# seq_mult_16_flat

### PDN straps and rails, seq_mult_16_flat

Pins as bars on the die edge.
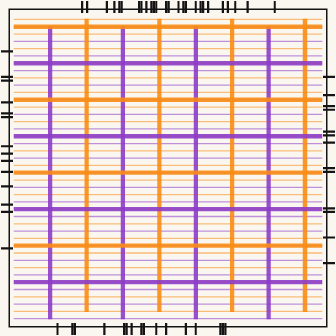
### Cells colored by class, seq_mult_16_flat

Scale bar: 20 microns.
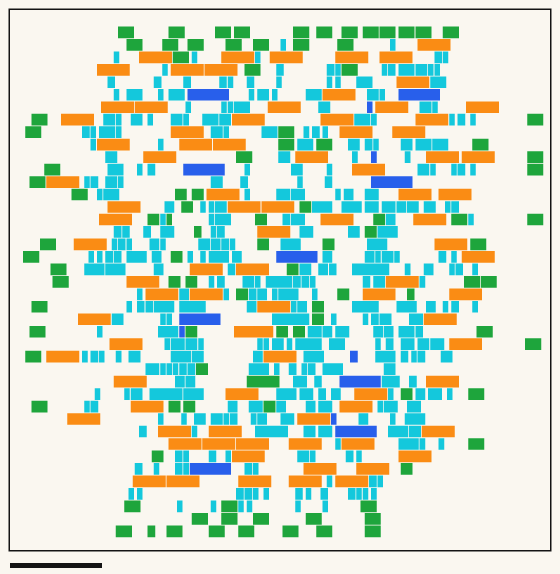
### Clock network drawn from the DEF, seq_mult_16_flat

Scale bar: 20 microns.
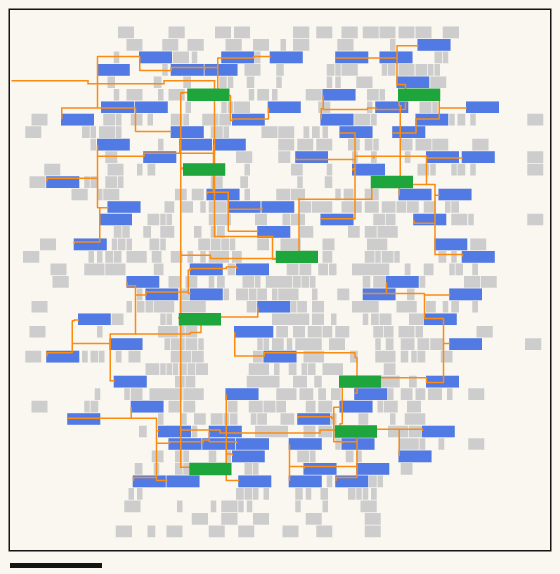
[config.mk]
export PLATFORM = sky130hd
export DESIGN_NAME = seq_mult_16_flat
export DESIGN_NICKNAME = d
export VERILOG_FILES = /design/src/rtl/seq_mult_16_pkg.sv /design/src/rtl/seq_mult_16_if.sv /design/src/rtl/seq_mult_16_lookahead.sv /design/src/rtl/seq_mult_16.sv /design/src/flat_wrapper.sv
export SDC_FILE = /design/constraint.sdc
export NUM_CORES = 1
export LEC_CHECK = 0
export CAP_MARGIN = 40
export CORE_UTILIZATION = 30
export CTS_BUF_LIST = sky130_fd_sc_hd__clkbuf_16
export DETAILED_ROUTE_END_ITERATION = 8
export PLACE_DENSITY = 0.55
export RECOVER_POWER = 25
export REMOVE_ABC_BUFFERS = 1
export SLEW_MARGIN = 20
export SYNTH_ARGS = -nofsm -noshare
export SYNTH_HDL_FRONTEND = slang
export SYNTH_SLANG_ARGS = --single-unit
[constraint.sdc]
create_clock -name clk -period 2.6 [get_ports clk]
set_input_delay 0.65 -clock clk [delete_from_list [all_inputs] [get_ports clk]]
set_output_delay 0.65 -clock clk [all_outputs]
set_load 0.01 [all_outputs]
[src/rtl/seq_mult_16_pkg.sv]
// Shared constants, FSM encoding and carry-lookahead helpers for the
// sequential 16x16 multiplier.
package seq_mult_16_pkg;

    localparam int unsigned WIDTH = 16;
    localparam int unsigned ITER  = 16;
    localparam int unsigned CNT_W = 4;

    localparam logic [CNT_W-1:0] LAST_ITER = CNT_W'(ITER - 1);

    typedef enum logic [1:0] {
        StIdle = 2'd0,
        StRun  = 2'd1,
        StDone = 2'd2
    } state_e;

    // Carry into each of four bit positions, fully expanded from cin.
    function automatic logic [3:0] cla_cin(input logic [2:0] p, input logic [2:0] g,
                                           input logic cin);
        logic [3:0] c;
        c[0] = cin;
        c[1] = g[0] | (p[0] & cin);
        c[2] = g[1] | (p[1] & g[0]) | (p[1] & p[0] & cin);
        c[3] = g[2] | (p[2] & g[1]) | (p[2] & p[1] & g[0]) | (p[2] & p[1] & p[0] & cin);
        return c;
    endfunction

    function automatic logic cla_gen(input logic [3:0] p, input logic [3:0] g);
        return g[3] | (p[3] & g[2]) | (p[3] & p[2] & g[1]) | (p[3] & p[2] & p[1] & g[0]);
    endfunction

endpackage

[src/rtl/seq_mult_16_if.sv]
// Handshake and operand/result bundle between a controller and seq_mult_16.
interface seq_mult_16_if;
    import seq_mult_16_pkg::*;

    logic               start;
    logic [WIDTH-1:0]   a;
    logic [WIDTH-1:0]   b;
    logic               busy;
    logic               done;
    logic [2*WIDTH-1:0] product;

    modport master (
        output start, a, b,
        input  busy, done, product
    );

    modport slave (
        input  start, a, b,
        output busy, done, product
    );

endinterface

[src/rtl/seq_mult_16_lookahead.sv]
// 16-bit two-level carry-lookahead adder (four 4-bit groups plus a group
// lookahead stage), used as the multiplier's per-iteration adder.
module bit_16_lookahead
    import seq_mult_16_pkg::*;
(
    input  logic [15:0] a,
    input  logic [15:0] b,
    input  logic        cin,
    output logic [15:0] sum,
    output logic        cout,
    output logic        p,
    output logic        g
);

    logic [15:0] bit_p;
    logic [15:0] bit_g;
    logic [3:0]  grp_p;
    logic [3:0]  grp_g;
    logic [3:0]  grp_cin;

    assign bit_p = a ^ b;
    assign bit_g = a & b;

    for (genvar n = 0; n < 4; n++) begin : g_nib
        logic [3:0] nib_c;

        assign grp_p[n] = &bit_p[4*n +: 4];
        assign grp_g[n] = cla_gen(bit_p[4*n +: 4], bit_g[4*n +: 4]);
        assign nib_c    = cla_cin(bit_p[4*n +: 3], bit_g[4*n +: 3], grp_cin[n]);
        assign sum[4*n +: 4] = bit_p[4*n +: 4] ^ nib_c;
    end

    assign grp_cin = cla_cin(grp_p[2:0], grp_g[2:0], cin);
    assign p       = &grp_p;
    assign g       = cla_gen(grp_p, grp_g);
    assign cout    = g | (p & cin);

endmodule

[src/rtl/seq_mult_16.sv]
// Sequential 16x16 unsigned shift-and-add multiplier: one add/shift per clock,
// 16 iterations per product, start/busy/done handshake.
module seq_mult_16
    import seq_mult_16_pkg::*;
(
    input  logic          clk,
    input  logic          rst,
    seq_mult_16_if.slave  bus
);

    state_e               state_q, state_d;
    logic [WIDTH-1:0]     mcand_q, mcand_d;
    logic [WIDTH-1:0]     acc_q, acc_d;
    logic [WIDTH-1:0]     mq_q, mq_d;
    logic [CNT_W-1:0]     count_q, count_d;
    logic [2*WIDTH-1:0]   product_q, product_d;

    logic [WIDTH-1:0]     add_b;
    logic [WIDTH-1:0]     add_sum;
    logic                 add_cout;
    logic                 add_p;
    logic                 add_g;
    logic                 unused_pg;
    logic [2*WIDTH-1:0]   shifted;

    assign add_b = mq_q[0] ? mcand_q : '0;

    bit_16_lookahead u_adder (
        .a    (acc_q),
        .b    (add_b),
        .cin  (1'b0),
        .sum  (add_sum),
        .cout (add_cout),
        .p    (add_p),
        .g    (add_g)
    );

    // Group propagate/generate are not needed by the multiplier.
    assign unused_pg = add_p ^ add_g;

    // Low bit of mq is consumed; the adder carry lands in acc[15].
    assign shifted = {add_cout, add_sum, mq_q[WIDTH-1:1]};

    always_comb begin
        state_d   = state_q;
        mcand_d   = mcand_q;
        acc_d     = acc_q;
        mq_d      = mq_q;
        count_d   = count_q;
        product_d = product_q;

        case (state_q)
            StIdle: begin
                if (bus.start) begin
                    mcand_d = bus.a;
                    mq_d    = bus.b;
                    acc_d   = '0;
                    count_d = '0;
                    state_d = StRun;
                end
            end
            StRun: begin
                {acc_d, mq_d} = shifted;
                count_d       = count_q + 1'b1;
                if (count_q == LAST_ITER) begin
                    product_d = shifted;
                    state_d   = StDone;
                end
            end
            StDone: begin
                state_d = StIdle;
            end
            default: begin
                state_d = StIdle;
            end
        endcase
    end

    always_ff @(posedge clk) begin
        if (rst) begin
            state_q   <= StIdle;
            mcand_q   <= '0;
            acc_q     <= '0;
            mq_q      <= '0;
            count_q   <= '0;
            product_q <= '0;
        end else begin
            state_q   <= state_d;
            mcand_q   <= mcand_d;
            acc_q     <= acc_d;
            mq_q      <= mq_d;
            count_q   <= count_d;
            product_q <= product_d;
        end
    end

    assign bus.busy    = (state_q == StRun) || (state_q == StDone);
    assign bus.done    = (state_q == StDone);
    assign bus.product = product_q;

endmodule

[src/flat_wrapper.sv]
// flat-port wrapper written by rule: the top's interface ports become plain ports
module seq_mult_16_flat import seq_mult_16_pkg::*;
  (clk, rst, bus_start, bus_a, bus_b, bus_busy, bus_done, bus_product);
  seq_mult_16_if bus_i ();
  input  logic clk;
  input  logic rst;
  input wire logic [$bits(bus_i.start)-1:0] bus_start;
  input wire logic [$bits(bus_i.a)-1:0] bus_a;
  input wire logic [$bits(bus_i.b)-1:0] bus_b;
  output wire logic [$bits(bus_i.busy)-1:0] bus_busy;
  output wire logic [$bits(bus_i.done)-1:0] bus_done;
  output wire logic [$bits(bus_i.product)-1:0] bus_product;
  assign bus_i.start = bus_start;
  assign bus_i.a = bus_a;
  assign bus_i.b = bus_b;
  assign bus_busy = bus_i.busy;
  assign bus_done = bus_i.done;
  assign bus_product = bus_i.product;
  seq_mult_16 u_core (.clk(clk), .rst(rst), .bus(bus_i));
endmodule
==> run summary <==
The full implementation flow was run.

The flow ran to the end, and the final reports show no timing, DRC or antenna violations. The share of total power in combinational logic stands at 0.118. The count of non-CTS buffers in the layout stands at 100.

The number of gates given a new drive strength after cts stands at 3. Wires add up to 10300 microns. The post-placement cell area is 0.00505 sq mm. TritonCTS built the clock tree. For the sequential group, total power comes out at 1.41 mW. The first detailed-routing pass took 4 iterations. Max fanout on the critical path was recorded as 8. Per the hold report, the tightest min-delay path originates at u_core.bus.product[4]. The routed length per placed instance stands at 14.1 microns. The highest layer touched by signal routing is met4. Summing internal, switching and leakage power gives 2.85 mW. The timing report notes that buffer and inverter cells on the critical path total 2. The summed standard-cell area reported by yosys stands at 0.00402 sq mm. The number of pins with negative max-slew slack in the final report stands at 0.

The synthesized design contains 0 enable-type register cells.
## Picture notes: 'PDN straps and rails' of seq_mult_16_flat
Orange is VDD. Purple is VSS.
The core has 41 rows. 8 straps on met5.
Die Span Y: 118 microns
Die W: 118 microns
area of the core: 0.0128 sq mm

## Picture notes: 'Cells colored by class' of seq_mult_16_flat
Blue is clock drivers and dummy loads, cells 14, share of their area 4.8%. Cyan is combinational and other logic, cells 359, share of their area 44%. Green is remaining buffers and delay cells, cells 100, share of their area 18%. Orange is sequential cells, cells 86, share of their area 34%.
fin area: 0.00534 sq mm
Core Rows: 41
utilization after layout: 0.416

## Picture notes: 'Clock network drawn from the DEF' of seq_mult_16_flat
Orange is clock wires, length 1120 microns. Blue is flip-flops, count 86. Green is clock drivers, count 9.
Position of the flops: spread over the die.

==> worst max path at each step <==
stage,startpoint,endpoint,slack [ns],depth (start not counted)
2_1_floorplan,u_core.state_q[1],u_core.acc_q[15],-0.63,7
5_1_grt,u_core.mq_q[0],u_core.acc_q[12],0.02,11
4_1_cts,u_core.mq_q[0],u_core.acc_q[12],0.02,11
3_5_place_dp,u_core.mq_q[0],u_core.acc_q[12],-0.15,11
3_3_place_gp,u_core.mq_q[0],u_core.acc_q[12],-0.006,11
6_report,u_core.mq_q[0],u_core.bus.product[31],0.11,10

# asic_padcfg_ctrl

### config.mk
export PLATFORM = sky130hd
export DESIGN_NAME = asic_padcfg_ctrl
export DESIGN_NICKNAME = d
export VERILOG_FILES = /design/src/rtl/asic_padcfg_pkg.sv /design/src/rtl/asic_padcfg_arb.sv /design/src/rtl/asic_padcfg_ctrl.sv
export SDC_FILE = /design/constraint.sdc
export NUM_CORES = 1
export LEC_CHECK = 0
export CORE_MARGIN = 1.5
export CORE_UTILIZATION = 40
export CTS_BUF_LIST = sky130_fd_sc_hd__clkbuf_8
export DETAILED_ROUTE_END_ITERATION = 12
export PLACE_DENSITY = 0.74
export SYNTH_ARGS = -nofsm -noshare
export SYNTH_HDL_FRONTEND = slang
export SYNTH_SLANG_ARGS = --single-unit
### constraint.sdc
create_clock -name clk -period 1.9 [get_ports clk]
set_input_delay 0.38 -clock clk [delete_from_list [all_inputs] [get_ports clk]]
set_output_delay 0.38 -clock clk [all_outputs]
set_load 0.02 [all_outputs]
### src/rtl/asic_padcfg_pkg.sv
// rtl/asic_padcfg_pkg.sv - shared types and address field layout for the pad configuration sequencer
package asic_padcfg_pkg;

    typedef enum logic [1:0] {
        SIDE_NO = 2'd0,
        SIDE_SO = 2'd1,
        SIDE_EA = 2'd2,
        SIDE_WE = 2'd3
    } side_e;

    typedef enum logic [1:0] {
        ST_IDLE    = 2'd0,
        ST_QUIESCE = 2'd1,
        ST_WRITE   = 2'd2,
        ST_RELEASE = 2'd3
    } state_e;

    localparam int ADDR_W   = 6;
    localparam int PAD_W    = 4;
    localparam int PAD_LSB  = 0;
    localparam int SIDE_W   = 2;
    localparam int SIDE_LSB = 4;

endpackage

### src/rtl/asic_padcfg_arb.sv
// rtl/asic_padcfg_arb.sv - two-requester round-robin arbiter producing a one-hot grant
module asic_padcfg_arb (
    input  logic       clk,
    input  logic       nreset,
    input  logic       en,
    input  logic       a_valid,
    input  logic       b_valid,
    output logic [1:0] grant
);

    // 0 = A has priority on contention, 1 = B
    logic ptr_q;

    // Grant only while the sequencer can accept; pointer breaks ties
    always_comb begin
        grant = 2'b00;
        if (en) begin
            if (a_valid && b_valid) begin
                grant = ptr_q ? 2'b10 : 2'b01;
            end else if (a_valid) begin
                grant = 2'b01;
            end else if (b_valid) begin
                grant = 2'b10;
            end
        end
    end

    // Pointer moves to the other requester after every grant
    always_ff @(posedge clk) begin
        if (!nreset) begin
            ptr_q <= 1'b0;
        end else if (|grant) begin
            ptr_q <= grant[0];
        end
    end

endmodule

### src/rtl/asic_padcfg_ctrl.sv
// rtl/asic_padcfg_ctrl.sv - padring config sequencer; PADCFG_QUIESCE_EN enables the driver quiesce/release phases
module asic_padcfg_ctrl
    import asic_padcfg_pkg::*;
#(
    parameter int NPADS  = 9,
    parameter int CFGW   = 8,
    parameter int SETTLE = 4
) (
    input  logic                  clk,
    input  logic                  nreset,
    input  logic                  a_valid,
    output logic                  a_ready,
    input  logic [ADDR_W-1:0]     a_addr,
    input  logic [CFGW-1:0]       a_wdata,
    output logic                  a_done,
    output logic                  a_err,
    input  logic                  b_valid,
    output logic                  b_ready,
    input  logic [ADDR_W-1:0]     b_addr,
    input  logic [CFGW-1:0]       b_wdata,
    output logic                  b_done,
    output logic                  b_err,
    input  logic [4*NPADS-1:0]    core_oen,
    output logic [4*NPADS-1:0]    pad_oen,
    output logic [NPADS*CFGW-1:0] no_cfg,
    output logic [NPADS*CFGW-1:0] so_cfg,
    output logic [NPADS*CFGW-1:0] ea_cfg,
    output logic [NPADS*CFGW-1:0] we_cfg
);

    state_e                      state_q, state_d;
    logic [1:0]                  grant;
    logic                        accept, acc_bad, finish;
    logic [ADDR_W-1:0]           sel_addr;
    logic [CFGW-1:0]             sel_wdata;
    logic [SIDE_W-1:0]           req_side_q;
    logic [PAD_W-1:0]            req_pad_q;
    logic [CFGW-1:0]             req_wdata_q;
    logic                        req_id_q;
    logic [3:0][NPADS*CFGW-1:0]  cfg_q;
    logic                        a_done_q, a_err_q, b_done_q, b_err_q;
    logic [4*NPADS-1:0]          mask;

    asic_padcfg_arb u_arb (
        .clk     (clk),
        .nreset  (nreset),
        .en      (state_q == ST_IDLE),
        .a_valid (a_valid),
        .b_valid (b_valid),
        .grant   (grant)
    );

    assign a_ready   = grant[0];
    assign b_ready   = grant[1];
    assign accept    = |grant;
    assign sel_addr  = grant[1] ? b_addr : a_addr;
    assign sel_wdata = grant[1] ? b_wdata : a_wdata;
    assign acc_bad   = sel_addr[PAD_LSB +: PAD_W] >= PAD_W'(NPADS);

`ifdef PADCFG_QUIESCE_EN
    localparam int CNT_W = $clog2(SETTLE + 1);
    logic [CNT_W-1:0] cnt_q;
    logic             cnt_last;

    assign cnt_last = (cnt_q == CNT_W'(SETTLE - 1));
    assign finish   = (state_q == ST_RELEASE) && cnt_last;

    // Settle counter restarts on every state change
    always_ff @(posedge clk) begin
        if (!nreset || (state_q != state_d)) begin
            cnt_q <= '0;
        end else if (state_q == ST_QUIESCE || state_q == ST_RELEASE) begin
            cnt_q <= cnt_q + 1'b1;
        end
    end

    // Force the target pad's driver off for the whole sequence
    always_comb begin
        mask = '0;
        for (int i = 0; i < 4 * NPADS; i++) begin
            if (state_q != ST_IDLE &&
                i == int'(req_side_q) * NPADS + int'(req_pad_q)) begin
                mask[i] = 1'b1;
            end
        end
    end
`else
    assign finish = (state_q == ST_WRITE);
    assign mask   = '0;
`endif

    assign pad_oen = core_oen | mask;

    // State register
    always_ff @(posedge clk) begin
        if (!nreset) begin
            state_q <= ST_IDLE;
        end else begin
            state_q <= state_d;
        end
    end

    // Next-state: invalid addresses never leave IDLE
    always_comb begin
        state_d = state_q;
        case (state_q)
            ST_IDLE: begin
                if (accept && !acc_bad) begin
`ifdef PADCFG_QUIESCE_EN
                    state_d = ST_QUIESCE;
`else
                    state_d = ST_WRITE;
`endif
                end
            end
`ifdef PADCFG_QUIESCE_EN
            ST_QUIESCE: if (cnt_last) state_d = ST_WRITE;
            ST_WRITE:   state_d = ST_RELEASE;
            ST_RELEASE: if (cnt_last) state_d = ST_IDLE;
`else
            ST_WRITE:   state_d = ST_IDLE;
`endif
            default:    state_d = ST_IDLE;
        endcase
    end

    // Request latch, config banks and completion pulses
    always_ff @(posedge clk) begin
        if (!nreset) begin
            req_side_q  <= '0;
            req_pad_q   <= '0;
            req_wdata_q <= '0;
            req_id_q    <= 1'b0;
            cfg_q       <= '0;
            a_done_q    <= 1'b0;
            a_err_q     <= 1'b0;
            b_done_q    <= 1'b0;
            b_err_q     <= 1'b0;
        end else begin
            a_done_q <= 1'b0;
            a_err_q  <= 1'b0;
            b_done_q <= 1'b0;
            b_err_q  <= 1'b0;
            if (accept) begin
                req_side_q  <= sel_addr[SIDE_LSB +: SIDE_W];
                req_pad_q   <= sel_addr[PAD_LSB +: PAD_W];
                req_wdata_q <= sel_wdata;
                req_id_q    <= grant[1];
                if (acc_bad) begin
                    a_done_q <= grant[0];
                    a_err_q  <= grant[0];
                    b_done_q <= grant[1];
                    b_err_q  <= grant[1];
                end
            end
            if (state_q == ST_WRITE) begin
                for (int p = 0; p < NPADS; p++) begin
                    if (req_pad_q == PAD_W'(p)) begin
                        cfg_q[req_side_q][p*CFGW +: CFGW] <= req_wdata_q;
                    end
                end
            end
            if (finish) begin
                a_done_q <= !req_id_q;
                b_done_q <= req_id_q;
            end
        end
    end

    assign a_done = a_done_q;
    assign a_err  = a_err_q;
    assign b_done = b_done_q;
    assign b_err  = b_err_q;
    assign no_cfg = cfg_q[SIDE_NO];
    assign so_cfg = cfg_q[SIDE_SO];
    assign ea_cfg = cfg_q[SIDE_EA];
    assign we_cfg = cfg_q[SIDE_WE];

endmodule

==> run summary <==
The full implementation flow was run.

The flow ran to the end, and the final reports show no timing, DRC or antenna violations. Looking at the max-slew report, the worst-margin pin has a slew of 0.545 ns. The clock-pin slew on the worst setup and hold paths stands at 0.06 ns. Routability-driven placement finished with a final weighted congestion of 0.854. According to the floorplan report, the total die area is 0.0305 sq mm. Setup repair after global routing could not meet its margin everywhere.

The share of total power in combinational logic stands at 0.075. The worst setup path is launched from a flip-flop. The remaining max-slew budget at the tightest pin stands at 0.637. Endpoints with negative setup slack in the final report add up to 0. The report shows a maximum critical-path fanout of 5. The critical path is of the flip-flop to primary output type.

Per the cell usage report, the commonest logic cell in the layout is nor2_1. The total buffers and inverters traversed by the critical path stands at 3. The number of placed instances, taps included, is 1815.

The worst reg-to-reg setup slack stands at 0.06 ns. The worst register-to-register path ends at we_cfg[52]. Counting the fill cells in the layout gives 2590.

The top cell types in the final layout, fill and taps aside, are nor2_1 (307), dfxtp_1 (300), mux2i_1 (288), dlygate4sd2_1 (261), buf_4 (64). The post-route worst hold slack stands at 0.406 ns. The global routing report lists combined usage of all routing layers as 0.223. The number of levels in the clock H-tree stands at 2.

The CTS report gives the tree buffer count as 51. The overall routed net length stands at 35000 microns. The net count reported at finish stands at 1552. The total DRC errors in the routed layout stands at 0. The chip height stands at 175 microns. Summing over the stages, the warning tally comes to 27. In this run the worst setup path begins at state_q[1]. In this run the power spent charging and discharging nets is 3.29 mW. Per the hold report, the tightest min-delay path originates at b_wdata[6]. In this run the remaining antenna-violating nets after routing total 0.
[final cells by class]
type / count / area (sq um) / area share
Multi-Input combinational cell: 706 / 4920 / 0.298
Sequential cell: 309 / 6200 / 0.375
Clock buffer: 63 / 867 / 0.0524
Clock inverter: 18 / 123 / 0.00741
Tap cell: 384 / 480 / 0.0290
Inverter: 4 / 22.5 / 0.00136
Timing Repair Buffer: 412 / 3930 / 0.238
[metrics by stage]
stage	cell area [sq um]	util
2_1_floorplan	11800	-
3_3_place_gp	15800	0.548
3_5_place_dp	15800	0.548
4_1_cts	16500	0.571
5_1_grt	16500	0.573
6_report	16500	0.573
### Clock network drawn from the DEF, asic_padcfg_ctrl

Scale bar: 50 microns.
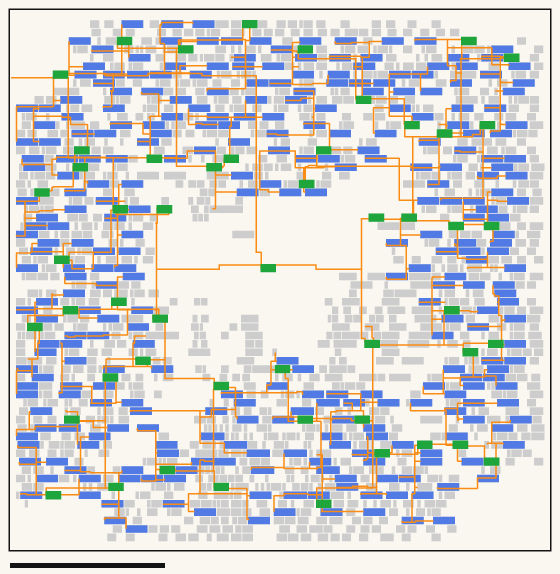
Green is clock drivers, count 51. Blue is flip-flops, count 309. Orange is clock wires, length 3960 microns.
Position of the flops: spread over the die. There are 52 routed clock nets.
clk latency late pin: 0.55 ns
Clk power: 5.73 mW
skew final: 0.0147 ns
proportion of power drawn by the clock network: 0.428


# counter_sweep_ctrl

### PDN straps and rails, counter_sweep_ctrl

Pins as bars on the die edge.
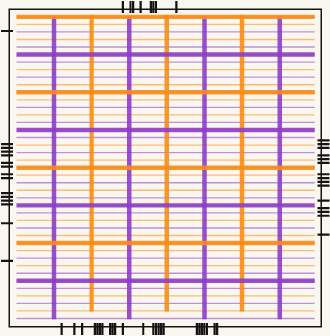
### Cells colored by class, counter_sweep_ctrl

Scale bar: 20 microns.
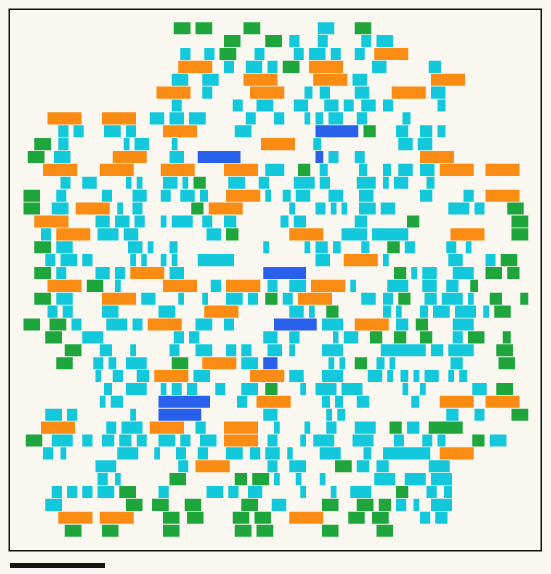
<file path="src/rtl/counter_ctrl_pkg.sv">
// -----------------------------------------------------------------------------
// counter_ctrl_pkg
//   Shared definitions for the counter sweep sequencer: FSM state encoding
//   and sweep-mode codes.
// -----------------------------------------------------------------------------
package counter_ctrl_pkg;

    typedef enum logic [1:0] {
        ST_IDLE = 2'd0,
        ST_LOAD = 2'd1,
        ST_RUN  = 2'd2,
        ST_DONE = 2'd3
    } state_t;

    localparam logic MODE_SAW = 1'b0;  // count up to hi, reload lo
    localparam logic MODE_TRI = 1'b1;  // bounce lo -> hi -> lo

endpackage

</file>
<file path="src/rtl/tick_divider.sv">
// -----------------------------------------------------------------------------
// tick_divider
//   Prescaler for the sweep step rate. While enabled, counts 0..i_div and
//   raises o_tick (combinationally) in the cycle the count equals i_div, then
//   wraps to 0. Step period is therefore i_div+1 cycles; i_div=0 ticks every
//   enabled cycle.
// Ports
//   clk       in   system clock
//   reset     in   synchronous active-high reset
//   i_clear   in   force count to 0 (takes precedence over i_enable)
//   i_enable  in   advance the prescaler this cycle
//   i_div     in   divisor (terminal count)
//   o_tick    out  one-cycle step strobe
// -----------------------------------------------------------------------------
module tick_divider #(
    parameter int DIV_W = 8
) (
    input  logic             clk,
    input  logic             reset,
    input  logic             i_clear,
    input  logic             i_enable,
    input  logic [DIV_W-1:0] i_div,
    output logic             o_tick
);

    logic [DIV_W-1:0] r_cnt;

    assign o_tick = i_enable && (r_cnt == i_div);

    always_ff @(posedge clk) begin
        if (reset || i_clear) begin
            r_cnt <= '0;
        end else if (i_enable) begin
            r_cnt <= o_tick ? '0 : r_cnt + 1'b1;
        end
    end

endmodule

</file>
<file path="src/rtl/counter_sweep_ctrl.sv">
// -----------------------------------------------------------------------------
// counter_sweep_ctrl
//   Sequencer that drives an 8-bit loadable up/down counter through
//   programmed sweeps between lo and hi: sawtooth (up, reload) or triangle
//   (up/down bounce), at a prescaled step rate, for reps sweeps (0 = forever).
// Ports
//   clk, reset     clock, synchronous active-high reset
//   start          launch a run; config sampled this cycle (ignored while busy)
//   stop           abort run, IDLE next cycle (beats start and internal events)
//   mode           0 sawtooth, 1 triangle
//   lo, hi         sweep bounds (start with lo > hi pulses cfg_err)
//   div            prescaler divisor, step period div+1
//   reps           sweeps to run, 0 = until stop
//   cnt_q          counter output fed back
//   cnt_en/load    counter controls, combinational (never both high)
//   cnt_up         counter direction, combinational
//   cnt_oe, busy   registered, high in LOAD/RUN
//   cnt_d          latched lo
//   done           one-cycle pulse while in DONE
//   cfg_err        one-cycle pulse after a rejected start
//   dbg_state      current FSM state for observation
// Handshake: start is a single-cycle request accepted only in IDLE; there is
//   no back-pressure, busy tells the requester whether a run is in progress.
// -----------------------------------------------------------------------------
module counter_sweep_ctrl
    import counter_ctrl_pkg::*;
#(
    parameter int WIDTH = 8,
    parameter int DIV_W = 8,
    parameter int REP_W = 8
) (
    input  logic             clk,
    input  logic             reset,
    input  logic             start,
    input  logic             stop,
    input  logic             mode,
    input  logic [WIDTH-1:0] lo,
    input  logic [WIDTH-1:0] hi,
    input  logic [DIV_W-1:0] div,
    input  logic [REP_W-1:0] reps,
    input  logic [WIDTH-1:0] cnt_q,
    output logic             cnt_en,
    output logic             cnt_load,
    output logic             cnt_up,
    output logic             cnt_oe,
    output logic [WIDTH-1:0] cnt_d,
    output logic             busy,
    output logic             done,
    output logic             cfg_err,
    output logic [1:0]       dbg_state
);

    state_t           r_state;
    logic             r_dir;      // 1 = counting up
    logic [REP_W-1:0] r_sweeps;
    logic             r_mode;
    logic [WIDTH-1:0] r_lo;
    logic [WIDTH-1:0] r_hi;
    logic [DIV_W-1:0] r_div;
    logic [REP_W-1:0] r_reps;
    logic             r_busy;
    logic             r_oe;
    logic             r_done;
    logic             r_cfg_err;

    state_t           w_next;
    logic             w_en;
    logic             w_load;
    logic             w_up;
    logic             w_dir_next;
    logic [REP_W-1:0] w_sweeps_next;
    logic [REP_W-1:0] w_sweeps_inc;
    logic             w_latch;
    logic             w_cfg_err;
    logic             w_div_clear;
    logic             w_div_en;
    logic             w_tick;
    logic             w_complete;
    logic             w_last;

    tick_divider #(.DIV_W(DIV_W)) u_div (
        .clk      (clk),
        .reset    (reset),
        .i_clear  (w_div_clear),
        .i_enable (w_div_en),
        .i_div    (r_div),
        .o_tick   (w_tick)
    );

    assign w_sweeps_inc = r_sweeps + 1'b1;
    assign w_last       = (r_reps != '0) && (w_sweeps_inc == r_reps);

    always_comb begin
        w_next        = r_state;
        w_en          = 1'b0;
        w_load        = 1'b0;
        w_up          = 1'b1;
        w_dir_next    = r_dir;
        w_sweeps_next = r_sweeps;
        w_latch       = 1'b0;
        w_cfg_err     = 1'b0;
        w_div_clear   = 1'b0;
        w_div_en      = 1'b0;
        w_complete    = 1'b0;

        case (r_state)
            ST_IDLE: begin
                if (start) begin
                    if (lo <= hi) begin
                        w_latch = 1'b1;
                        w_next  = ST_LOAD;
                    end else begin
                        w_cfg_err = 1'b1;
                    end
                end
            end
            ST_LOAD: begin
                w_load        = 1'b1;
                w_dir_next    = 1'b1;
                w_sweeps_next = '0;
                w_div_clear   = 1'b1;
                w_next        = ST_RUN;
            end
            ST_RUN: begin
                w_div_en = 1'b1;
                if (w_tick) begin
                    // Decision uses the live counter value so a step can be
                    // issued every cycle when div is 0.
                    if (r_lo == r_hi) begin
                        w_complete = 1'b1;
                    end else if (r_dir) begin
                        if (cnt_q < r_hi) begin
                            w_en = 1'b1;
                        end else if (r_mode == MODE_SAW) begin
                            w_complete = 1'b1;
                            w_load     = 1'b1;
                        end else begin
                            w_dir_next = 1'b0;
                            w_en       = 1'b1;
                            w_up       = 1'b0;
                        end
                    end else begin
                        if (cnt_q > r_lo) begin
                            w_en = 1'b1;
                            w_up = 1'b0;
                        end else begin
                            w_complete = 1'b1;
                            w_dir_next = 1'b1;
                            w_en       = 1'b1;
                        end
                    end

                    if (w_complete) begin
                        if (w_last) begin
                            // Final sweep: leave the counter where it ended.
                            w_en   = 1'b0;
                            w_load = 1'b0;
                            w_up   = 1'b1;
                            w_next = ST_DONE;
                        end else if (r_sweeps != '1) begin
                            w_sweeps_next = w_sweeps_inc;
                        end
                    end
                end
            end
            ST_DONE: begin
                w_next = ST_IDLE;
            end
            default: begin
                w_next = ST_IDLE;
            end
        endcase

        if (stop) begin
            w_next    = ST_IDLE;
            w_en      = 1'b0;
            w_load    = 1'b0;
            w_latch   = 1'b0;
            w_cfg_err = 1'b0;
        end

        // Counter controls are combinational, so reset must mask them too.
        if (reset) begin
            w_en   = 1'b0;
            w_load = 1'b0;
            w_up   = 1'b1;
        end
    end

    always_ff @(posedge clk) begin
        if (reset) begin
            r_state   <= ST_IDLE;
            r_dir     <= 1'b1;
            r_sweeps  <= '0;
            r_mode    <= 1'b0;
            r_lo      <= '0;
            r_hi      <= '0;
            r_div     <= '0;
            r_reps    <= '0;
            r_busy    <= 1'b0;
            r_oe      <= 1'b0;
            r_done    <= 1'b0;
            r_cfg_err <= 1'b0;
        end else begin
            r_state   <= w_next;
            r_dir     <= w_dir_next;
            r_sweeps  <= w_sweeps_next;
            if (w_latch) begin
                r_mode <= mode;
                r_lo   <= lo;
                r_hi   <= hi;
                r_div  <= div;
                r_reps <= reps;
            end
            r_busy    <= (w_next == ST_LOAD) || (w_next == ST_RUN);
            r_oe      <= (w_next == ST_LOAD) || (w_next == ST_RUN);
            r_done    <= (w_next == ST_DONE);
            r_cfg_err <= w_cfg_err;
        end
    end

    assign cnt_en    = w_en;
    assign cnt_load  = w_load;
    assign cnt_up    = w_up;
    assign cnt_oe    = r_oe;
    assign cnt_d     = r_lo;
    assign busy      = r_busy;
    assign done      = r_done;
    assign cfg_err   = r_cfg_err;
    assign dbg_state = r_state;

endmodule

</file>
<file path="config.mk">
export PLATFORM = sky130hd
export DESIGN_NAME = counter_sweep_ctrl
export DESIGN_NICKNAME = d
export VERILOG_FILES = /design/src/rtl/counter_ctrl_pkg.sv /design/src/rtl/tick_divider.sv /design/src/rtl/counter_sweep_ctrl.sv
export SDC_FILE = /design/constraint.sdc
export NUM_CORES = 1
export LEC_CHECK = 0
export CAP_MARGIN = 20
export CELL_PAD_IN_SITES_DETAIL_PLACEMENT = 1
export CELL_PAD_IN_SITES_GLOBAL_PLACEMENT = 2
export CORE_AREA = 2 2 110 112
export DETAILED_ROUTE_END_ITERATION = 8
export DIE_AREA = 0 0 112 114
export PLACE_DENSITY_LB_ADDON = 0.2
export SLEW_MARGIN = 0
export SYNTH_ARGS = -nofsm -noshare
export SYNTH_HDL_FRONTEND = slang
export SYNTH_HIERARCHICAL = 1
export SYNTH_SLANG_ARGS = --single-unit
</file>
<file path="constraint.sdc">
create_clock -name clk -period 3.45 [get_ports clk]
set_clock_uncertainty 0.05 [all_clocks]
set_input_delay 0.69 -clock clk [delete_from_list [all_inputs] [get_ports clk]]
set_output_delay 0.69 -clock clk [all_outputs]
set_load 0.02 [all_outputs]
</file>
==> run summary <==
The full implementation flow was run.

Power comes to 1.61 mW. Counting flops with a built-in enable in the synthesized netlist gives 0. The proportion of power drawn by flip-flops and latches stands at 0.421. The tally of max-capacitance violations stands at 0.

The fraction of layout cells with a size suffix above 1 stands at 0.105. The initial antenna violation count came to 0. Dividing total power by cell area gives a power density of 339 mW/mm^2. The run finished with clean final reports. Once detailed placement completed, the half-perimeter wirelength came to 7430 microns. The largest fanout of any net on the critical path stands at 3. The post-route worst hold slack stands at 0.443 ns. The count of nets left with antenna violations after detail routing stands at 0. The relative area of non-clock buffer cells in the final design stands at 0.166. Counting tap cells, the placed design contains a total of 621 instances. Looking at the reg2reg group, the worst path ends at r_sweeps[3]. The total via count after detailed routing stands at 3019.

The area of placed instances stands at 0.00454 sq mm. The internal power stands at 1.18 mW. The tap cell instance count stands at 147. Note that the worst hold path type here is flip-flop to flip-flop. The placement report lists the number of port buffers as 61. The switching power as a share of total power stands at 0.267. The floorplan report gives the top-level pin count as 62. CTS placed an instance of clkbuf_16 at the clock tree root. On the critical path, the stage with the largest delay is an instance of clkdlybuf4s50_1. By area, the class that comes first in the final layout consists of combinational gates. The sum of negative setup slack stands at 0 ns. After floorplanning, the die was sized to cover 0.0128 sq mm.

The antenna diode instance count stands at 0. The most critical setup path has its startpoint at cnt_q[6]. In the hold report, the worst path ends at r_div[7]. The share of the cycle needed by the critical path after routing stands at 0.988.

After layout, the worst setup slack is 0.0413 ns. The critical path data arrival time stands at 2.67 ns.
Notes on 'PDN straps and rails' of counter_sweep_ctrl above:
Purple is VSS. Orange is VDD.
62 signal pins sit on the boundary. 41 met1 rails follow the rows. 8 straps on met5. 7 straps on met4.
VDD IR max: 194 uV
Die W: 112 microns
area of the core: 0.0117 sq mm
Die Span Y: 114 microns

Notes on 'Cells colored by class' of counter_sweep_ctrl above:
Blue is clock drivers and dummy loads, cells 8, share of their area 3.7%. Green is remaining buffers and delay cells, cells 85, share of their area 17%. Cyan is combinational and other logic, cells 336, share of their area 55%. Orange is sequential cells, cells 55, share of their area 24%.

## repair_timing
action | 4_1_cts | 5_1_grt
setup buffers | 2 | 0
gates resized | 18 | 2
pin swaps | 4 | 0
endpoints found under the setup margin | 3 | 2
gates cloned | 0 | 0
## kinds of logic after synthesis
logic type / count (synthesis) / share of synthesized area
AOI/OAI and AO/OA: 63 / 0.129
xor gates and xnor gates: 35 / 0.0842
adders and majority gates: 30 / 0.103
buffers and inverters: 47 / 0.0519
DFF: 55 / 0.303
muxes: 34 / 0.0938
and+or+nand+nor: 144 / 0.235

# multicycle_controller

### PDN straps and rails, multicycle_controller

Pins as bars on the die edge.
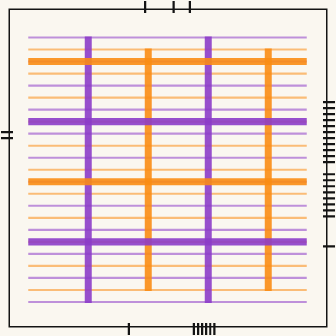
### Cells colored by class, multicycle_controller

Scale bar: 20 microns.
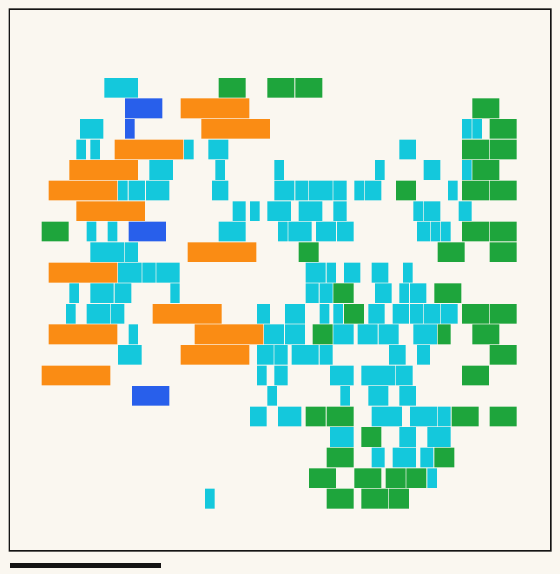
--- src/rtl/mips_ctrl_pkg.sv ---
// mips_ctrl_pkg: state, opcode and mux encodings for the multicycle MIPS controller.
// MC_ILLEGAL_HALT_EN selects halting on unsupported opcodes instead of treating them as NOPs.
package mips_ctrl_pkg;
    typedef enum logic [3:0] {
        IDLE    = 4'd0,
        FETCH   = 4'd1,
        DECODE  = 4'd2,
        MEM_ADR = 4'd3,
        MEM_RD  = 4'd4,
        MEM_WB  = 4'd5,
        MEM_WR  = 4'd6,
        EXEC    = 4'd7,
        ALU_WB  = 4'd8,
        BRANCH  = 4'd9,
        ADDI_EX = 4'd10,
        ADDI_WB = 4'd11,
        JUMP    = 4'd12,
        HALT    = 4'd13
    } state_t;
    localparam logic [5:0] OP_R    = 6'b000000;
    localparam logic [5:0] OP_LW   = 6'b100011;
    localparam logic [5:0] OP_SW   = 6'b101011;
    localparam logic [5:0] OP_BEQ  = 6'b000100;
    localparam logic [5:0] OP_ADDI = 6'b001000;
    localparam logic [5:0] OP_J    = 6'b000010;
    localparam logic [1:0] ALUOP_ADD   = 2'b00;
    localparam logic [1:0] ALUOP_SUB   = 2'b01;
    localparam logic [1:0] ALUOP_FUNCT = 2'b10;
    localparam logic [1:0] SRCB_REG    = 2'b00;
    localparam logic [1:0] SRCB_FOUR   = 2'b01;
    localparam logic [1:0] SRCB_IMM    = 2'b10;
    localparam logic [1:0] SRCB_IMM_SH = 2'b11;
    localparam logic [1:0] PCS_ALU    = 2'b00;
    localparam logic [1:0] PCS_ALUOUT = 2'b01;
    localparam logic [1:0] PCS_JUMP   = 2'b10;
`ifdef MC_ILLEGAL_HALT_EN
    localparam bit ILLEGAL_HALT = 1'b1;
`else
    localparam bit ILLEGAL_HALT = 1'b0;
`endif
    function automatic logic op_legal(input logic [5:0] op);
        return op inside {OP_R, OP_LW, OP_SW, OP_BEQ, OP_ADDI, OP_J};
    endfunction
endpackage

--- src/rtl/mc_output_decode.sv ---
// mc_output_decode: state (plus Mem_Ready and opcode) to datapath control word.
// Only FETCH/MEM_WR strobes and the DECODE NOP completion depend on inputs.
module mc_output_decode
    import mips_ctrl_pkg::*;
(
    input  state_t      state,
    input  logic        mem_ready,
    input  logic [5:0]  op,
    output logic        pc_write,
    output logic        pc_write_cond,
    output logic        iord,
    output logic        mem_read,
    output logic        mem_write,
    output logic        ir_write,
    output logic        reg_dst,
    output logic        mem_to_reg,
    output logic        reg_write,
    output logic        alu_src_a,
    output logic [1:0]  alu_src_b,
    output logic [1:0]  alu_op,
    output logic [1:0]  pc_source,
    output logic        instr_done
);
    always_comb begin
        pc_write = 1'b0;
        pc_write_cond = 1'b0;
        iord = 1'b0;
        mem_read = 1'b0;
        mem_write = 1'b0;
        ir_write = 1'b0;
        reg_dst = 1'b0;
        mem_to_reg = 1'b0;
        reg_write = 1'b0;
        alu_src_a = 1'b0;
        alu_src_b = SRCB_REG;
        alu_op = ALUOP_ADD;
        pc_source = PCS_ALU;
        instr_done = 1'b0;
        case (state)
            FETCH: begin
                mem_read = 1'b1;
                alu_src_b = SRCB_FOUR;
                ir_write = mem_ready;
                pc_write = mem_ready;
            end
            DECODE: begin
                alu_src_b = SRCB_IMM_SH;
                instr_done = !ILLEGAL_HALT && !op_legal(op);
            end
            MEM_ADR: begin
                alu_src_a = 1'b1;
                alu_src_b = SRCB_IMM;
            end
            MEM_RD: begin
                iord = 1'b1;
                mem_read = 1'b1;
            end
            MEM_WB: begin
                mem_to_reg = 1'b1;
                reg_write = 1'b1;
                instr_done = 1'b1;
            end
            MEM_WR: begin
                iord = 1'b1;
                mem_write = 1'b1;
                instr_done = mem_ready;
            end
            EXEC: begin
                alu_src_a = 1'b1;
                alu_op = ALUOP_FUNCT;
            end
            ALU_WB: begin
                reg_dst = 1'b1;
                reg_write = 1'b1;
                instr_done = 1'b1;
            end
            BRANCH: begin
                alu_src_a = 1'b1;
                alu_op = ALUOP_SUB;
                pc_write_cond = 1'b1;
                pc_source = PCS_ALUOUT;
                instr_done = 1'b1;
            end
            ADDI_EX: begin
                alu_src_a = 1'b1;
                alu_src_b = SRCB_IMM;
            end
            ADDI_WB: begin
                reg_write = 1'b1;
                instr_done = 1'b1;
            end
            JUMP: begin
                pc_write = 1'b1;
                pc_source = PCS_JUMP;
                instr_done = 1'b1;
            end
            default: ;
        endcase
    end
endmodule

--- src/rtl/multicycle_controller.sv ---
// multicycle_controller: MIPS multicycle FSM with memory-stall watchdog and sticky fault flags.
// MC_ILLEGAL_HALT_EN: unsupported opcodes halt the core and set Illegal.
module multicycle_controller
    import mips_ctrl_pkg::*;
#(
    parameter int unsigned MEM_TIMEOUT = 255
) (
    input  logic        clk,
    input  logic        rst_n,
    input  logic [5:0]  OP,
    input  logic        Mem_Ready,
    output logic        PC_Write,
    output logic        PC_Write_Cond,
    output logic        IorD,
    output logic        Mem_Read,
    output logic        Mem_Write,
    output logic        IR_Write,
    output logic        Reg_Dst,
    output logic        Mem_to_Reg,
    output logic        Reg_Write,
    output logic        ALU_Src_A,
    output logic [1:0]  ALU_Src_B,
    output logic [1:0]  ALU_OP,
    output logic [1:0]  PC_Source,
    output logic        Instr_Done,
    output logic        Illegal,
    output logic        Mem_Err,
    output logic [3:0]  State
);
    state_t state;
    logic [7:0] cnt;
    logic mem_err;
    // cnt defaults to zero so any state change clears it; only a stall keeps counting
    always_ff @(posedge clk or negedge rst_n) begin
        if (!rst_n) begin
            state <= IDLE;
            cnt <= '0;
            mem_err <= 1'b0;
        end else begin
            cnt <= '0;
            case (state)
                IDLE: state <= FETCH;
                FETCH, MEM_RD, MEM_WR: begin
                    if (Mem_Ready)
                        state <= (state == FETCH) ? DECODE : (state == MEM_RD) ? MEM_WB : FETCH;
                    else if (MEM_TIMEOUT != 0 && cnt == 8'(MEM_TIMEOUT - 1)) begin
                        state <= HALT;
                        mem_err <= 1'b1;
                    end else
                        cnt <= cnt + 8'd1;
                end
                DECODE: begin
                    case (OP)
                        OP_LW, OP_SW: state <= MEM_ADR;
                        OP_R:         state <= EXEC;
                        OP_BEQ:       state <= BRANCH;
                        OP_ADDI:      state <= ADDI_EX;
                        OP_J:         state <= JUMP;
                        default:      state <= ILLEGAL_HALT ? HALT : FETCH;
                    endcase
                end
                MEM_ADR: state <= (OP == OP_LW) ? MEM_RD : MEM_WR;
                EXEC:    state <= ALU_WB;
                ADDI_EX: state <= ADDI_WB;
                HALT:    state <= HALT;
                default: state <= FETCH;
            endcase
        end
    end
`ifdef MC_ILLEGAL_HALT_EN
    logic illegal;
    always_ff @(posedge clk or negedge rst_n) begin
        if (!rst_n)
            illegal <= 1'b0;
        else if (state == DECODE && !op_legal(OP))
            illegal <= 1'b1;
    end
    assign Illegal = illegal;
`else
    assign Illegal = 1'b0;
`endif
    assign Mem_Err = mem_err;
    assign State = state;
    mc_output_decode u_decode (
        .state(state),
        .mem_ready(Mem_Ready),
        .op(OP),
        .pc_write(PC_Write),
        .pc_write_cond(PC_Write_Cond),
        .iord(IorD),
        .mem_read(Mem_Read),
        .mem_write(Mem_Write),
        .ir_write(IR_Write),
        .reg_dst(Reg_Dst),
        .mem_to_reg(Mem_to_Reg),
        .reg_write(Reg_Write),
        .alu_src_a(ALU_Src_A),
        .alu_src_b(ALU_Src_B),
        .alu_op(ALU_OP),
        .pc_source(PC_Source),
        .instr_done(Instr_Done)
    );
endmodule

--- config.mk ---
export PLATFORM = sky130hd
export DESIGN_NAME = multicycle_controller
export DESIGN_NICKNAME = d
export VERILOG_FILES = /design/src/rtl/mips_ctrl_pkg.sv /design/src/rtl/mc_output_decode.sv /design/src/rtl/multicycle_controller.sv
export SDC_FILE = /design/constraint.sdc
export NUM_CORES = 1
export LEC_CHECK = 0
export CELL_PAD_IN_SITES_DETAIL_PLACEMENT = 0
export CELL_PAD_IN_SITES_GLOBAL_PLACEMENT = 2
export CORE_MARGIN = 4
export CORE_UTILIZATION = 26
export CTS_CLUSTER_SIZE = 30
export DETAILED_ROUTE_END_ITERATION = 8
export HOLD_SLACK_MARGIN = 0.08
export PLACE_DENSITY = 0.9
export SLEW_MARGIN = 5
export SYNTH_ARGS = -nofsm -noshare
export SYNTH_HDL_FRONTEND = slang
export SYNTH_SLANG_ARGS = --single-unit
--- constraint.sdc ---
create_clock -name clk -period 2.6 [get_ports clk]
set_input_delay 0.39 -clock clk [delete_from_list [all_inputs] [get_ports clk]]
set_output_delay 0.39 -clock clk [all_outputs]
set_load 0.02 [all_outputs]
==> run summary <==
The full implementation flow was run.

Detailed routing placed a total of 1370 microns of wire on met2. Switching power as a fraction of the total was reported as 0.456. The power consumed by combinational cells stands at 913 uW. The most common cell in the synthesized netlist is nor2_1. Clock tree synthesis inserted a total of 3 buffers. The first global-routing pass estimated 4780 microns of wire. 105 cells are multi-input combinational gates.

The flow ran to the end, and the final reports show no timing, DRC or antenna violations. The end-of-flow timing check tallies setup violations at 0. The share of total power dissipated in sequential elements is 0.227. The core area stands at 0.00377 sq mm. The endpoint of the worst hold path is reported as Mem_Err. The overall routed net length stands at 2870 microns. The width of the chip stands at 71.5 microns. Max fanout on the critical path was recorded as 5. The achievable frequency stands at 408 MHz. For reference, the critical path is launched at OP[3]. The detailed router finished its first iteration with 70 violations.

Summed over all instances, the cell type with the most area after synthesis is dfrtp_1. The cell count after synthesis stands at 133. The number of global-route vias before repair is 1024.

The tree built by TritonCTS fans out to 13 sinks. The highest layer touched by signal routing is met4. Global route summary, busiest routing layer listed as met2. After filler insertion, the fill cell instance count of the layout stands at 383.
About 'PDN straps and rails' of multicycle_controller:
Purple is VSS. Orange is VDD.
32 signal pins sit on the boundary. 23 met1 rails follow the rows. 4 straps on met4. 4 straps on met5. The core has 22 rows.

About 'Cells colored by class' of multicycle_controller:
Green is remaining buffers and delay cells, cells 41, share of their area 26%. Orange is sequential cells, cells 13, share of their area 23%. Cyan is combinational and other logic, cells 111, share of their area 48%. Blue is clock drivers and dummy loads, cells 4, share of their area 3.2%.

-- sequential cells by signal (all words and copies together) (netlist names) --
| signal | count |
|---|---|
| State | 4 |
| Mem_Err | 1 |
| cnt | 8 |
-- stage by stage --
step	area, sq um	instances	utilization	power, mW
3_5_place_dp	1440	213	0.383	1.25
3_3_place_gp	1440	213	0.383	1.24
2_1_floorplan	1050	133	-	0.882
6_report	1490	217	0.395	1.41
4_1_cts	1490	217	0.396	1.43
5_1_grt	1490	217	0.395	1.52

# mem_access_unit_flat

### PDN straps and rails, mem_access_unit_flat

Pins as bars on the die edge.
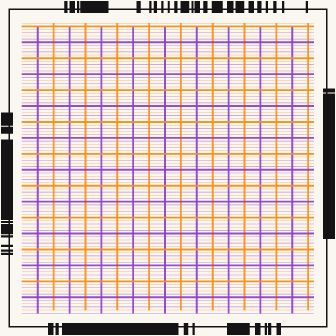
### Cells colored by class, mem_access_unit_flat

Scale bar: 100 microns.
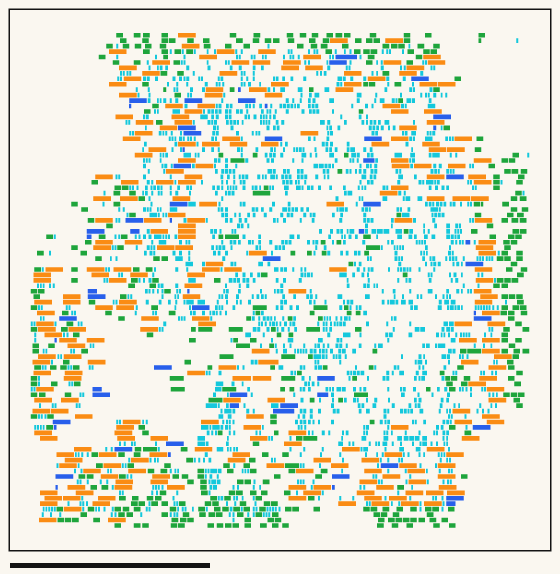
==> src/rtl/mem_access_unit_if.sv <==
// Request/response and memory-bus bundles for mem_access_unit.
//   mem_req_if : pipeline side. master = MEM stage (drives req_*),
//                slave = mem_access_unit (drives req_ready, resp_*).
//   mem_bus_if : data-memory side. master = mem_access_unit (drives
//                mem_adr/mem_datain/mem_w/mem_r), slave = memory (drives
//                mem_dataout).
interface mem_req_if #(
    parameter int XLEN = 64
);
    logic            req_valid;
    logic            req_ready;
    logic            req_we;
    logic [1:0]      req_size;
    logic            req_unsigned;
    logic [XLEN-1:0] req_addr;
    logic [XLEN-1:0] req_wdata;
    logic            resp_done;
    logic [XLEN-1:0] resp_rdata;
    logic            resp_fault;

    modport master (
        output req_valid, req_we, req_size, req_unsigned, req_addr, req_wdata,
        input  req_ready, resp_done, resp_rdata, resp_fault
    );
    modport slave (
        input  req_valid, req_we, req_size, req_unsigned, req_addr, req_wdata,
        output req_ready, resp_done, resp_rdata, resp_fault
    );
endinterface

interface mem_bus_if #(
    parameter int XLEN = 64
);
    logic [XLEN-1:0] mem_adr;
    logic [XLEN-1:0] mem_datain;
    logic            mem_w;
    logic            mem_r;
    logic [XLEN-1:0] mem_dataout;

    modport master (
        output mem_adr, mem_datain, mem_w, mem_r,
        input  mem_dataout
    );
    modport slave (
        input  mem_adr, mem_datain, mem_w, mem_r,
        output mem_dataout
    );
endinterface

==> src/rtl/mem_access_unit.sv <==
// mem_access_unit: load/store initiator for a byte-addressed 64-bit data
// memory. Accepts one B/H/W/D load or store per handshake and always issues
// doubleword-aligned memory cycles. Sub-doubleword stores are read-modify-
// write; loads are lane-extracted and sign/zero-extended.
// Ports:
//   clk, rst_n : clock (rising edge), asynchronous active-low reset
//   req        : mem_req_if.slave  - request handshake and completion pulse
//   bus        : mem_bus_if.master - aligned memory read/write cycles
module mem_access_unit #(
    parameter int MEM_BYTES = 32,
    parameter int XLEN      = 64
) (
    input  logic       clk,
    input  logic       rst_n,
    mem_req_if.slave   req,
    mem_bus_if.master  bus
);

    typedef enum logic [2:0] {
        S_IDLE, S_RD, S_RMW_RD, S_WR, S_RMW_WR, S_RESP
    } state_e;

    state_e          state_q;
    logic [1:0]      size_q;
    logic            uns_q;
    logic [2:0]      lane_q;
    logic [XLEN-1:0] wdata_q;

    logic            mem_r_q, mem_w_q;
    logic [XLEN-1:0] mem_adr_q, mem_datain_q;
    logic            done_q, fault_q;
    logic [XLEN-1:0] rdata_q;

    // Low-order byte mask for an access of the given size.
    function automatic logic [XLEN-1:0] size_mask(input logic [1:0] sz);
        logic [XLEN-1:0] m;
        m = '1;
        case (sz)
            2'd0:    m = XLEN'(64'h0000_0000_0000_00FF);
            2'd1:    m = XLEN'(64'h0000_0000_0000_FFFF);
            2'd2:    m = XLEN'(64'h0000_0000_FFFF_FFFF);
            default: m = '1;
        endcase
        return m;
    endfunction

    // Accept-time decode on the live request fields.
    logic [2:0]      acc_lane;
    logic [XLEN-1:0] acc_aligned;
    logic [2:0]      acc_lane_mask;
    logic            acc_fault;

    assign acc_lane    = req.req_addr[2:0];
    assign acc_aligned = {req.req_addr[XLEN-1:3], 3'b000};

    always_comb begin
        acc_lane_mask = 3'd0;
        case (req.req_size)
            2'd0:    acc_lane_mask = 3'd0;
            2'd1:    acc_lane_mask = 3'd1;
            2'd2:    acc_lane_mask = 3'd3;
            default: acc_lane_mask = 3'd7;
        endcase
    end

    // Comparing against MEM_BYTES-8 avoids the wrap of aligned+8 at the top
    // of the address space.
    assign acc_fault = ((acc_lane & acc_lane_mask) != 3'd0) ||
                       (acc_aligned > XLEN'(MEM_BYTES - 8));

    // Load extraction and RMW merge on the latched lane/size.
    logic [5:0]      shamt;
    logic [XLEN-1:0] fmask, field, extracted, merged;
    logic            sign_bit;

    assign shamt = {lane_q, 3'b000};
    assign fmask = size_mask(size_q);
    assign field = (bus.mem_dataout >> shamt) & fmask;

    always_comb begin
        sign_bit = 1'b0;
        case (size_q)
            2'd0:    sign_bit = field[7];
            2'd1:    sign_bit = field[15];
            2'd2:    sign_bit = field[31];
            default: sign_bit = 1'b0;   // D has nothing to extend
        endcase
    end

    assign extracted = (!uns_q && sign_bit) ? (field | ~fmask) : field;
    assign merged    = (bus.mem_dataout & ~(fmask << shamt)) |
                       ((wdata_q & fmask) << shamt);

    always_ff @(posedge clk or negedge rst_n) begin
        if (!rst_n) begin
            state_q      <= S_IDLE;
            size_q       <= 2'd0;
            uns_q        <= 1'b0;
            lane_q       <= 3'd0;
            wdata_q      <= '0;
            mem_r_q      <= 1'b0;
            mem_w_q      <= 1'b0;
            mem_adr_q    <= '0;
            mem_datain_q <= '0;
            done_q       <= 1'b0;
            fault_q      <= 1'b0;
            rdata_q      <= '0;
        end else begin
            case (state_q)
                S_IDLE: begin
                    if (req.req_valid) begin
                        size_q  <= req.req_size;
                        uns_q   <= req.req_unsigned;
                        lane_q  <= acc_lane;
                        wdata_q <= req.req_wdata;
                        if (acc_fault) begin
                            // No memory cycle; complete on the next cycle.
                            state_q <= S_RESP;
                            done_q  <= 1'b1;
                            fault_q <= 1'b1;
                            rdata_q <= '0;
                        end else begin
                            mem_adr_q <= acc_aligned;
                            if (!req.req_we) begin
                                state_q <= S_RD;
                                mem_r_q <= 1'b1;
                            end else if (req.req_size == 2'd3) begin
                                state_q      <= S_WR;
                                mem_w_q      <= 1'b1;
                                mem_datain_q <= req.req_wdata;
                            end else begin
                                state_q <= S_RMW_RD;
                                mem_r_q <= 1'b1;
                            end
                        end
                    end
                end
                S_RD: begin
                    mem_r_q <= 1'b0;
                    rdata_q <= extracted;
                    done_q  <= 1'b1;
                    fault_q <= 1'b0;
                    state_q <= S_RESP;
                end
                S_RMW_RD: begin
                    mem_r_q      <= 1'b0;
                    mem_w_q      <= 1'b1;
                    mem_datain_q <= merged;
                    state_q      <= S_RMW_WR;
                end
                S_WR, S_RMW_WR: begin
                    mem_w_q <= 1'b0;
                    rdata_q <= '0;
                    done_q  <= 1'b1;
                    fault_q <= 1'b0;
                    state_q <= S_RESP;
                end
                S_RESP: begin
                    done_q  <= 1'b0;
                    fault_q <= 1'b0;
                    state_q <= S_IDLE;
                end
                default: state_q <= S_IDLE;
            endcase
        end
    end

    assign req.req_ready  = (state_q == S_IDLE);
    assign req.resp_done  = done_q;
    assign req.resp_fault = fault_q;
    assign req.resp_rdata = rdata_q;
    assign bus.mem_adr    = mem_adr_q;
    assign bus.mem_datain = mem_datain_q;
    assign bus.mem_r      = mem_r_q;
    assign bus.mem_w      = mem_w_q;

endmodule

==> src/flat_wrapper.sv <==
// flat-port wrapper written by rule: the top's interface ports become plain ports
module mem_access_unit_flat 
#(
    parameter int MEM_BYTES = 32,
    parameter int XLEN      = 64
)
  (clk, rst_n, req_req_valid, req_req_we, req_req_size, req_req_unsigned, req_req_addr, req_req_wdata, req_req_ready, req_resp_done, req_resp_rdata, req_resp_fault, bus_mem_adr, bus_mem_datain, bus_mem_w, bus_mem_r, bus_mem_dataout);
  mem_req_if #(.XLEN(XLEN)) req_i ();
  mem_bus_if #(.XLEN(XLEN)) bus_i ();
  input  logic clk;
  input  logic rst_n;
  input wire logic [$bits(req_i.req_valid)-1:0] req_req_valid;
  input wire logic [$bits(req_i.req_we)-1:0] req_req_we;
  input wire logic [$bits(req_i.req_size)-1:0] req_req_size;
  input wire logic [$bits(req_i.req_unsigned)-1:0] req_req_unsigned;
  input wire logic [$bits(req_i.req_addr)-1:0] req_req_addr;
  input wire logic [$bits(req_i.req_wdata)-1:0] req_req_wdata;
  output wire logic [$bits(req_i.req_ready)-1:0] req_req_ready;
  output wire logic [$bits(req_i.resp_done)-1:0] req_resp_done;
  output wire logic [$bits(req_i.resp_rdata)-1:0] req_resp_rdata;
  output wire logic [$bits(req_i.resp_fault)-1:0] req_resp_fault;
  output wire logic [$bits(bus_i.mem_adr)-1:0] bus_mem_adr;
  output wire logic [$bits(bus_i.mem_datain)-1:0] bus_mem_datain;
  output wire logic [$bits(bus_i.mem_w)-1:0] bus_mem_w;
  output wire logic [$bits(bus_i.mem_r)-1:0] bus_mem_r;
  input wire logic [$bits(bus_i.mem_dataout)-1:0] bus_mem_dataout;
  assign req_i.req_valid = req_req_valid;
  assign req_i.req_we = req_req_we;
  assign req_i.req_size = req_req_size;
  assign req_i.req_unsigned = req_req_unsigned;
  assign req_i.req_addr = req_req_addr;
  assign req_i.req_wdata = req_req_wdata;
  assign req_req_ready = req_i.req_ready;
  assign req_resp_done = req_i.resp_done;
  assign req_resp_rdata = req_i.resp_rdata;
  assign req_resp_fault = req_i.resp_fault;
  assign bus_mem_adr = bus_i.mem_adr;
  assign bus_mem_datain = bus_i.mem_datain;
  assign bus_mem_w = bus_i.mem_w;
  assign bus_mem_r = bus_i.mem_r;
  assign bus_i.mem_dataout = bus_mem_dataout;
  mem_access_unit #(.MEM_BYTES(MEM_BYTES), .XLEN(XLEN)) u_core (.clk(clk), .rst_n(rst_n), .req(req_i), .bus(bus_i));
endmodule
==> config.mk <==
export PLATFORM = sky130hd
export DESIGN_NAME = mem_access_unit_flat
export DESIGN_NICKNAME = d
export VERILOG_FILES = /design/src/rtl/mem_access_unit_if.sv /design/src/rtl/mem_access_unit.sv /design/src/flat_wrapper.sv
export SDC_FILE = /design/constraint.sdc
export NUM_CORES = 1
export LEC_CHECK = 0
export ABC_AREA = 1
export CAP_MARGIN = 15
export CORE_MARGIN = 10
export CORE_UTILIZATION = 25
export DETAILED_ROUTE_END_ITERATION = 10
export PLACE_DENSITY_LB_ADDON = 0.2
export RECOVER_POWER = 25
export SETUP_SLACK_MARGIN = 0.2
export SLEW_MARGIN = 0
export SYNTH_ARGS = -nofsm -noshare
export SYNTH_HDL_FRONTEND = slang
export SYNTH_SLANG_ARGS = --single-unit
==> constraint.sdc <==
create_clock -name clk -period 2.7 [get_ports clk]
set_clock_uncertainty 0.1 [all_clocks]
set_input_delay 0.405 -clock clk [delete_from_list [all_inputs] [get_ports clk]]
set_output_delay 0.405 -clock clk [all_outputs]
set_load 0.005 [all_outputs]
==> run summary <==
The full implementation flow was run.

The flow ran to the end, but the final reports show violations. The checks that failed: max-capacitance violations, max-slew violations. The share of final layout cell area taken by clock buffers and inverters stands at 0.0514. The global routing usage on met1 stands at 0.274. The number of warnings reported in the stage logs is 27. The relative area of non-clock buffer cells in the final design stands at 0.221. For reference, the critical path is captured by u_core.bus.mem_datain[60].

The pin count of the biggest net entering global routing stands at 79. The routed wire length on met3 stands at 6780 microns. The area fraction in xor and xnor cells stands at 0. The run reported a max-capacitance violation count of 1. The post-route minimum period stands at 2.50 ns. The actual transition at the worst max-transition pin stands at 1.75 ns.

The synthesis stats list as the most numerous cell nand2_1. The detailed router reports a met2 wire length of 34800 microns. The share of total power in combinational logic stands at 0.531. Ranked by total area, the top cell class in this layout is combinational gates.

Summing over every cut layer, the via total after detailed routing is 16711. The placed instances occupy a cell area of 0.0205 sq mm. The mean number of vias per cell stands at 4.88. In the layout the commonest cells are nand2_1 (664), clkdlybuf4s50_1 (391), nand3_1 (374), dfrtp_1 (263), nor2_1 (205).

Clock tree synthesis selected as its root buffer the cell clkbuf_16. Counting pins that exceed their max-slew limit in the final report gives 49. Per the hold report, the tightest min-delay path originates at req_req_addr[3]. In the global route stage, met2 resource usage came out at 0.319. In the final report, the number of hold violations comes to 0. Looking at the critical path, the highest net fanout was 18.
About 'PDN straps and rails' of mem_access_unit_flat:
Orange is VDD. Purple is VSS.
92 met1 rails follow the rows. 396 signal pins sit on the boundary. The core has 91 rows. 18 straps on met5.
Die Span Y: 270 microns
VDD IR max: 423 uV
area of the core: 0.0617 sq mm
Die W: 270 microns

About 'Cells colored by class' of mem_access_unit_flat:
Cyan is combinational and other logic, cells 1785, share of their area 39%. Green is remaining buffers and delay cells, cells 472, share of their area 23%. Orange is sequential cells, cells 266, share of their area 32%. Blue is clock drivers and dummy loads, cells 60, share of their area 5.4%.
fraction of standard cell area that is sequential: 0.307
Core Rows: 91
utilization after layout: 0.352

[worst min-delay path, delay by kind of cell]
family | cells | cell delay (ns)
buffers and inverters | 1 | 0.39
AND/OR/NAND/NOR | 2 | 0.10
[what timing repair did]
item	in CTS	in global routing
resized	1	9
setup buffers	1	2
hold endpoints to repair	45	0
pin swaps	1	0
hold buffers	1	0
setup endpoints to repair	2	72
cloned	0	1

# ex_mul_unit

### PDN straps and rails, ex_mul_unit

Pins as bars on the die edge.
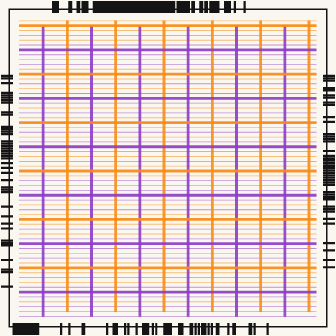
**src/rtl/ex_mul_unit.sv**
```systemverilog
// EX-stage iterative shift-add multiplier for RV64 MUL (low XLEN bits of the product).
// Optional feature macro: MUL_EARLY_EXIT_EN (finish as soon as the remaining multiplier is zero).
module ex_mul_unit #(
    parameter int unsigned XLEN = 64
) (
    input  logic            clk,
    input  logic            rst,
    input  logic [31:0]     EX_Inst,
    input  logic [XLEN-1:0] op_a,
    input  logic [XLEN-1:0] op_b,
    input  logic            flush,
    output logic            mul_stall,
    output logic            mul_done,
    output logic [XLEN-1:0] mul_result
);

    localparam int unsigned CW = $clog2(XLEN);

    typedef enum logic [1:0] {
        S_IDLE = 2'd0,
        S_RUN  = 2'd1,
        S_DONE = 2'd2
    } state_e;

    state_e          state_q, state_d;
    logic [XLEN-1:0] acc_q, acc_d;
    logic [XLEN-1:0] a_sh_q, a_sh_d;
    logic [XLEN-1:0] b_sh_q, b_sh_d;
    logic [CW-1:0]   count_q, count_d;
    logic [XLEN-1:0] mul_result_q, mul_result_d;
    logic            mul_done_q, mul_done_d;

    logic            is_mul_c;
    logic [XLEN-1:0] b_next_c;
    logic            last_iter_c;
    logic            unused_inst_c;

    assign is_mul_c = (EX_Inst[6:0] == 7'b0110011) &&
                      (EX_Inst[14:12] == 3'b000) &&
                      (EX_Inst[31:25] == 7'b0000001);

    // Register fields are irrelevant to the decode.
    assign unused_inst_c = ^{EX_Inst[24:15], EX_Inst[11:7]};

    assign b_next_c = b_sh_q >> 1;

`ifdef MUL_EARLY_EXIT_EN
    assign last_iter_c = (count_q == CW'(XLEN - 1)) || (b_next_c == '0);
`else
    assign last_iter_c = (count_q == CW'(XLEN - 1));
`endif

    // State register
    always_ff @(posedge clk) begin
        if (rst) begin
            state_q <= S_IDLE;
        end else begin
            state_q <= state_d;
        end
    end

    // Next-state logic; flush overrides everything
    always_comb begin
        state_d = state_q;
        if (flush) begin
            state_d = S_IDLE;
        end else begin
            case (state_q)
                S_IDLE: begin
                    if (is_mul_c) begin
`ifdef MUL_EARLY_EXIT_EN
                        state_d = (op_b == '0) ? S_DONE : S_RUN;
`else
                        state_d = S_RUN;
`endif
                    end
                end
                S_RUN: begin
                    if (last_iter_c) begin
                        state_d = S_DONE;
                    end
                end
                S_DONE:  state_d = S_IDLE;
                default: state_d = S_IDLE;
            endcase
        end
    end

    // Datapath and output logic
    always_comb begin
        acc_d     = acc_q;
        a_sh_d    = a_sh_q;
        b_sh_d    = b_sh_q;
        count_d   = count_q;
        mul_stall = is_mul_c && (state_q != S_DONE) && !flush && !rst;
        if (!flush) begin
            case (state_q)
                S_IDLE: begin
                    if (is_mul_c) begin
                        acc_d   = '0;
                        a_sh_d  = op_a;
                        b_sh_d  = op_b;
                        count_d = '0;
                    end
                end
                S_RUN: begin
                    if (b_sh_q[0]) begin
                        acc_d = acc_q + a_sh_q;
                    end
                    a_sh_d  = a_sh_q << 1;
                    b_sh_d  = b_next_c;
                    count_d = count_q + CW'(1);
                end
                default: ;
            endcase
        end
        mul_done_d   = (state_d == S_DONE);
        mul_result_d = ((state_d == S_DONE) && (state_q != S_DONE)) ? acc_d : mul_result_q;
    end

    always_ff @(posedge clk) begin
        if (rst) begin
            acc_q        <= '0;
            a_sh_q       <= '0;
            b_sh_q       <= '0;
            count_q      <= '0;
            mul_result_q <= '0;
            mul_done_q   <= 1'b0;
        end else begin
            acc_q        <= acc_d;
            a_sh_q       <= a_sh_d;
            b_sh_q       <= b_sh_d;
            count_q      <= count_d;
            mul_result_q <= mul_result_d;
            mul_done_q   <= mul_done_d;
        end
    end

    assign mul_done   = mul_done_q;
    assign mul_result = mul_result_q;

endmodule

```
**config.mk**
```make
export PLATFORM = sky130hd
export DESIGN_NAME = ex_mul_unit
export DESIGN_NICKNAME = d
export VERILOG_FILES = /design/src/rtl/ex_mul_unit.sv
export SDC_FILE = /design/constraint.sdc
export NUM_CORES = 1
export LEC_CHECK = 0
export CAP_MARGIN = 5
export CORE_MARGIN = 5
export CORE_UTILIZATION = 50
export DETAILED_ROUTE_END_ITERATION = 8
export DONT_BUFFER_PORTS = 1
export GPL_TIMING_DRIVEN = 0
export PLACE_DENSITY = 0.69
export SKIP_CTS_REPAIR_TIMING = 1
export SLEW_MARGIN = 20
export SYNTH_ARGS = -nofsm -noshare
export SYNTH_HDL_FRONTEND = slang
export SYNTH_SLANG_ARGS = --single-unit
```
**constraint.sdc**
```tcl
create_clock -name clk -period 4.05 [get_ports clk]
set_input_delay 0.6075 -clock clk [delete_from_list [all_inputs] [get_ports clk]]
set_output_delay 0.6075 -clock clk [all_outputs]
set_load 0.03 [all_outputs]
```
==> run summary <==
The full implementation flow was run.

The flow ran to the end, and the final reports show no timing, DRC or antenna violations. The total of buffers placed on input and output ports stands at 0. The share of final layout cell area taken by clock buffers and inverters stands at 0.0649. By area, combinational gates come first. For the worst reg-to-reg path, the endpoint reported by OpenROAD is acc_q[56]. CTS reports a maximum clock tree buffer depth of 3. The worst reg-to-reg setup slack stands at 0.41 ns. The setup slack after placement stands at 0.453 ns. The layout filler cell count stands at 2623. Per the post-synthesis stats, the area per cell is 8.49 sq um.

Across all checked pins, the minimum headroom to the slew limit is 0.240. Setup repair after global routing left no endpoint under its margin. The final setup slack of the worst path stands at 0.412 ns. The count of TritonRoute iterations in the first routing pass stands at 5.

The achievable frequency stands at 275 MHz. The power per cell area stands at 354 mW/mm^2. The sequential standard cell area stands at 0.00531 sq mm. The post-route worst hold slack stands at 0.214 ns. The cell area after layout stands at 0.0155 sq mm.

The first global-routing pass estimated 66900 microns of wire. The post-synth register bit count is 265. The critical path starts at a_sh_q[0]. The cell count after synthesis stands at 1651. TritonCTS built the clock tree. Counting tap cells, the placed design contains a total of 2029 instances. The transition time recorded at the tightest slew-check pin is 1.14 ns.

Among all stages on the critical path, the largest delay is contributed by o41a_2. The total DRC errors in the routed layout stands at 0. Detailed routing placed a total of 2870 microns of wire on met3.

The largest single stage delay on the critical path is 0.56 ns. The detail route stage leaves a number of antenna-violating nets equal to 0. The share of the synthesized area in the top cell type stands at 0.378. The count of different cell masters after synthesis stands at 72. Detailed routing inserted a total of 12577 vias. The number of cells traversed by the worst register-to-register path stands at 13. The number of synthesized flops with an enable pin stands at 0. In this run the clock root is driven by a clkbuf_16.

Looking at area per cell type in the netlist, the leader is dfxtp_1. The top cell type in the final layout, fill and taps aside, is nor2_1. Signal nets in the final route climb as high as met4.

The internal portion of the total power is 4.28 mW. In the hold report, the worst path ends at a_sh_q[0]. Of the total standard cell area in the layout, the sequential portion is 0.342. The routed length per placed instance stands at 20.7 microns.
Notes on 'PDN straps and rails' of ex_mul_unit above:
Purple is VSS. Orange is VDD.
229 signal pins sit on the boundary. 12 straps on met5. 12 straps on met4. 62 met1 rails follow the rows. The core has 61 rows.
area of the core: 0.0277 sq mm
Die Span Y: 177 microns
Die W: 177 microns
VDD IR max: 239 uV

==> critical path: cells and delay by family, from the launching register on <==
family / cells / cell delay (ns)
buf+inv: 1 / 0.06
fa+ha+maj: 2 / 0.59
simple gates: 1 / 0.16
flops: 1 / 0.35
compound gates: 9 / 2.40
==> cell families after synthesis <==
| logic type | synth area share |
|---|---|
| compound gates | 0.247 |
| xor+xnor | 0.0362 |
| fa+ha+maj | 0.0586 |
| buf+inv | 0.0383 |
| flops | 0.378 |
| mux | 0.0893 |
| simple gates | 0.152 |

# ddf_tagged_flux_merger

[config.mk]
export PLATFORM = sky130hd
export DESIGN_NAME = ddf_tagged_flux_merger
export DESIGN_NICKNAME = d
export VERILOG_FILES = /design/src/rtl/ddf_tagged_flux_merger_pkg.sv /design/src/rtl/ddf_flux_fifo.sv /design/src/rtl/ddf_tagged_flux_merger.sv
export SDC_FILE = /design/constraint.sdc
export NUM_CORES = 1
export LEC_CHECK = 0
export CELL_PAD_IN_SITES_DETAIL_PLACEMENT = 0
export CELL_PAD_IN_SITES_GLOBAL_PLACEMENT = 1
export CORE_MARGIN = 4
export CORE_UTILIZATION = 51
export DETAILED_ROUTE_END_ITERATION = 7
export PLACE_DENSITY_LB_ADDON = 0.3
export SLEW_MARGIN = 20
export SYNTH_ARGS = -nofsm -noshare
export SYNTH_HDL_FRONTEND = slang
export SYNTH_SLANG_ARGS = --single-unit
[constraint.sdc]
create_clock -name clk -period 6.5 [get_ports clk]
set_input_delay 1.3 -clock clk [delete_from_list [all_inputs] [get_ports clk]]
set_output_delay 1.3 -clock clk [all_outputs]
set_load 0.02 [all_outputs]
[src/rtl/ddf_tagged_flux_merger_pkg.sv]
// Package shared by the tagged flux merger and its per-flux FIFO.
// Contents:
//   clog2_min1  - ceil(log2(n)) clamped to at least 1, so that one-entry
//                 cases (FLUX=1) still get a 1-bit tag / index field.
//   tag_width   - tag field width for a given flux count.
//   token_width - width of a {tag,data} token.
package ddf_tagged_flux_merger_pkg;

    function automatic int clog2_min1(input int n);
        return (n > 1) ? $clog2(n) : 1;
    endfunction

    function automatic int tag_width(input int flux);
        return clog2_min1(flux);
    endfunction

    function automatic int token_width(input int flux, input int data_width);
        return tag_width(flux) + data_width;
    endfunction

endpackage

[src/rtl/ddf_flux_fifo.sv]
// Synchronous first-word-fall-through FIFO, one per flux.
// Ports:
//   clk, rst  - rising-edge clock, synchronous active-high reset
//   wr, din   - write strobe and data; ignored while full
//   rd        - pop strobe; ignored while empty
//   dout      - head entry, valid whenever empty=0
//   full      - count == DEPTH (registered count only)
//   empty     - count == 0
//   count     - current occupancy, 0..DEPTH
// DEPTH must be a power of two, so the pointers wrap by natural overflow.
module ddf_flux_fifo #(
    parameter int DATA_WIDTH = 8,
    parameter int DEPTH      = 4
) (
    input  logic                    clk,
    input  logic                    rst,
    input  logic                    wr,
    input  logic [DATA_WIDTH-1:0]   din,
    input  logic                    rd,
    output logic [DATA_WIDTH-1:0]   dout,
    output logic                    full,
    output logic                    empty,
    output logic [$clog2(DEPTH):0]  count
);

    localparam int PW = $clog2(DEPTH);
    localparam int CW = PW + 1;

    logic [DATA_WIDTH-1:0] mem [DEPTH];
    logic [PW-1:0]         wr_ptr;
    logic [PW-1:0]         rd_ptr;
    logic                  do_wr;
    logic                  do_rd;

    assign full  = (count == CW'(DEPTH));
    assign empty = (count == '0);

    // A write at count==DEPTH is rejected even if a pop happens in the same
    // cycle; this keeps full free of any path from the read side.
    assign do_wr = wr && !full;
    assign do_rd = rd && !empty;

    assign dout = mem[rd_ptr];

    always_ff @(posedge clk) begin
        if (do_wr) begin
            mem[wr_ptr] <= din;
        end
    end

    always_ff @(posedge clk) begin
        if (rst) begin
            wr_ptr <= '0;
            rd_ptr <= '0;
            count  <= '0;
        end else begin
            if (do_wr) begin
                wr_ptr <= wr_ptr + 1'b1;
            end
            if (do_rd) begin
                rd_ptr <= rd_ptr + 1'b1;
            end
            case ({do_wr, do_rd})
                2'b10:   count <= count + 1'b1;
                2'b01:   count <= count - 1'b1;
                default: count <= count;
            endcase
        end
    end

endmodule

[src/rtl/ddf_tagged_flux_merger.sv]
// Transmit side of the tagged multi-flux DDF input stream.
// FLUX untagged producer streams are each buffered in their own FIFO; a
// round-robin arbiter emits one {tag,data} token per cycle on a single
// write/full port, honouring per-flux back-pressure from downstream.
// Ports:
//   clk, rst          - rising-edge clock, synchronous active-high reset
//   src_write         - per-flux write strobe
//   src_datain        - per-flux payload, flux f at [f*DATA_WIDTH +: DATA_WIDTH]
//   src_full          - per-flux FIFO full; all ones while rst=1
//   out_port_write    - token write strobe to downstream
//   out_port_dataout  - {tag, data}, tag in the MSBs; holds last value when idle
//   out_port_full     - downstream full per flux, indexed by tag
//   err_overflow      - sticky per-flux flag: write attempted while full
//
// Handshake: a producer write on flux f is taken at the edge where
// src_write[f]=1 and src_full[f]=0. Downstream takes every token written in
// a cycle where out_port_full[tag]=0 in that same cycle; the merger only
// writes a tag whose full bit is low, so a written token is always accepted.
module ddf_tagged_flux_merger
    import ddf_tagged_flux_merger_pkg::*;
#(
    parameter int FLUX       = 2,
    parameter int DATA_WIDTH = 8,
    parameter int DEPTH      = 4
) (
    input  logic                                      clk,
    input  logic                                      rst,
    input  logic [FLUX-1:0]                           src_write,
    input  logic [FLUX*DATA_WIDTH-1:0]                src_datain,
    output logic [FLUX-1:0]                           src_full,
    output logic                                      out_port_write,
    output logic [token_width(FLUX, DATA_WIDTH)-1:0]  out_port_dataout,
    input  logic [FLUX-1:0]                           out_port_full,
    output logic [FLUX-1:0]                           err_overflow
);

    localparam int TAG_WIDTH = tag_width(FLUX);
    localparam int WIDTH     = token_width(FLUX, DATA_WIDTH);
    localparam int CW        = $clog2(DEPTH) + 1;

    logic [FLUX-1:0]       fifo_full;
    logic [FLUX-1:0]       fifo_empty;
    logic [FLUX-1:0]       fifo_rd;
    logic [FLUX-1:0]       eligible;
    logic [DATA_WIDTH-1:0] head       [FLUX];
    logic [CW-1:0]         fifo_count [FLUX];

    logic [TAG_WIDTH-1:0]  rr_ptr;
    logic [TAG_WIDTH-1:0]  grant_idx;
    logic                  grant_valid;
    logic [WIDTH-1:0]      grant_token;
    logic [WIDTH-1:0]      last_token;

    for (genvar g = 0; g < FLUX; g++) begin : g_flux
        ddf_flux_fifo #(
            .DATA_WIDTH (DATA_WIDTH),
            .DEPTH      (DEPTH)
        ) u_fifo (
            .clk   (clk),
            .rst   (rst),
            .wr    (src_write[g]),
            .din   (src_datain[g*DATA_WIDTH +: DATA_WIDTH]),
            .rd    (fifo_rd[g]),
            .dout  (head[g]),
            .full  (fifo_full[g]),
            .empty (fifo_empty[g]),
            .count (fifo_count[g])
        );

        assign eligible[g] = (fifo_count[g] != '0) && !out_port_full[g];
        assign fifo_rd[g]  = out_port_write && (grant_idx == TAG_WIDTH'(g));

        // empty and count are two views of the same occupancy; they must agree.
        assert property (@(posedge clk) disable iff (rst)
                         fifo_empty[g] == (fifo_count[g] == '0));
    end

    // Round-robin search starting just after the last granted flux. A flux
    // that is blocked downstream is simply skipped, so it never stalls others.
    always_comb begin
        grant_valid = 1'b0;
        grant_idx   = '0;
        for (int k = 1; k <= FLUX; k++) begin
            if (!grant_valid && eligible[(int'(rr_ptr) + k) % FLUX]) begin
                grant_valid = 1'b1;
                grant_idx   = TAG_WIDTH'((int'(rr_ptr) + k) % FLUX);
            end
        end
    end

    assign grant_token      = {grant_idx, head[grant_idx]};
    assign out_port_write   = grant_valid && !rst;
    assign out_port_dataout = out_port_write ? grant_token : last_token;
    assign src_full         = rst ? '1 : fifo_full;

    always_ff @(posedge clk) begin
        if (rst) begin
            rr_ptr       <= TAG_WIDTH'(FLUX - 1);
            last_token   <= '0;
            err_overflow <= '0;
        end else begin
            if (out_port_write) begin
                rr_ptr     <= grant_idx;
                last_token <= grant_token;
            end
            err_overflow <= err_overflow | (src_write & fifo_full);
        end
    end

endmodule
### Clock nets, ddf_tagged_flux_merger

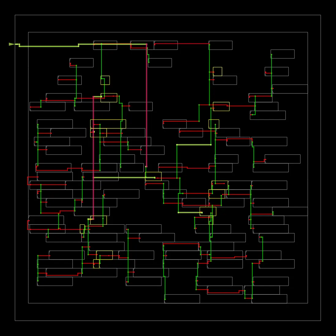
total CTS buffers: 9
clk latency late pin: 0.35 ns
sequential cell count: 94

### PDN straps and rails, ddf_tagged_flux_merger

Pins as bars on the die edge.
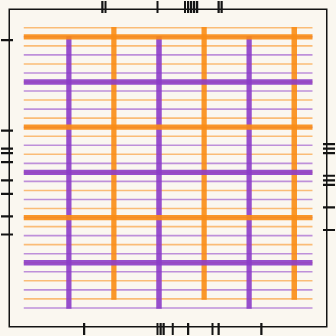
Orange is VDD. Purple is VSS.
36 signal pins sit on the boundary. 6 straps on met4. The core has 31 rows. 32 met1 rails follow the rows. 6 straps on met5.

==> run summary <==
The full implementation flow was run.

The run finished with clean final reports. Based on the critical path, the design can be clocked at up to 186 MHz. The first-pass GRT wire length stands at 11400 microns. Looking at the hold checks, the worst path lands on rr_ptr. The register with the most flip-flops in the layout has 64 of them.

The async set-or-reset flop fraction in the synthesized netlist stands at 0. The global router reports that the layer with the highest usage is met2. The critical path in this run is classified as input pin to primary output. For this run, global-route usage on met3 was measured as 0.0276. The met2 routed wirelength stands at 3520 microns.

The width of the chip stands at 95.1 microns. According to the tapcell log, the count of inserted taps is 99. Synthesis produced 275 cells. The report lists the number of cells resized after CTS as 0. During I/O placement, the number of pins put on the boundary was 36. Once placement finished, the instance area stood at 0.00429 sq mm.

In the per-layer summary, the met1 wirelength comes to 3060 microns. For reference, the critical path cell chain is clkdlybuf4s50_1, nor2_1, a22oi_1, nand2_1, nand3_1, clkdlybuf4s50_1. The total power after layout stands at 1.44 mW. Max-slew check failures listed in the final report amount to 0. The library cells used most frequently in the layout, excluding fill and tap cells, are edfxtp_1 (64), clkdlybuf4s50_1 (35), dfxtp_1 (30), nand2_1 (28), nor2_1 (18). In this run the worst setup path begins at rst. The run reported a max-capacitance violation count of 0. The post-detailed-placement half-perimeter wirelength stands at 4830 microns.

The critical path contains buffers and inverters numbering 2 combined.
## cell families after synthesis
| logic type | after synthesis | synth area share |
|---|---|---|
| compound gates | 31 | 0.0566 |
| xor+xnor | 7 | 0.0158 |
| fa+ha+maj | 12 | 0.0427 |
| buf+inv | 27 | 0.0307 |
| flops | 94 | 0.652 |
| mux | 17 | 0.0957 |
| simple gates | 87 | 0.107 |
## report_power, final
group	switching [mW]	internal [mW]
sequential	0.0409	0.701
combinational	0.182	0.150
clock	0.194	0.177
total	0.417	1.03

# register_file_banked

### PDN straps and rails, register_file_banked

Pins as bars on the die edge.
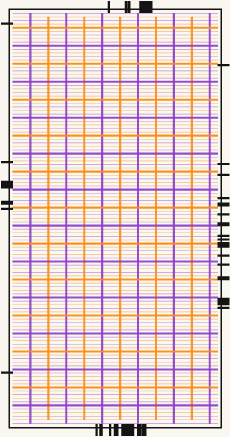
### Cells colored by class, register_file_banked

Scale bar: 50 microns.
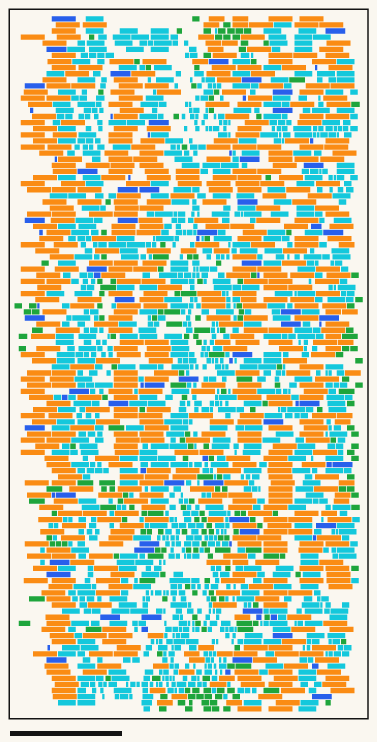
[config.mk]
export PLATFORM = sky130hd
export DESIGN_NAME = register_file_banked
export DESIGN_NICKNAME = d
export VERILOG_FILES = /design/src/rtl/register_file_banked.sv
export SDC_FILE = /design/constraint.sdc
export NUM_CORES = 1
export LEC_CHECK = 0
export CORE_ASPECT_RATIO = 2
export CORE_MARGIN = 1.5
export CORE_UTILIZATION = 62
export CTS_CLUSTER_DIAMETER = 80
export DETAILED_ROUTE_END_ITERATION = 7
export PLACE_DENSITY = 0.8
export SLEW_MARGIN = 0
export SYNTH_ARGS = -nofsm -noshare
export SYNTH_HDL_FRONTEND = slang
export SYNTH_SLANG_ARGS = --single-unit
[constraint.sdc]
create_clock -name CLK -period 3.4 [get_ports CLK]
set_input_delay 0.34 -clock CLK [delete_from_list [all_inputs] [get_ports CLK]]
set_output_delay 0.34 -clock CLK [all_outputs]
set_load 0.01 [all_outputs]
[src/rtl/register_file_banked.sv]
// rtl/register_file_banked.sv - banked register file, byte-lane writes, two registered read ports, sequenced clear
module register_file_banked #(
    parameter int WIDTH  = 16,
    parameter int ADDR_W = 4,
    parameter int BANKS  = 2,
    parameter int BYPASS = 1
) (
    input  logic                       CLK,
    input  logic                       RESET,
    input  logic [ADDR_W-1:0]          RD_A_ADDR,
    output logic [WIDTH-1:0]           RD_A_DATA,
    input  logic [ADDR_W-1:0]          RD_B_ADDR,
    output logic [WIDTH-1:0]           RD_B_DATA,
    input  logic [ADDR_W-1:0]          WR_ADDR,
    input  logic [WIDTH-1:0]           WR_DATA,
    input  logic [WIDTH/8-1:0]         WR_EN,
    input  logic                       BANK_REQ,
    input  logic [$clog2(BANKS)-1:0]   BANK_REQ_ID,
    output logic [$clog2(BANKS)-1:0]   CUR_BANK,
    input  logic                       CLR_REQ,
    output logic                       BUSY
);
    localparam int DEPTH  = 2 ** ADDR_W;
    localparam int BANK_W = $clog2(BANKS);
    localparam int LANES  = WIDTH / 8;
    localparam int CNT_W  = ADDR_W + BANK_W;

    typedef enum logic {S_IDLE = 1'b0, S_CLEAR = 1'b1} state_t;

    state_t              r_state;
    state_t              w_state_nxt;
    logic [CNT_W-1:0]    r_cnt;
    logic                r_all;
    logic [BANK_W-1:0]   r_clr_bank;
    logic [BANK_W-1:0]   r_cur_bank;
    logic [BANK_W-1:0]   r_pend_bank;
    logic                r_pend_v;
    logic [WIDTH-1:0]    r_rda;
    logic [WIDTH-1:0]    r_rdb;
    logic [WIDTH-1:0]    r_mem [0:BANKS*DEPTH-1];

    logic                w_busy;
    logic                w_wr_go;
    logic                w_last;
    logic [CNT_W-1:0]    w_clr_idx;
    logic [CNT_W-1:0]    w_wr_idx;
    logic [WIDTH-1:0]    w_mask;
    logic [WIDTH-1:0]    w_wr_merged;
    logic [WIDTH-1:0]    w_rda_val;
    logic [WIDTH-1:0]    w_rdb_val;

    assign w_busy      = (r_state == S_CLEAR);
    // An accepted clear request drops any write issued in the same cycle.
    assign w_wr_go     = !w_busy && !CLR_REQ && (|WR_EN);
    assign w_last      = r_all ? (&r_cnt) : (&r_cnt[ADDR_W-1:0]);
    assign w_clr_idx   = r_all ? r_cnt : {r_clr_bank, r_cnt[ADDR_W-1:0]};
    assign w_wr_idx    = {r_cur_bank, WR_ADDR};

    always_comb begin
        w_mask = '0;
        for (int i = 0; i < LANES; i++) begin
            w_mask[8*i +: 8] = {8{WR_EN[i]}};
        end
    end

    assign w_wr_merged = (r_mem[w_wr_idx] & ~w_mask) | (WR_DATA & w_mask);

    assign w_rda_val = (BYPASS != 0 && w_wr_go && RD_A_ADDR == WR_ADDR) ?
                       w_wr_merged : r_mem[{r_cur_bank, RD_A_ADDR}];
    assign w_rdb_val = (BYPASS != 0 && w_wr_go && RD_B_ADDR == WR_ADDR) ?
                       w_wr_merged : r_mem[{r_cur_bank, RD_B_ADDR}];

    always_ff @(posedge CLK) begin
        if (RESET) begin
            r_state <= S_CLEAR;
        end else begin
            r_state <= w_state_nxt;
        end
    end

    always_comb begin
        w_state_nxt = r_state;
        case (r_state)
            S_IDLE:  if (CLR_REQ) w_state_nxt = S_CLEAR;
            S_CLEAR: if (w_last)  w_state_nxt = S_IDLE;
            default: w_state_nxt = S_IDLE;
        endcase
    end

    always_comb begin
        BUSY      = w_busy;
        CUR_BANK  = r_cur_bank;
        RD_A_DATA = r_rda;
        RD_B_DATA = r_rdb;
    end

    always_ff @(posedge CLK) begin
        if (RESET) begin
            r_cnt       <= '0;
            r_all       <= 1'b1;
            r_clr_bank  <= '0;
            r_cur_bank  <= '0;
            r_pend_bank <= '0;
            r_pend_v    <= 1'b0;
            r_rda       <= '0;
            r_rdb       <= '0;
        end else if (r_state == S_IDLE) begin
            r_rda <= w_rda_val;
            r_rdb <= w_rdb_val;
            if (BANK_REQ) r_cur_bank <= BANK_REQ_ID;
            if (CLR_REQ) begin
                r_all      <= 1'b0;
                r_cnt      <= '0;
                r_clr_bank <= BANK_REQ ? BANK_REQ_ID : r_cur_bank;
            end
        end else begin
            r_rda <= '0;
            r_rdb <= '0;
            r_cnt <= w_last ? '0 : r_cnt + 1'b1;
            // A request arriving on the final clear edge is the latest one and wins.
            if (w_last) begin
                if (BANK_REQ)      r_cur_bank <= BANK_REQ_ID;
                else if (r_pend_v) r_cur_bank <= r_pend_bank;
                r_pend_v <= 1'b0;
            end else if (BANK_REQ) begin
                r_pend_v    <= 1'b1;
                r_pend_bank <= BANK_REQ_ID;
            end
        end
    end

    always_ff @(posedge CLK) begin
        if (!RESET) begin
            if (w_busy) begin
                r_mem[w_clr_idx] <= '0;
            end else if (w_wr_go) begin
                r_mem[w_wr_idx] <= w_wr_merged;
            end
        end
    end
endmodule

==> run summary <==
The full implementation flow was run.

STA classifies the critical path endpoint as a flip-flop. The total DRC errors in the routed layout stands at 0. At the worst endpoint, the arrival time is 3.27 ns. In this run the critical register-to-register path is launched from BUSY. Per the layout report, the design carries 229 non-clock buffers. The total global routing overflow stands at 0.

Per the gpl log, the routability congestion estimate is 1.04. Per the layout area report, the register area comes to 0.0162 sq mm. The tool warning count for the run is 26. Once synthesis finished, the tally of register bits stood at 555. The routed length per placed instance stands at 36.8 microns. The data required time at the worst endpoint stands at 3.80 ns.

Per the hold report, the tightest min-delay path originates at BANK_REQ_ID. Grouping non-sequential cells by family puts the most area in multiplexers. In this run the vertical extent of the chip is 315 microns. The net switching power in the latest report is 3.33 mW. The relative contribution of the clock network to total power stands at 0.382. The run finished with clean final reports. 1102 cells are multi-input combinational gates. In the final report, the number of endpoints failing setup comes to 0. Counting every sink on the clock net gives 555. The net count after synthesis stands at 1880. The critical path is of the input pin to flip-flop type.

The final hold violation count stands at 0. The power report lists the clock group at 5.43 mW. Per the synthesis report, the adder-cell share of the synthesized area is 0.000827. The worst reg-to-reg setup slack stands at 0.67 ns. Per the cell usage report, the commonest logic cell in the layout is edfxtp_1. According to the I/O placement log, the pin count is 69. The number of global-route vias before repair came to 21082. Per the slew report, the remaining headroom to the max-slew limit stands at 0.423.

By area, sequential cells come first. The worst register-to-register path ends at r_mem[9][10]. The number of logic inverters in the finished layout stands at 24. The floorplan step defined a die boundary enclosing 0.0502 sq mm. Looking at the hold checks, the worst path lands on r_pend_bank. In the floorplan report the effective utilization is 0.627.

The total power after layout stands at 14.2 mW. The pre-antenna-repair detailed-routing pass consisted of 8 iterations. The met2 routed wirelength stands at 48200 microns. The area fraction in mux cells stands at 0.308. For this design, the slowest cell found on the critical path is clkdlybuf4s50_1.
## Picture notes: 'PDN straps and rails' of register_file_banked
Orange is VDD. Purple is VSS.
22 straps on met5. 11 straps on met4. 115 met1 rails follow the rows.

## Picture notes: 'Cells colored by class' of register_file_banked
Cyan is combinational and other logic, cells 1126, share of their area 40%. Green is remaining buffers and delay cells, cells 229, share of their area 6.9%. Blue is clock drivers and dummy loads, cells 85, share of their area 4.6%. Orange is sequential cells, cells 555, share of their area 49%.
area of the core: 0.0482 sq mm
utilization after layout: 0.706
fin area: 0.0340 sq mm
fraction of standard cell area that is sequential: 0.477
Core Rows: 114

## flip-flops by register name, summed over array words and instances, names as in the netlist
name,cells
r_mem,512
RD_A_DATA,16
RD_B_DATA,16
r_cnt,5
BUSY,1
CUR_BANK,1
r_all,1
r_clr_bank,1
r_pend_bank,1
r_pend_v,1
## stage by stage
stage	setup slack [ns]	area, sq um
after floorplan	0.402	30200
after global placement	0.294	32500
after detailed placement	0.218	32500
after CTS	0.721	34000
after global routing	0.369	34000
final	0.532	34000
## tightest hold or removal path, stage by stage
cell	delay, ns
clkdlybuf4s50_1	0.45
mux2i_1	0.14
nor2_1	0.05

# train_target_seq

### PDN straps and rails, train_target_seq

Pins as bars on the die edge.
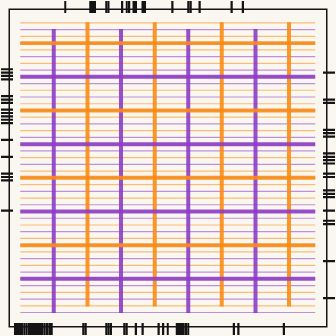
### Cells colored by class, train_target_seq

Scale bar: 50 microns.
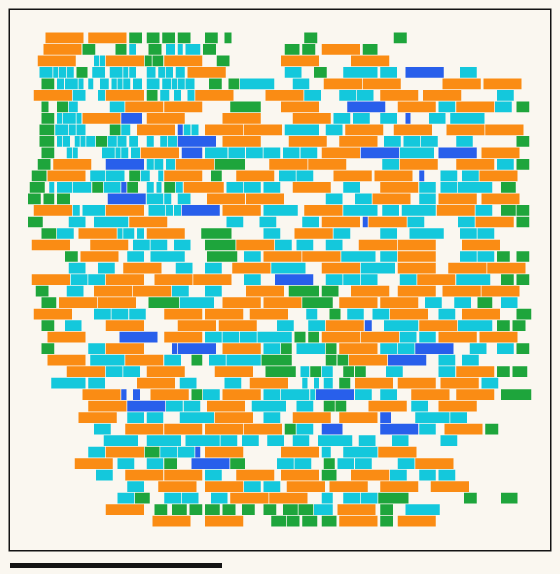
### Clock network drawn from the DEF, train_target_seq

Scale bar: 50 microns.
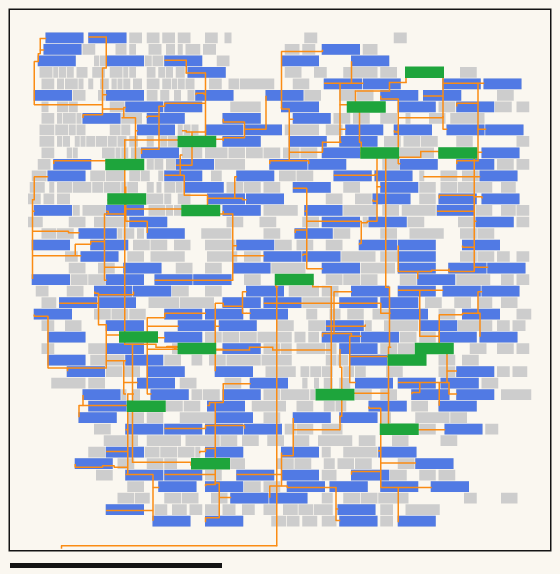
$ cat src/rtl/train_target_seq.sv
// -----------------------------------------------------------------------------
// train_target_seq
//
// Purpose:
//   Run-time loadable target-value store for the backpropagation network.
//   Holds NUM_SAMPLES patterns of NUM_CH fixed-point targets. It steps through
//   the patterns by itself and presents one pattern per valid/ready handshake
//   to the error/delta stage. It also counts completed epochs.
//   Stored words are unsigned 8.24. Each output channel is the slice
//   stored[OUT_LSB+DWIDTH-1:OUT_LSB], with truncation and no rounding.
//
// Optional feature (compile-time macro TGT_SAT_EN):
//   defined     - any stored bit above the output slice forces that channel
//                 to all ones (saturation).
//   not defined - plain slice; overflow bits are dropped.
//
// Ports:
//   clk         in   rising-edge clock
//   rst_n       in   asynchronous active-low reset
//   wr_en       in   pattern memory write strobe (legal in any state)
//   wr_addr     in   word address = sample*NUM_CH + ch; out-of-range ignored
//   wr_data     in   stored target value, 8.24
//   start       in   one-cycle pulse, begins sequencing at sample 0 (IDLE only)
//   stop        in   synchronous abort, priority over start and handshake
//   out_ready   in   consumer accepts the presented pattern
//   out_valid   out  out_data holds a valid pattern
//   out_data    out  channel ch at bits [ch*DWIDTH +: DWIDTH]
//   sample_idx  out  index of the presented pattern
//   epoch_cnt   out  epochs completed since the last start
//   epoch_done  out  one-cycle pulse after the last sample of an epoch is accepted
//   busy        out  sequencer not idle
// -----------------------------------------------------------------------------
module train_target_seq #(
   parameter int DWIDTH      = 16,
   parameter int SWIDTH      = 32,
   parameter int OUT_LSB     = 14,
   parameter int NUM_CH      = 2,
   parameter int NUM_SAMPLES = 4,
   parameter int AWIDTH      = 4,
   parameter int NUM_EPOCHS  = 0,
   parameter int EWIDTH      = 16,
   localparam int IWIDTH     = (NUM_SAMPLES > 1) ? $clog2(NUM_SAMPLES) : 1
) (
   input  logic                     clk,
   input  logic                     rst_n,
   input  logic                     wr_en,
   input  logic [AWIDTH-1:0]        wr_addr,
   input  logic [SWIDTH-1:0]        wr_data,
   input  logic                     start,
   input  logic                     stop,
   input  logic                     out_ready,
   output logic                     out_valid,
   output logic [NUM_CH*DWIDTH-1:0] out_data,
   output logic [IWIDTH-1:0]        sample_idx,
   output logic [EWIDTH-1:0]        epoch_cnt,
   output logic                     epoch_done,
   output logic                     busy
);

   typedef enum logic [1:0] {
      IDLE    = 2'd0,
      FETCH   = 2'd1,
      PRESENT = 2'd2,
      DONE    = 2'd3
   } state_t;

   state_t                     state_r;
   state_t                     state_nxt;
   logic [SWIDTH-1:0]          mem_r [NUM_SAMPLES][NUM_CH];
   logic [NUM_CH*DWIDTH-1:0]   fetch_s;
   logic [NUM_CH*DWIDTH-1:0]   out_data_r;
   logic [IWIDTH-1:0]          sample_idx_r;
   logic [EWIDTH-1:0]          epoch_cnt_r;
   logic [EWIDTH-1:0]          epoch_inc_s;
   logic                       out_valid_r;
   logic                       epoch_done_r;
   logic                       busy_r;
   logic                       handshake_s;
   logic                       last_s;
   logic                       epochs_hit_s;
   logic                       start_acc_s;
   logic                       stop_acc_s;
   logic                       advance_s;
   logic                       wrap_s;

   // Stored 8.24 word to output format, with optional overflow saturation.
   function automatic logic [DWIDTH-1:0] conv_word(input logic [SWIDTH-1:0] word);
      logic [DWIDTH-1:0] slice;
      slice = word[OUT_LSB +: DWIDTH];
`ifdef TGT_SAT_EN
      return ((word >> (OUT_LSB + DWIDTH)) != {SWIDTH{1'b0}}) ? {DWIDTH{1'b1}} : slice;
`else
      return slice;
`endif
   endfunction

   // Convert every channel of the currently indexed sample.
   for (genvar c = 0; c < NUM_CH; c++) begin : g_fetch
      assign fetch_s[c*DWIDTH +: DWIDTH] = conv_word(mem_r[sample_idx_r][c]);
   end

   // Pattern memory: cleared on reset, written whenever wr_en hits a valid word.
   always_ff @(posedge clk or negedge rst_n) begin
      if (!rst_n) begin
         for (int s = 0; s < NUM_SAMPLES; s++) begin
            for (int c = 0; c < NUM_CH; c++) begin
               mem_r[s][c] <= {SWIDTH{1'b0}};
            end
         end
      end else begin
         for (int s = 0; s < NUM_SAMPLES; s++) begin
            for (int c = 0; c < NUM_CH; c++) begin
               if (wr_en && (32'(wr_addr) == 32'(s*NUM_CH + c))) begin
                  mem_r[s][c] <= wr_data;
               end
            end
         end
      end
   end

   // Next-state logic and the one-cycle control strobes that drive the registers.
   always_comb begin
      state_nxt    = state_r;
      start_acc_s  = 1'b0;
      advance_s    = 1'b0;
      wrap_s       = 1'b0;
      handshake_s  = out_valid_r && out_ready;
      last_s       = (sample_idx_r == IWIDTH'(NUM_SAMPLES - 1));
      epoch_inc_s  = epoch_cnt_r + EWIDTH'(1);
      epochs_hit_s = (NUM_EPOCHS != 32'sd0) && (epoch_inc_s == EWIDTH'(NUM_EPOCHS));
      stop_acc_s   = stop && (state_r != IDLE);
      case (state_r)
         IDLE: begin
            if (start && !stop) begin
               state_nxt   = FETCH;
               start_acc_s = 1'b1;
            end else begin
               state_nxt = IDLE;
            end
         end
         FETCH: begin
            if (stop) begin
               state_nxt = IDLE;
            end else begin
               state_nxt = PRESENT;
            end
         end
         PRESENT: begin
            if (stop) begin
               state_nxt = IDLE;
            end else if (handshake_s && last_s) begin
               wrap_s    = 1'b1;
               state_nxt = epochs_hit_s ? DONE : FETCH;
            end else if (handshake_s) begin
               advance_s = 1'b1;
               state_nxt = FETCH;
            end else begin
               state_nxt = PRESENT;
            end
         end
         DONE: begin
            state_nxt = IDLE;
         end
         default: begin
            state_nxt = IDLE;
         end
      endcase
   end

   // State, handshake and counter registers; all outputs come from here.
   always_ff @(posedge clk or negedge rst_n) begin
      if (!rst_n) begin
         state_r      <= IDLE;
         out_valid_r  <= 1'b0;
         busy_r       <= 1'b0;
         epoch_done_r <= 1'b0;
         out_data_r   <= {(NUM_CH*DWIDTH){1'b0}};
         sample_idx_r <= {IWIDTH{1'b0}};
         epoch_cnt_r  <= {EWIDTH{1'b0}};
      end else begin
         state_r      <= state_nxt;
         out_valid_r  <= (state_nxt == PRESENT);
         busy_r       <= (state_nxt != IDLE);
         epoch_done_r <= wrap_s;
         // Capture happens once per FETCH, so later writes never disturb a
         // presented pattern and a same-cycle write is not seen.
         if ((state_r == FETCH) && (state_nxt == PRESENT)) begin
            out_data_r <= fetch_s;
         end
         if (start_acc_s || stop_acc_s || wrap_s) begin
            sample_idx_r <= {IWIDTH{1'b0}};
         end else if (advance_s) begin
            sample_idx_r <= sample_idx_r + IWIDTH'(1);
         end
         if (start_acc_s) begin
            epoch_cnt_r <= {EWIDTH{1'b0}};
         end else if (wrap_s) begin
            epoch_cnt_r <= epoch_inc_s;
         end
      end
   end

   assign out_valid  = out_valid_r;
   assign out_data   = out_data_r;
   assign sample_idx = sample_idx_r;
   assign epoch_cnt  = epoch_cnt_r;
   assign epoch_done = epoch_done_r;
   assign busy       = busy_r;

endmodule

$ cat config.mk
export PLATFORM = sky130hd
export DESIGN_NAME = train_target_seq
export DESIGN_NICKNAME = d
export VERILOG_FILES = /design/src/rtl/train_target_seq.sv
export SDC_FILE = /design/constraint.sdc
export NUM_CORES = 1
export LEC_CHECK = 0
export CAP_MARGIN = 10
export CORE_MARGIN = 4
export CORE_UTILIZATION = 55
export CTS_CLUSTER_SIZE = 14
export DETAILED_ROUTE_END_ITERATION = 6
export HOLD_SLACK_MARGIN = 0.02
export PLACE_DENSITY = 0.81
export SYNTH_ARGS = -nofsm -noshare
export SYNTH_HDL_FRONTEND = slang
export SYNTH_SLANG_ARGS = --single-unit
export TNS_END_PERCENT = 1
$ cat constraint.sdc
create_clock -name clk -period 1.9 [get_ports clk]
set_input_delay 0.57 -clock clk [delete_from_list [all_inputs] [get_ports clk]]
set_output_delay 0.57 -clock clk [all_outputs]
set_load 0.03 [all_outputs]
==> run summary <==
The full implementation flow was run.

Between the synthesized netlist and the finished layout, the area growth was recorded as 23.0%. The actual transition at the worst max-transition pin stands at 0.512 ns. The cell count in the Yosys report stands at 503. In this run the maximum-capacitance check reported violations numbering 0. Recorded from the global router log, the overflow total was 0. The area of the die stands at 0.0163 sq mm. Adding up every negative setup slack in the final design gives 0 ns. Per the skew report, the later register of the worst-skew pair sees a clock latency of 0.42 ns. The summed standard-cell area reported by yosys stands at 0.00787 sq mm. After synthesis, the largest family of logic cells by area is multiplexers. After global routing, the most crowded layer is met2. The number of global-route vias before repair stands at 5166. The fraction of final cell area spent on clock buffers and inverters in this run is 0.0531. The initial antenna violation count stands at 0. The number of placed instances with taps included stands at 776. The script extracted a total leakage power of 4.29 nW. Wire segments on met2 add up to 8670 microns in the final route.

During placement, the flow inserted port buffers numbering 78. The run finished with clean final reports. The detailed router's first-iteration violation count stands at 238. The launch point of the critical path was reported as wr_addr[3].

Ranking logic cells in the layout by count gives the top entries dfrtp_1 (182), mux2_2 (160), dlygate4sd2_1 (48), mux4_2 (32), buf_4 (31). The min-delay analysis places its worst path in the category input pin to asynchronous set/reset pin. The total DRC errors in the routed layout stands at 0. The maximum resistive drop on vdd stands at 723 uV. The worst setup path is captured at a flip-flop.

Per the synth stats, the flop cell with the highest instance count is dfrtp_1. The cell-mix breakdown from Yosys lists the XOR/XNOR area share as 0.00779. The routability congestion estimate from global placement stands at 0.818. Registers take 0.00458 sq mm. In this run the remaining antenna-violating nets after routing total 0. The relative area of non-clock buffer cells in the final design stands at 0.122.

By count the netlist is led by dfrtp_1 (183), mux2_2 (160), mux4_2 (32). The cell-mix breakdown from Yosys lists the adder-cell area share as 0.00318. In the CTS report, the clock slew at the register clock pins of the worst setup and hold paths is listed as 0.06 ns.
## Picture notes: 'PDN straps and rails' of train_target_seq
Orange is VDD. Purple is VSS.
8 straps on met4. 8 straps on met5. 44 met1 rails follow the rows. The core has 43 rows. 95 signal pins sit on the boundary.

## Picture notes: 'Cells colored by class' of train_target_seq
Blue is clock drivers and dummy loads, cells 31, share of their area 5.4%. Orange is sequential cells, cells 183, share of their area 48%. Cyan is combinational and other logic, cells 294, share of their area 34%. Green is remaining buffers and delay cells, cells 121, share of their area 12%.
Core Rows: 43
area of the core: 0.0139 sq mm
utilization after layout: 0.695

## Picture notes: 'Clock network drawn from the DEF' of train_target_seq
Green is clock drivers, count 17. Orange is clock wires, length 1990 microns. Blue is flip-flops, count 183.
There are 18 routed clock nets. Position of the flops: spread over the die.

[power breakdown]
group	internal (mW)	switching, mW	total (mW)	leakage [nW]
logic	1.30	1.25	2.55	1.76
registers	4.84	0.471	5.31	2.29
clock network	1.77	1.36	3.13	0.248
total	7.91	3.08	11.0	4.29
[repair_timing]
item                       in CTS  in global routing
resized                        55                 10
gates cloned                    0                  0
hold buffers                    0                  0
setup buffers                   0                  2
setup endpoints to repair      53                 31
pin swaps                       0                  2
[critical path, cell delays in order]
cell and delay, ns:
clkdlybuf4s50_1 0.43, nand3b_1 0.19, buf_4 0.18, nor3b_4 0.26
buf_4 0.22, mux2_2 0.35

# hwag_sync_ctrl

--- config.mk ---
export PLATFORM = sky130hd
export DESIGN_NAME = hwag_sync_ctrl
export DESIGN_NICKNAME = d
export VERILOG_FILES = /design/src/rtl/hwag_sync_ctrl.sv
export SDC_FILE = /design/constraint.sdc
export NUM_CORES = 1
export LEC_CHECK = 0
export ABC_CLOCK_PERIOD_IN_PS = 4400
export CAP_MARGIN = 20
export CORE_UTILIZATION = 60
export DETAILED_ROUTE_END_ITERATION = 8
export PLACE_DENSITY_LB_ADDON = 0.1
export SYNTH_ARGS = -nofsm -noshare
export SYNTH_HDL_FRONTEND = slang
export SYNTH_SLANG_ARGS = --single-unit
--- constraint.sdc ---
create_clock -name clk -period 4.4 [get_ports clk]
set_input_delay 0.88 -clock clk [delete_from_list [all_inputs] [get_ports clk]]
set_output_delay 0.88 -clock clk [all_outputs]
set_load 0.01 [all_outputs]
--- src/rtl/hwag_sync_ctrl.sv ---
// hwag_sync_ctrl: crank-wheel synchronisation for a 60-2 style trigger wheel.
// Qualifies VR comparator edges, measures tooth periods, finds the missing-tooth
// gap, verifies whole revolutions and then tracks tooth position, flagging any
// loss of sync. Cam level is latched at each gap to select the engine-cycle half.
//
// Ports
//   clk           : rising-edge clock
//   rst           : asynchronous active-low reset
//   cap           : asynchronous VR comparator output (tooth = rising edge)
//   cam           : asynchronous cam sensor level
//   tooth_edge    : 1-cycle pulse per qualified tooth edge
//   tooth_num     : current tooth index, 0..TEETH-1
//   tooth_period  : last edge-to-edge period in clk cycles
//   synced        : crank position locked
//   hwag_start    : 1-cycle pulse at tooth 0 while synced
//   cam_phase     : synchronised cam level sampled at the last gap
//   sync_err      : 1-cycle pulse on loss of sync
module hwag_sync_ctrl #(
    parameter int unsigned TEETH       = 58,
    parameter int unsigned PER_W       = 20,
    parameter int unsigned VERIFY_REVS = 1
) (
    input  logic             clk,
    input  logic             rst,
    input  logic             cap,
    input  logic             cam,
    output logic             tooth_edge,
    output logic [5:0]       tooth_num,
    output logic [PER_W-1:0] tooth_period,
    output logic             synced,
    output logic             hwag_start,
    output logic             cam_phase,
    output logic             sync_err
);

    localparam int unsigned TN_W  = 6;
    localparam int unsigned REV_W = (VERIFY_REVS < 2) ? 1 : $clog2(VERIFY_REVS + 1);

    localparam logic [TN_W-1:0]  LAST_TOOTH = TN_W'(TEETH - 1);
    localparam logic [REV_W-1:0] REV_TARGET = REV_W'(VERIFY_REVS);
    localparam logic [PER_W-1:0] TIMER_MAX  = '1;

    typedef enum logic [1:0] {
        IDLE     = 2'd0,
        WAIT_GAP = 2'd1,
        VERIFY   = 2'd2,
        SYNCED   = 2'd3
    } state_t;

    state_t state, state_nx;

    // Synchroniser and edge-detect pipeline
    logic cap_s1, cap_s2, cap_s3;
    logic cam_s1, cam_s2;
    logic edge_q;

    // Period measurement
    logic [PER_W-1:0] timer;
    logic [PER_W-1:0] prev_period, prev_period_nx;
    logic [PER_W-1:0] tooth_period_nx;
    logic [PER_W:0]   prev_x2;
    logic             is_gap;
    logic             stall;

    // Revolution verification and registered-output next values
    logic [REV_W-1:0] rev_cnt, rev_cnt_nx, rev_inc;
    logic [TN_W-1:0]  tooth_num_nx;
    logic             hwag_start_nx;
    logic             sync_err_nx;
    logic             cam_phase_nx;

    // Two-flop synchronisers; third cap flop gives the previous level for edge detect
    always_ff @(posedge clk or negedge rst) begin
        if (!rst) begin
            cap_s1 <= 1'b0;
            cap_s2 <= 1'b0;
            cap_s3 <= 1'b0;
            cam_s1 <= 1'b0;
            cam_s2 <= 1'b0;
            edge_q <= 1'b0;
        end else begin
            cap_s1 <= cap;
            cap_s2 <= cap_s1;
            cap_s3 <= cap_s2;
            cam_s1 <= cam;
            cam_s2 <= cam_s1;
            edge_q <= cap_s2 & ~cap_s3;
        end
    end

    // Free-running period timer: restarts at 1 on an edge, saturates when the wheel stops
    always_ff @(posedge clk or negedge rst) begin
        if (!rst) begin
            timer <= '0;
        end else if (edge_q) begin
            timer <= PER_W'(1);
        end else if (timer != TIMER_MAX) begin
            timer <= timer + PER_W'(1);
        end
    end

    // Gap test at one extra bit so doubling never wraps; needs a valid reference period
    assign prev_x2 = {prev_period, 1'b0};
    assign is_gap  = (prev_period != '0) && ({1'b0, timer} > prev_x2);

    // A coincident edge wins over saturation
    assign stall   = (timer == TIMER_MAX) && (state != IDLE) && !edge_q;

    assign rev_inc = rev_cnt + REV_W'(1);

    // Next-state and next-output logic
    always_comb begin
        state_nx        = state;
        tooth_num_nx    = tooth_num;
        rev_cnt_nx      = rev_cnt;
        hwag_start_nx   = 1'b0;
        sync_err_nx     = 1'b0;
        cam_phase_nx    = cam_phase;
        tooth_period_nx = tooth_period;
        prev_period_nx  = prev_period;

        if (edge_q) begin
            tooth_period_nx = timer;
            prev_period_nx  = tooth_period;

            if (is_gap && ((state == VERIFY) || (state == SYNCED))) begin
                cam_phase_nx = cam_s2;
            end

            case (state)
                IDLE: begin
                    state_nx = WAIT_GAP;
                end
                WAIT_GAP: begin
                    if (is_gap) begin
                        state_nx     = VERIFY;
                        tooth_num_nx = '0;
                        rev_cnt_nx   = '0;
                    end
                end
                VERIFY: begin
                    if (is_gap) begin
                        if (tooth_num == LAST_TOOTH) begin
                            tooth_num_nx = '0;
                            if (rev_inc == REV_TARGET) begin
                                state_nx      = SYNCED;
                                hwag_start_nx = 1'b1;
                                rev_cnt_nx    = '0;
                            end else begin
                                rev_cnt_nx = rev_inc;
                            end
                        end else begin
                            // Misplaced gap while still verifying: quietly restart the search
                            state_nx = WAIT_GAP;
                        end
                    end else if (tooth_num == LAST_TOOTH) begin
                        state_nx = WAIT_GAP;
                    end else begin
                        tooth_num_nx = tooth_num + TN_W'(1);
                    end
                end
                SYNCED: begin
                    if (is_gap && (tooth_num == LAST_TOOTH)) begin
                        tooth_num_nx  = '0;
                        hwag_start_nx = 1'b1;
                    end else if (!is_gap && (tooth_num < LAST_TOOTH)) begin
                        tooth_num_nx = tooth_num + TN_W'(1);
                    end else begin
                        state_nx    = WAIT_GAP;
                        sync_err_nx = 1'b1;
                    end
                end
                default: begin
                    state_nx = IDLE;
                end
            endcase
        end else if (stall) begin
            // Wheel stopped: drop back to IDLE and forget the period history
            state_nx        = IDLE;
            tooth_period_nx = '0;
            prev_period_nx  = '0;
            sync_err_nx     = (state == SYNCED);
        end
    end

    // State register
    always_ff @(posedge clk or negedge rst) begin
        if (!rst) begin
            state <= IDLE;
        end else begin
            state <= state_nx;
        end
    end

    // Registered outputs and datapath state
    always_ff @(posedge clk or negedge rst) begin
        if (!rst) begin
            tooth_edge   <= 1'b0;
            tooth_num    <= '0;
            tooth_period <= '0;
            prev_period  <= '0;
            rev_cnt      <= '0;
            synced       <= 1'b0;
            hwag_start   <= 1'b0;
            cam_phase    <= 1'b0;
            sync_err     <= 1'b0;
        end else begin
            tooth_edge   <= edge_q;
            tooth_num    <= tooth_num_nx;
            tooth_period <= tooth_period_nx;
            prev_period  <= prev_period_nx;
            rev_cnt      <= rev_cnt_nx;
            synced       <= (state_nx == SYNCED);
            hwag_start   <= hwag_start_nx;
            cam_phase    <= cam_phase_nx;
            sync_err     <= sync_err_nx;
        end
    end

endmodule

### PDN straps and rails, hwag_sync_ctrl

Pins as bars on the die edge.
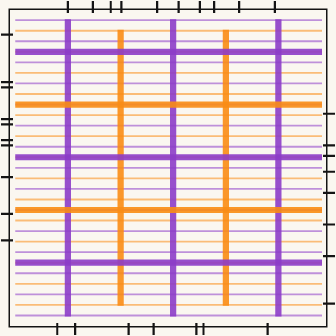
Purple is VSS. Orange is VDD.
5 straps on met4. The core has 28 rows.

### Cells colored by class, hwag_sync_ctrl

Scale bar: 20 microns.
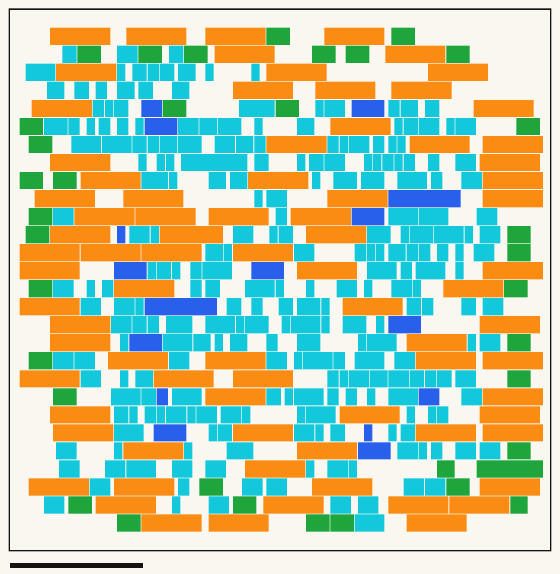
Orange is sequential cells, cells 79, share of their area 46%. Green is remaining buffers and delay cells, cells 36, share of their area 8.6%. Cyan is combinational and other logic, cells 251, share of their area 41%. Blue is clock drivers and dummy loads, cells 16, share of their area 4.9%.
fin area: 0.00442 sq mm
fraction of standard cell area that is sequential: 0.448
utilization after layout: 0.733

==> run summary <==
The full implementation flow was run.

In this run, placement finished with an instance count of 440. In this run, post-CTS hold repair placed 0 buffers. The timing report notes that buffer and inverter cells on the critical path total 0. The worst reg-to-reg setup slack stands at 1.59 ns. STA shows the worst min-delay path finishing at cam_s2. STA classifies the critical path startpoint as a flip-flop. Sequential cells consume a total of 885 uW.

Per the layout area report, the combinational fraction of cell area is 0.375. The post-route worst hold slack stands at 0.352 ns. The post-CTS repair timing setup buffer count stands at 0. The power report lists cell-internal power as 1.31 mW.

The library cell used most frequently in the layout, excluding fill and tap cells, is dfrtp_1. The flow ran to the end, and the final reports show no timing, DRC or antenna violations. During tapcell insertion the tool placed 75 well taps.

The post-synthesis simple-gate area fraction stands at 0.138. The detailed router's first-iteration violation count stands at 136. The largest registers in the layout are prev_period (20), timer (20), tooth_period (20). STA classifies the critical path endpoint as a flip-flop. In this run the clock root is driven by a clkbuf_8. The number of cells traversed by the worst register-to-register path stands at 8.
[worst max path at each step]
| stage | from | to | slack, ns | cells past startpoint |
|---|---|---|---|---|
| after global placement | timer[2] | tooth_num[1] | 1.71 | 8 |
| after floorplan | timer[2] | cam_phase | 2.06 | 9 |
| after global routing | edge_q | tooth_num[1] | 1.43 | 4 |
| after CTS | timer[2] | tooth_num[1] | 1.59 | 8 |
| final | timer[2] | tooth_num[1] | 1.59 | 8 |
| after detailed placement | timer[2] | tooth_num[5] | 1.61 | 8 |

# spi_master_param

### Clock network drawn from the DEF, spi_master_param

Scale bar: 20 microns.
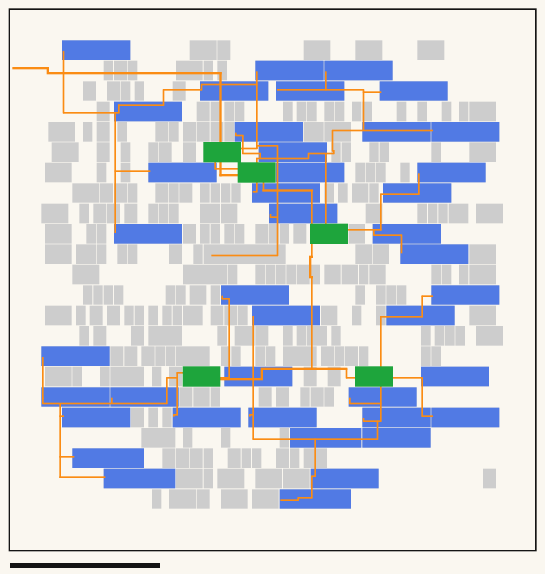
### PDN straps and rails, spi_master_param

Pins as bars on the die edge.
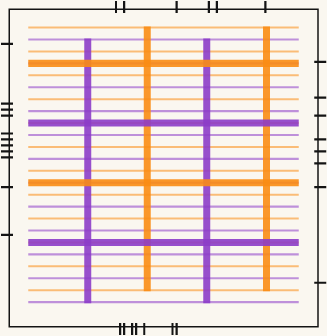
## src/rtl/spi_master_param.sv

```systemverilog
// Parametrised SPI master: configurable width, SCK divider, one-hot active-low CS,
// all four CKP/CPH modes latched per transaction, full-duplex receive with busy/done.
module spi_master_param #(
  parameter int DATA_W   = 8,
  parameter int CLK_DIV  = 2,
  parameter int N_SLAVES = 4,
  parameter int SEL_W    = 2
) (
  input  logic                CLK,
  input  logic                Reset,
  input  logic                start_transaction,
  input  logic                CKP,
  input  logic                CPH,
  input  logic [SEL_W-1:0]    slave_sel,
  input  logic [DATA_W-1:0]   tx_data,
  input  logic                MISO,
  output logic                MOSI,
  output logic                SCK,
  output logic [N_SLAVES-1:0] CS,
  output logic [DATA_W-1:0]   rx_data,
  output logic                busy,
  output logic                done
);

  localparam int DIV_W  = (CLK_DIV > 1) ? $clog2(CLK_DIV) : 1;
  localparam int EDGE_W = $clog2(2 * DATA_W);
  localparam logic [DIV_W-1:0]  DIV_LAST  = DIV_W'(CLK_DIV - 1);
  localparam logic [EDGE_W-1:0] EDGE_LAST = EDGE_W'(2 * DATA_W - 1);

  typedef enum logic [1:0] {IDLE, SETUP, TRANSFER, HOLD} state_t;

  state_t                state_q, state_d;
  logic [DIV_W-1:0]      div_q, div_d;
  logic [EDGE_W-1:0]     edge_q, edge_d;
  logic [DATA_W-1:0]     tx_q, tx_d;
  logic [DATA_W-1:0]     rx_sh_q, rx_sh_d;
  logic [DATA_W-1:0]     rx_q, rx_d;
  logic [N_SLAVES-1:0]   cs_q, cs_d;
  logic                  ckp_q, ckp_d, cph_q, cph_d;
  logic                  sck_q, sck_d, mosi_q, mosi_d;
  logic                  busy_q, busy_d, done_q, done_d;
  logic [N_SLAVES-1:0]   sel_hot;
  logic                  sel_ok, div_end, leading;

  for (genvar gi = 0; gi < N_SLAVES; gi++) begin : g_sel
    assign sel_hot[gi] = (slave_sel == SEL_W'(gi));
  end

  // An out-of-range select decodes to no line at all, so the request is dropped.
  assign sel_ok  = |sel_hot;
  assign div_end = (div_q == DIV_LAST);
  assign leading = ~edge_q[0];

  always_ff @(posedge CLK or negedge Reset) begin
    if (!Reset) begin
      state_q <= IDLE;
      div_q   <= '0;
      edge_q  <= '0;
      tx_q    <= '0;
      rx_sh_q <= '0;
      rx_q    <= '0;
      cs_q    <= '1;
      ckp_q   <= 1'b0;
      cph_q   <= 1'b0;
      sck_q   <= 1'b0;
      mosi_q  <= 1'b0;
      busy_q  <= 1'b0;
      done_q  <= 1'b0;
    end else begin
      state_q <= state_d;
      div_q   <= div_d;
      edge_q  <= edge_d;
      tx_q    <= tx_d;
      rx_sh_q <= rx_sh_d;
      rx_q    <= rx_d;
      cs_q    <= cs_d;
      ckp_q   <= ckp_d;
      cph_q   <= cph_d;
      sck_q   <= sck_d;
      mosi_q  <= mosi_d;
      busy_q  <= busy_d;
      done_q  <= done_d;
    end
  end

  always_comb begin
    state_d = state_q;
    div_d   = div_q;
    edge_d  = edge_q;
    tx_d    = tx_q;
    rx_sh_d = rx_sh_q;
    rx_d    = rx_q;
    cs_d    = cs_q;
    ckp_d   = ckp_q;
    cph_d   = cph_q;
    sck_d   = sck_q;
    mosi_d  = mosi_q;
    busy_d  = busy_q;
    done_d  = 1'b0;

    case (state_q)
      IDLE: begin
        sck_d  = CKP;
        mosi_d = 1'b0;
        div_d  = '0;
        edge_d = '0;
        if (start_transaction && sel_ok) begin
          ckp_d   = CKP;
          cph_d   = CPH;
          cs_d    = ~sel_hot;
          busy_d  = 1'b1;
          rx_sh_d = '0;
          // CPH=0 presents the MSB before the first edge; CPH=1 drives it on the first leading edge.
          if (CPH) begin
            tx_d = tx_data;
          end else begin
            tx_d   = tx_data << 1;
            mosi_d = tx_data[DATA_W-1];
          end
          state_d = SETUP;
        end
      end

      SETUP: begin
        sck_d = ckp_q;
        div_d = div_end ? '0 : div_q + 1'b1;
        if (div_end) state_d = TRANSFER;
      end

      TRANSFER: begin
        div_d = div_end ? '0 : div_q + 1'b1;
        if (div_end) begin
          sck_d  = ~sck_q;
          edge_d = edge_q + 1'b1;
          // Sample edge is the leading one for CPH=0 and the trailing one for CPH=1.
          if (leading ^ cph_q) begin
            rx_sh_d = {rx_sh_q[DATA_W-2:0], MISO};
          end else if (edge_q != EDGE_LAST) begin
            mosi_d = tx_q[DATA_W-1];
            tx_d   = tx_q << 1;
          end
          if (edge_q == EDGE_LAST) begin
            edge_d  = '0;
            state_d = HOLD;
          end
        end
      end

      HOLD: begin
        sck_d = ckp_q;
        div_d = div_end ? '0 : div_q + 1'b1;
        if (div_end) begin
          cs_d    = '1;
          busy_d  = 1'b0;
          done_d  = 1'b1;
          rx_d    = rx_sh_q;
          state_d = IDLE;
        end
      end

      default: state_d = IDLE;
    endcase
  end

  assign MOSI    = mosi_q;
  assign SCK     = sck_q;
  assign CS      = cs_q;
  assign rx_data = rx_q;
  assign busy    = busy_q;
  assign done    = done_q;

endmodule

```

## config.mk

```make
export PLATFORM = sky130hd
export DESIGN_NAME = spi_master_param
export DESIGN_NICKNAME = d
export VERILOG_FILES = /design/src/rtl/spi_master_param.sv
export SDC_FILE = /design/constraint.sdc
export NUM_CORES = 1
export LEC_CHECK = 0
export ABC_AREA = 1
export CAP_MARGIN = 20
export CORE_AREA = 4 4 66 68
export CTS_BUF_LIST = sky130_fd_sc_hd__clkbuf_8
export DETAILED_ROUTE_END_ITERATION = 6
export DIE_AREA = 0 0 70 72
export PLACE_DENSITY = 0.79
export SYNTH_ARGS = -nofsm -noshare
export SYNTH_HDL_FRONTEND = slang
export SYNTH_SLANG_ARGS = --single-unit
```

## constraint.sdc

```tcl
create_clock -name CLK -period 2.1 [get_ports CLK]
set_input_delay 0.315 -clock CLK [delete_from_list [all_inputs] [get_ports CLK]]
set_output_delay 0.315 -clock CLK [all_outputs]
set_load 0.01 [all_outputs]
```

==> run summary <==
The full implementation flow was run.

The worst setup path is launched from a flip-flop. The cell area after synthesis stands at 0.00198 sq mm. The synthesized flop and latch total stands at 41. The global routing stage identified its most utilized layer as met2. In this run the critical register-to-register path is captured at tx_q[7]. Leaving out fill and tap cells, the most frequent cell in the layout is nand2_1.

The sum of negative setup slack stands at 0 ns. The final report lists the setup-violating endpoint count as 0. The synthesis report gives the async set-or-reset register share as 1.00. The post-synthesis simple-gate area fraction stands at 0.345. The most common logic cells in the final layout are nand2_1 (106), dfrtp_1 (37), nand3_1 (33), clkdlybuf4s50_1 (30), inv_1 (13). The flow ran to the end, and the final reports show no timing, DRC or antenna violations. The share of total power dissipated in sequential elements is 0.368. The internal power stands at 1.93 mW.

The area of the die stands at 0.00504 sq mm. The detailed-routing wirelength on met1 stands at 1870 microns. The final hold violation count stands at 0.

The share of total power dissipated in the clock network is 0.188. The count of TritonRoute iterations in the first routing pass stands at 6. The slowest stage of the critical path belongs to the cell nor2_1. In this design, the largest share of critical-path delay is due to simple AND/OR/NAND/NOR gates. Traced cell by cell, the critical path runs through inv_1, ha_1, buf_4, nor2_1, nand2_1, nand3_1, nand3_1, nand2_1. Leaving out buffers and inverters, the combinational logic in the layout accounts for 857 sq um.

Counting pins that exceed their max-slew limit in the final report gives 0. The number of global-route vias before repair stands at 1813. At the pin with the least slew margin, the transition time is 0.583 ns. The total CTS buffers stands at 5.

The pin count of the biggest net entering global routing stands at 28. In this run, the synthesized area fraction spent on AND-OR/OR-AND gates is recorded as 0.0511. The area fraction in xor and xnor cells stands at 0.00442. In the global route stage, met1 resource usage came out at 0.229. The routability congestion estimate from global placement stands at 0.873.

Of the available clock period, the critical path in the final layout requires 0.890. The maximum resistive drop on vdd stands at 718 uV. For this design the top-level I/O count stands at 32. Counting tap cells, the placed design contains a total of 330 instances.
About 'Clock network drawn from the DEF' of spi_master_param:
Green is clock drivers, count 5. Blue is flip-flops, count 41. Orange is clock wires, length 476 microns.
There are 6 routed clock nets.
clk latency late pin: 0.29 ns
Clk power: 611 uW
skew final: 0.00756 ns

About 'PDN straps and rails' of spi_master_param:
Orange is VDD. Purple is VSS.
24 met1 rails follow the rows. 4 straps on met4. The core has 23 rows. 4 straps on met5.

## metrics by stage
step                 util  instance area [sq um]  worst slack (ns)
finish              0.640                   2470             0.230
global route        0.640                   2470            0.0340
CTS                 0.640                   2470             0.245
detailed placement  0.613                   2360             0.303
global placement    0.613                   2360             0.350
floorplan               -                   1980             0.557
## area by class of cell
| cell class | count | area share |
|---|---|---|
| inverter | 14 | 0.0218 |
| multi-input combinational | 187 | 0.347 |
| clock buffer | 5 | 0.0279 |
| sequential | 41 | 0.417 |
| tap | 50 | 0.0253 |
| timing repair buffer | 38 | 0.145 |
| clock inverter | 3 | 0.0157 |


==> notes/layouts.md <==
Pictures saved along the way, in no particular order.

Cells colored by class.
picture 1
Scale bar: 50 microns.
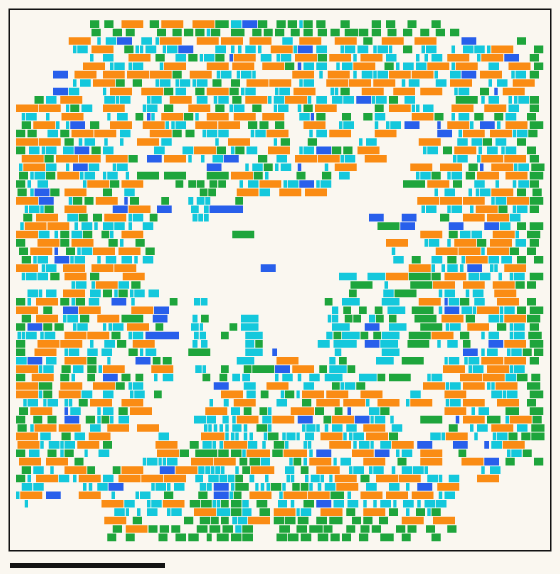
picture 2
Scale bar: 20 microns.
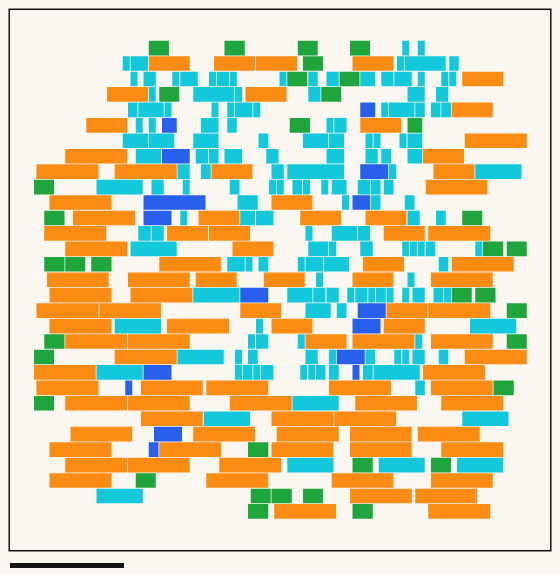
picture 3
Scale bar: 20 microns.
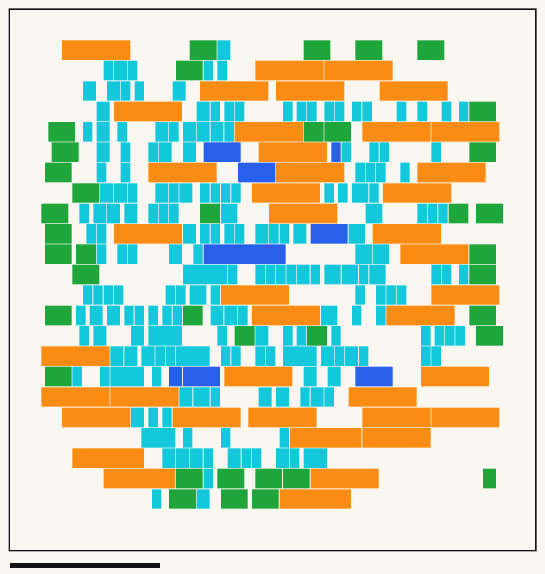
picture 4
Scale bar: 50 microns.
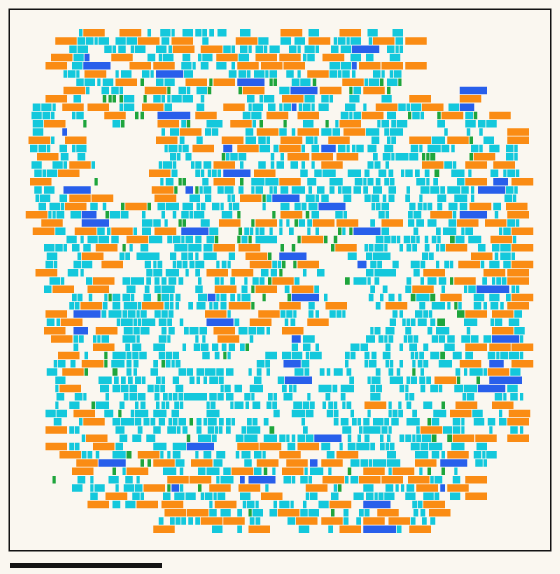
ex_mul_unit: picture 4
asic_padcfg_ctrl: picture 1
spi_master_param: picture 3
ddf_tagged_flux_merger: picture 2
- smallest die: picture 3


==> notes/layouts.md <==
Pictures saved along the way, in no particular order.

Clock network drawn from the DEF.
panel A
Scale bar: 100 microns.
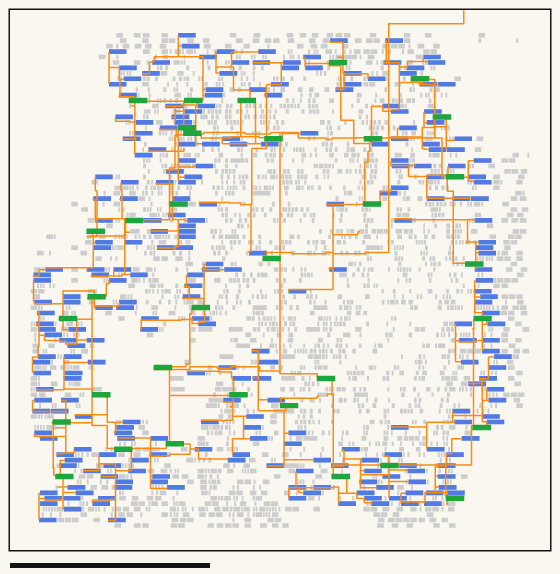
panel B
Scale bar: 20 microns.
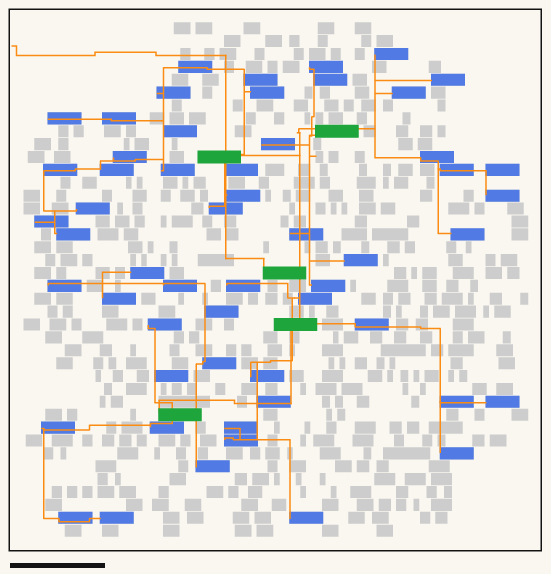
panel C
Scale bar: 20 microns.
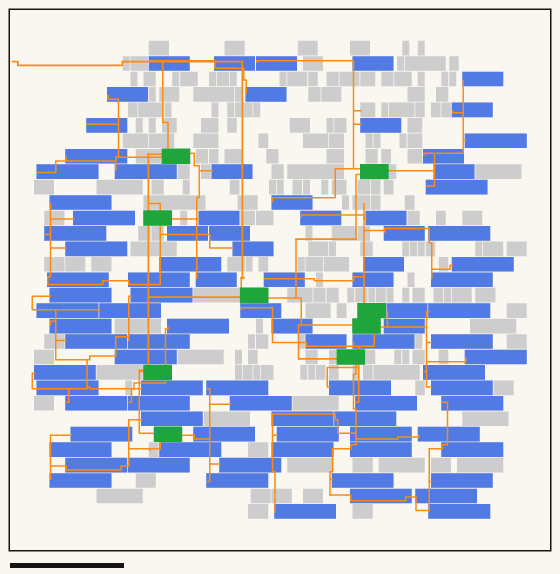
panel D
Scale bar: 20 microns.
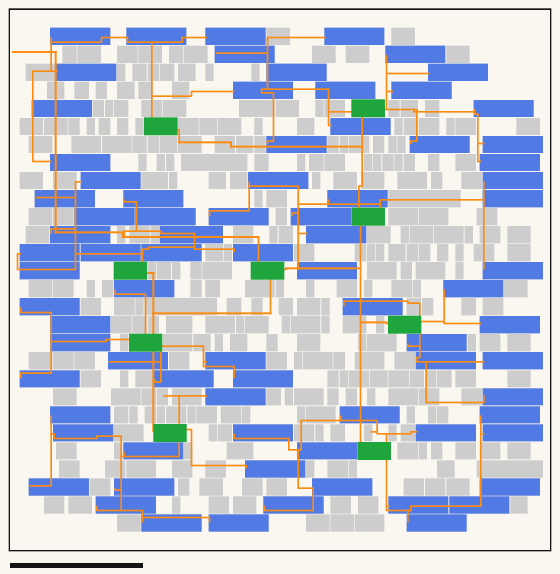
Panel A is mem_access_unit_flat.
Panel C is ddf_tagged_flux_merger.
Panel D is hwag_sync_ctrl.
Panel B is counter_sweep_ctrl.

Power and IR drop assume default switching activity.
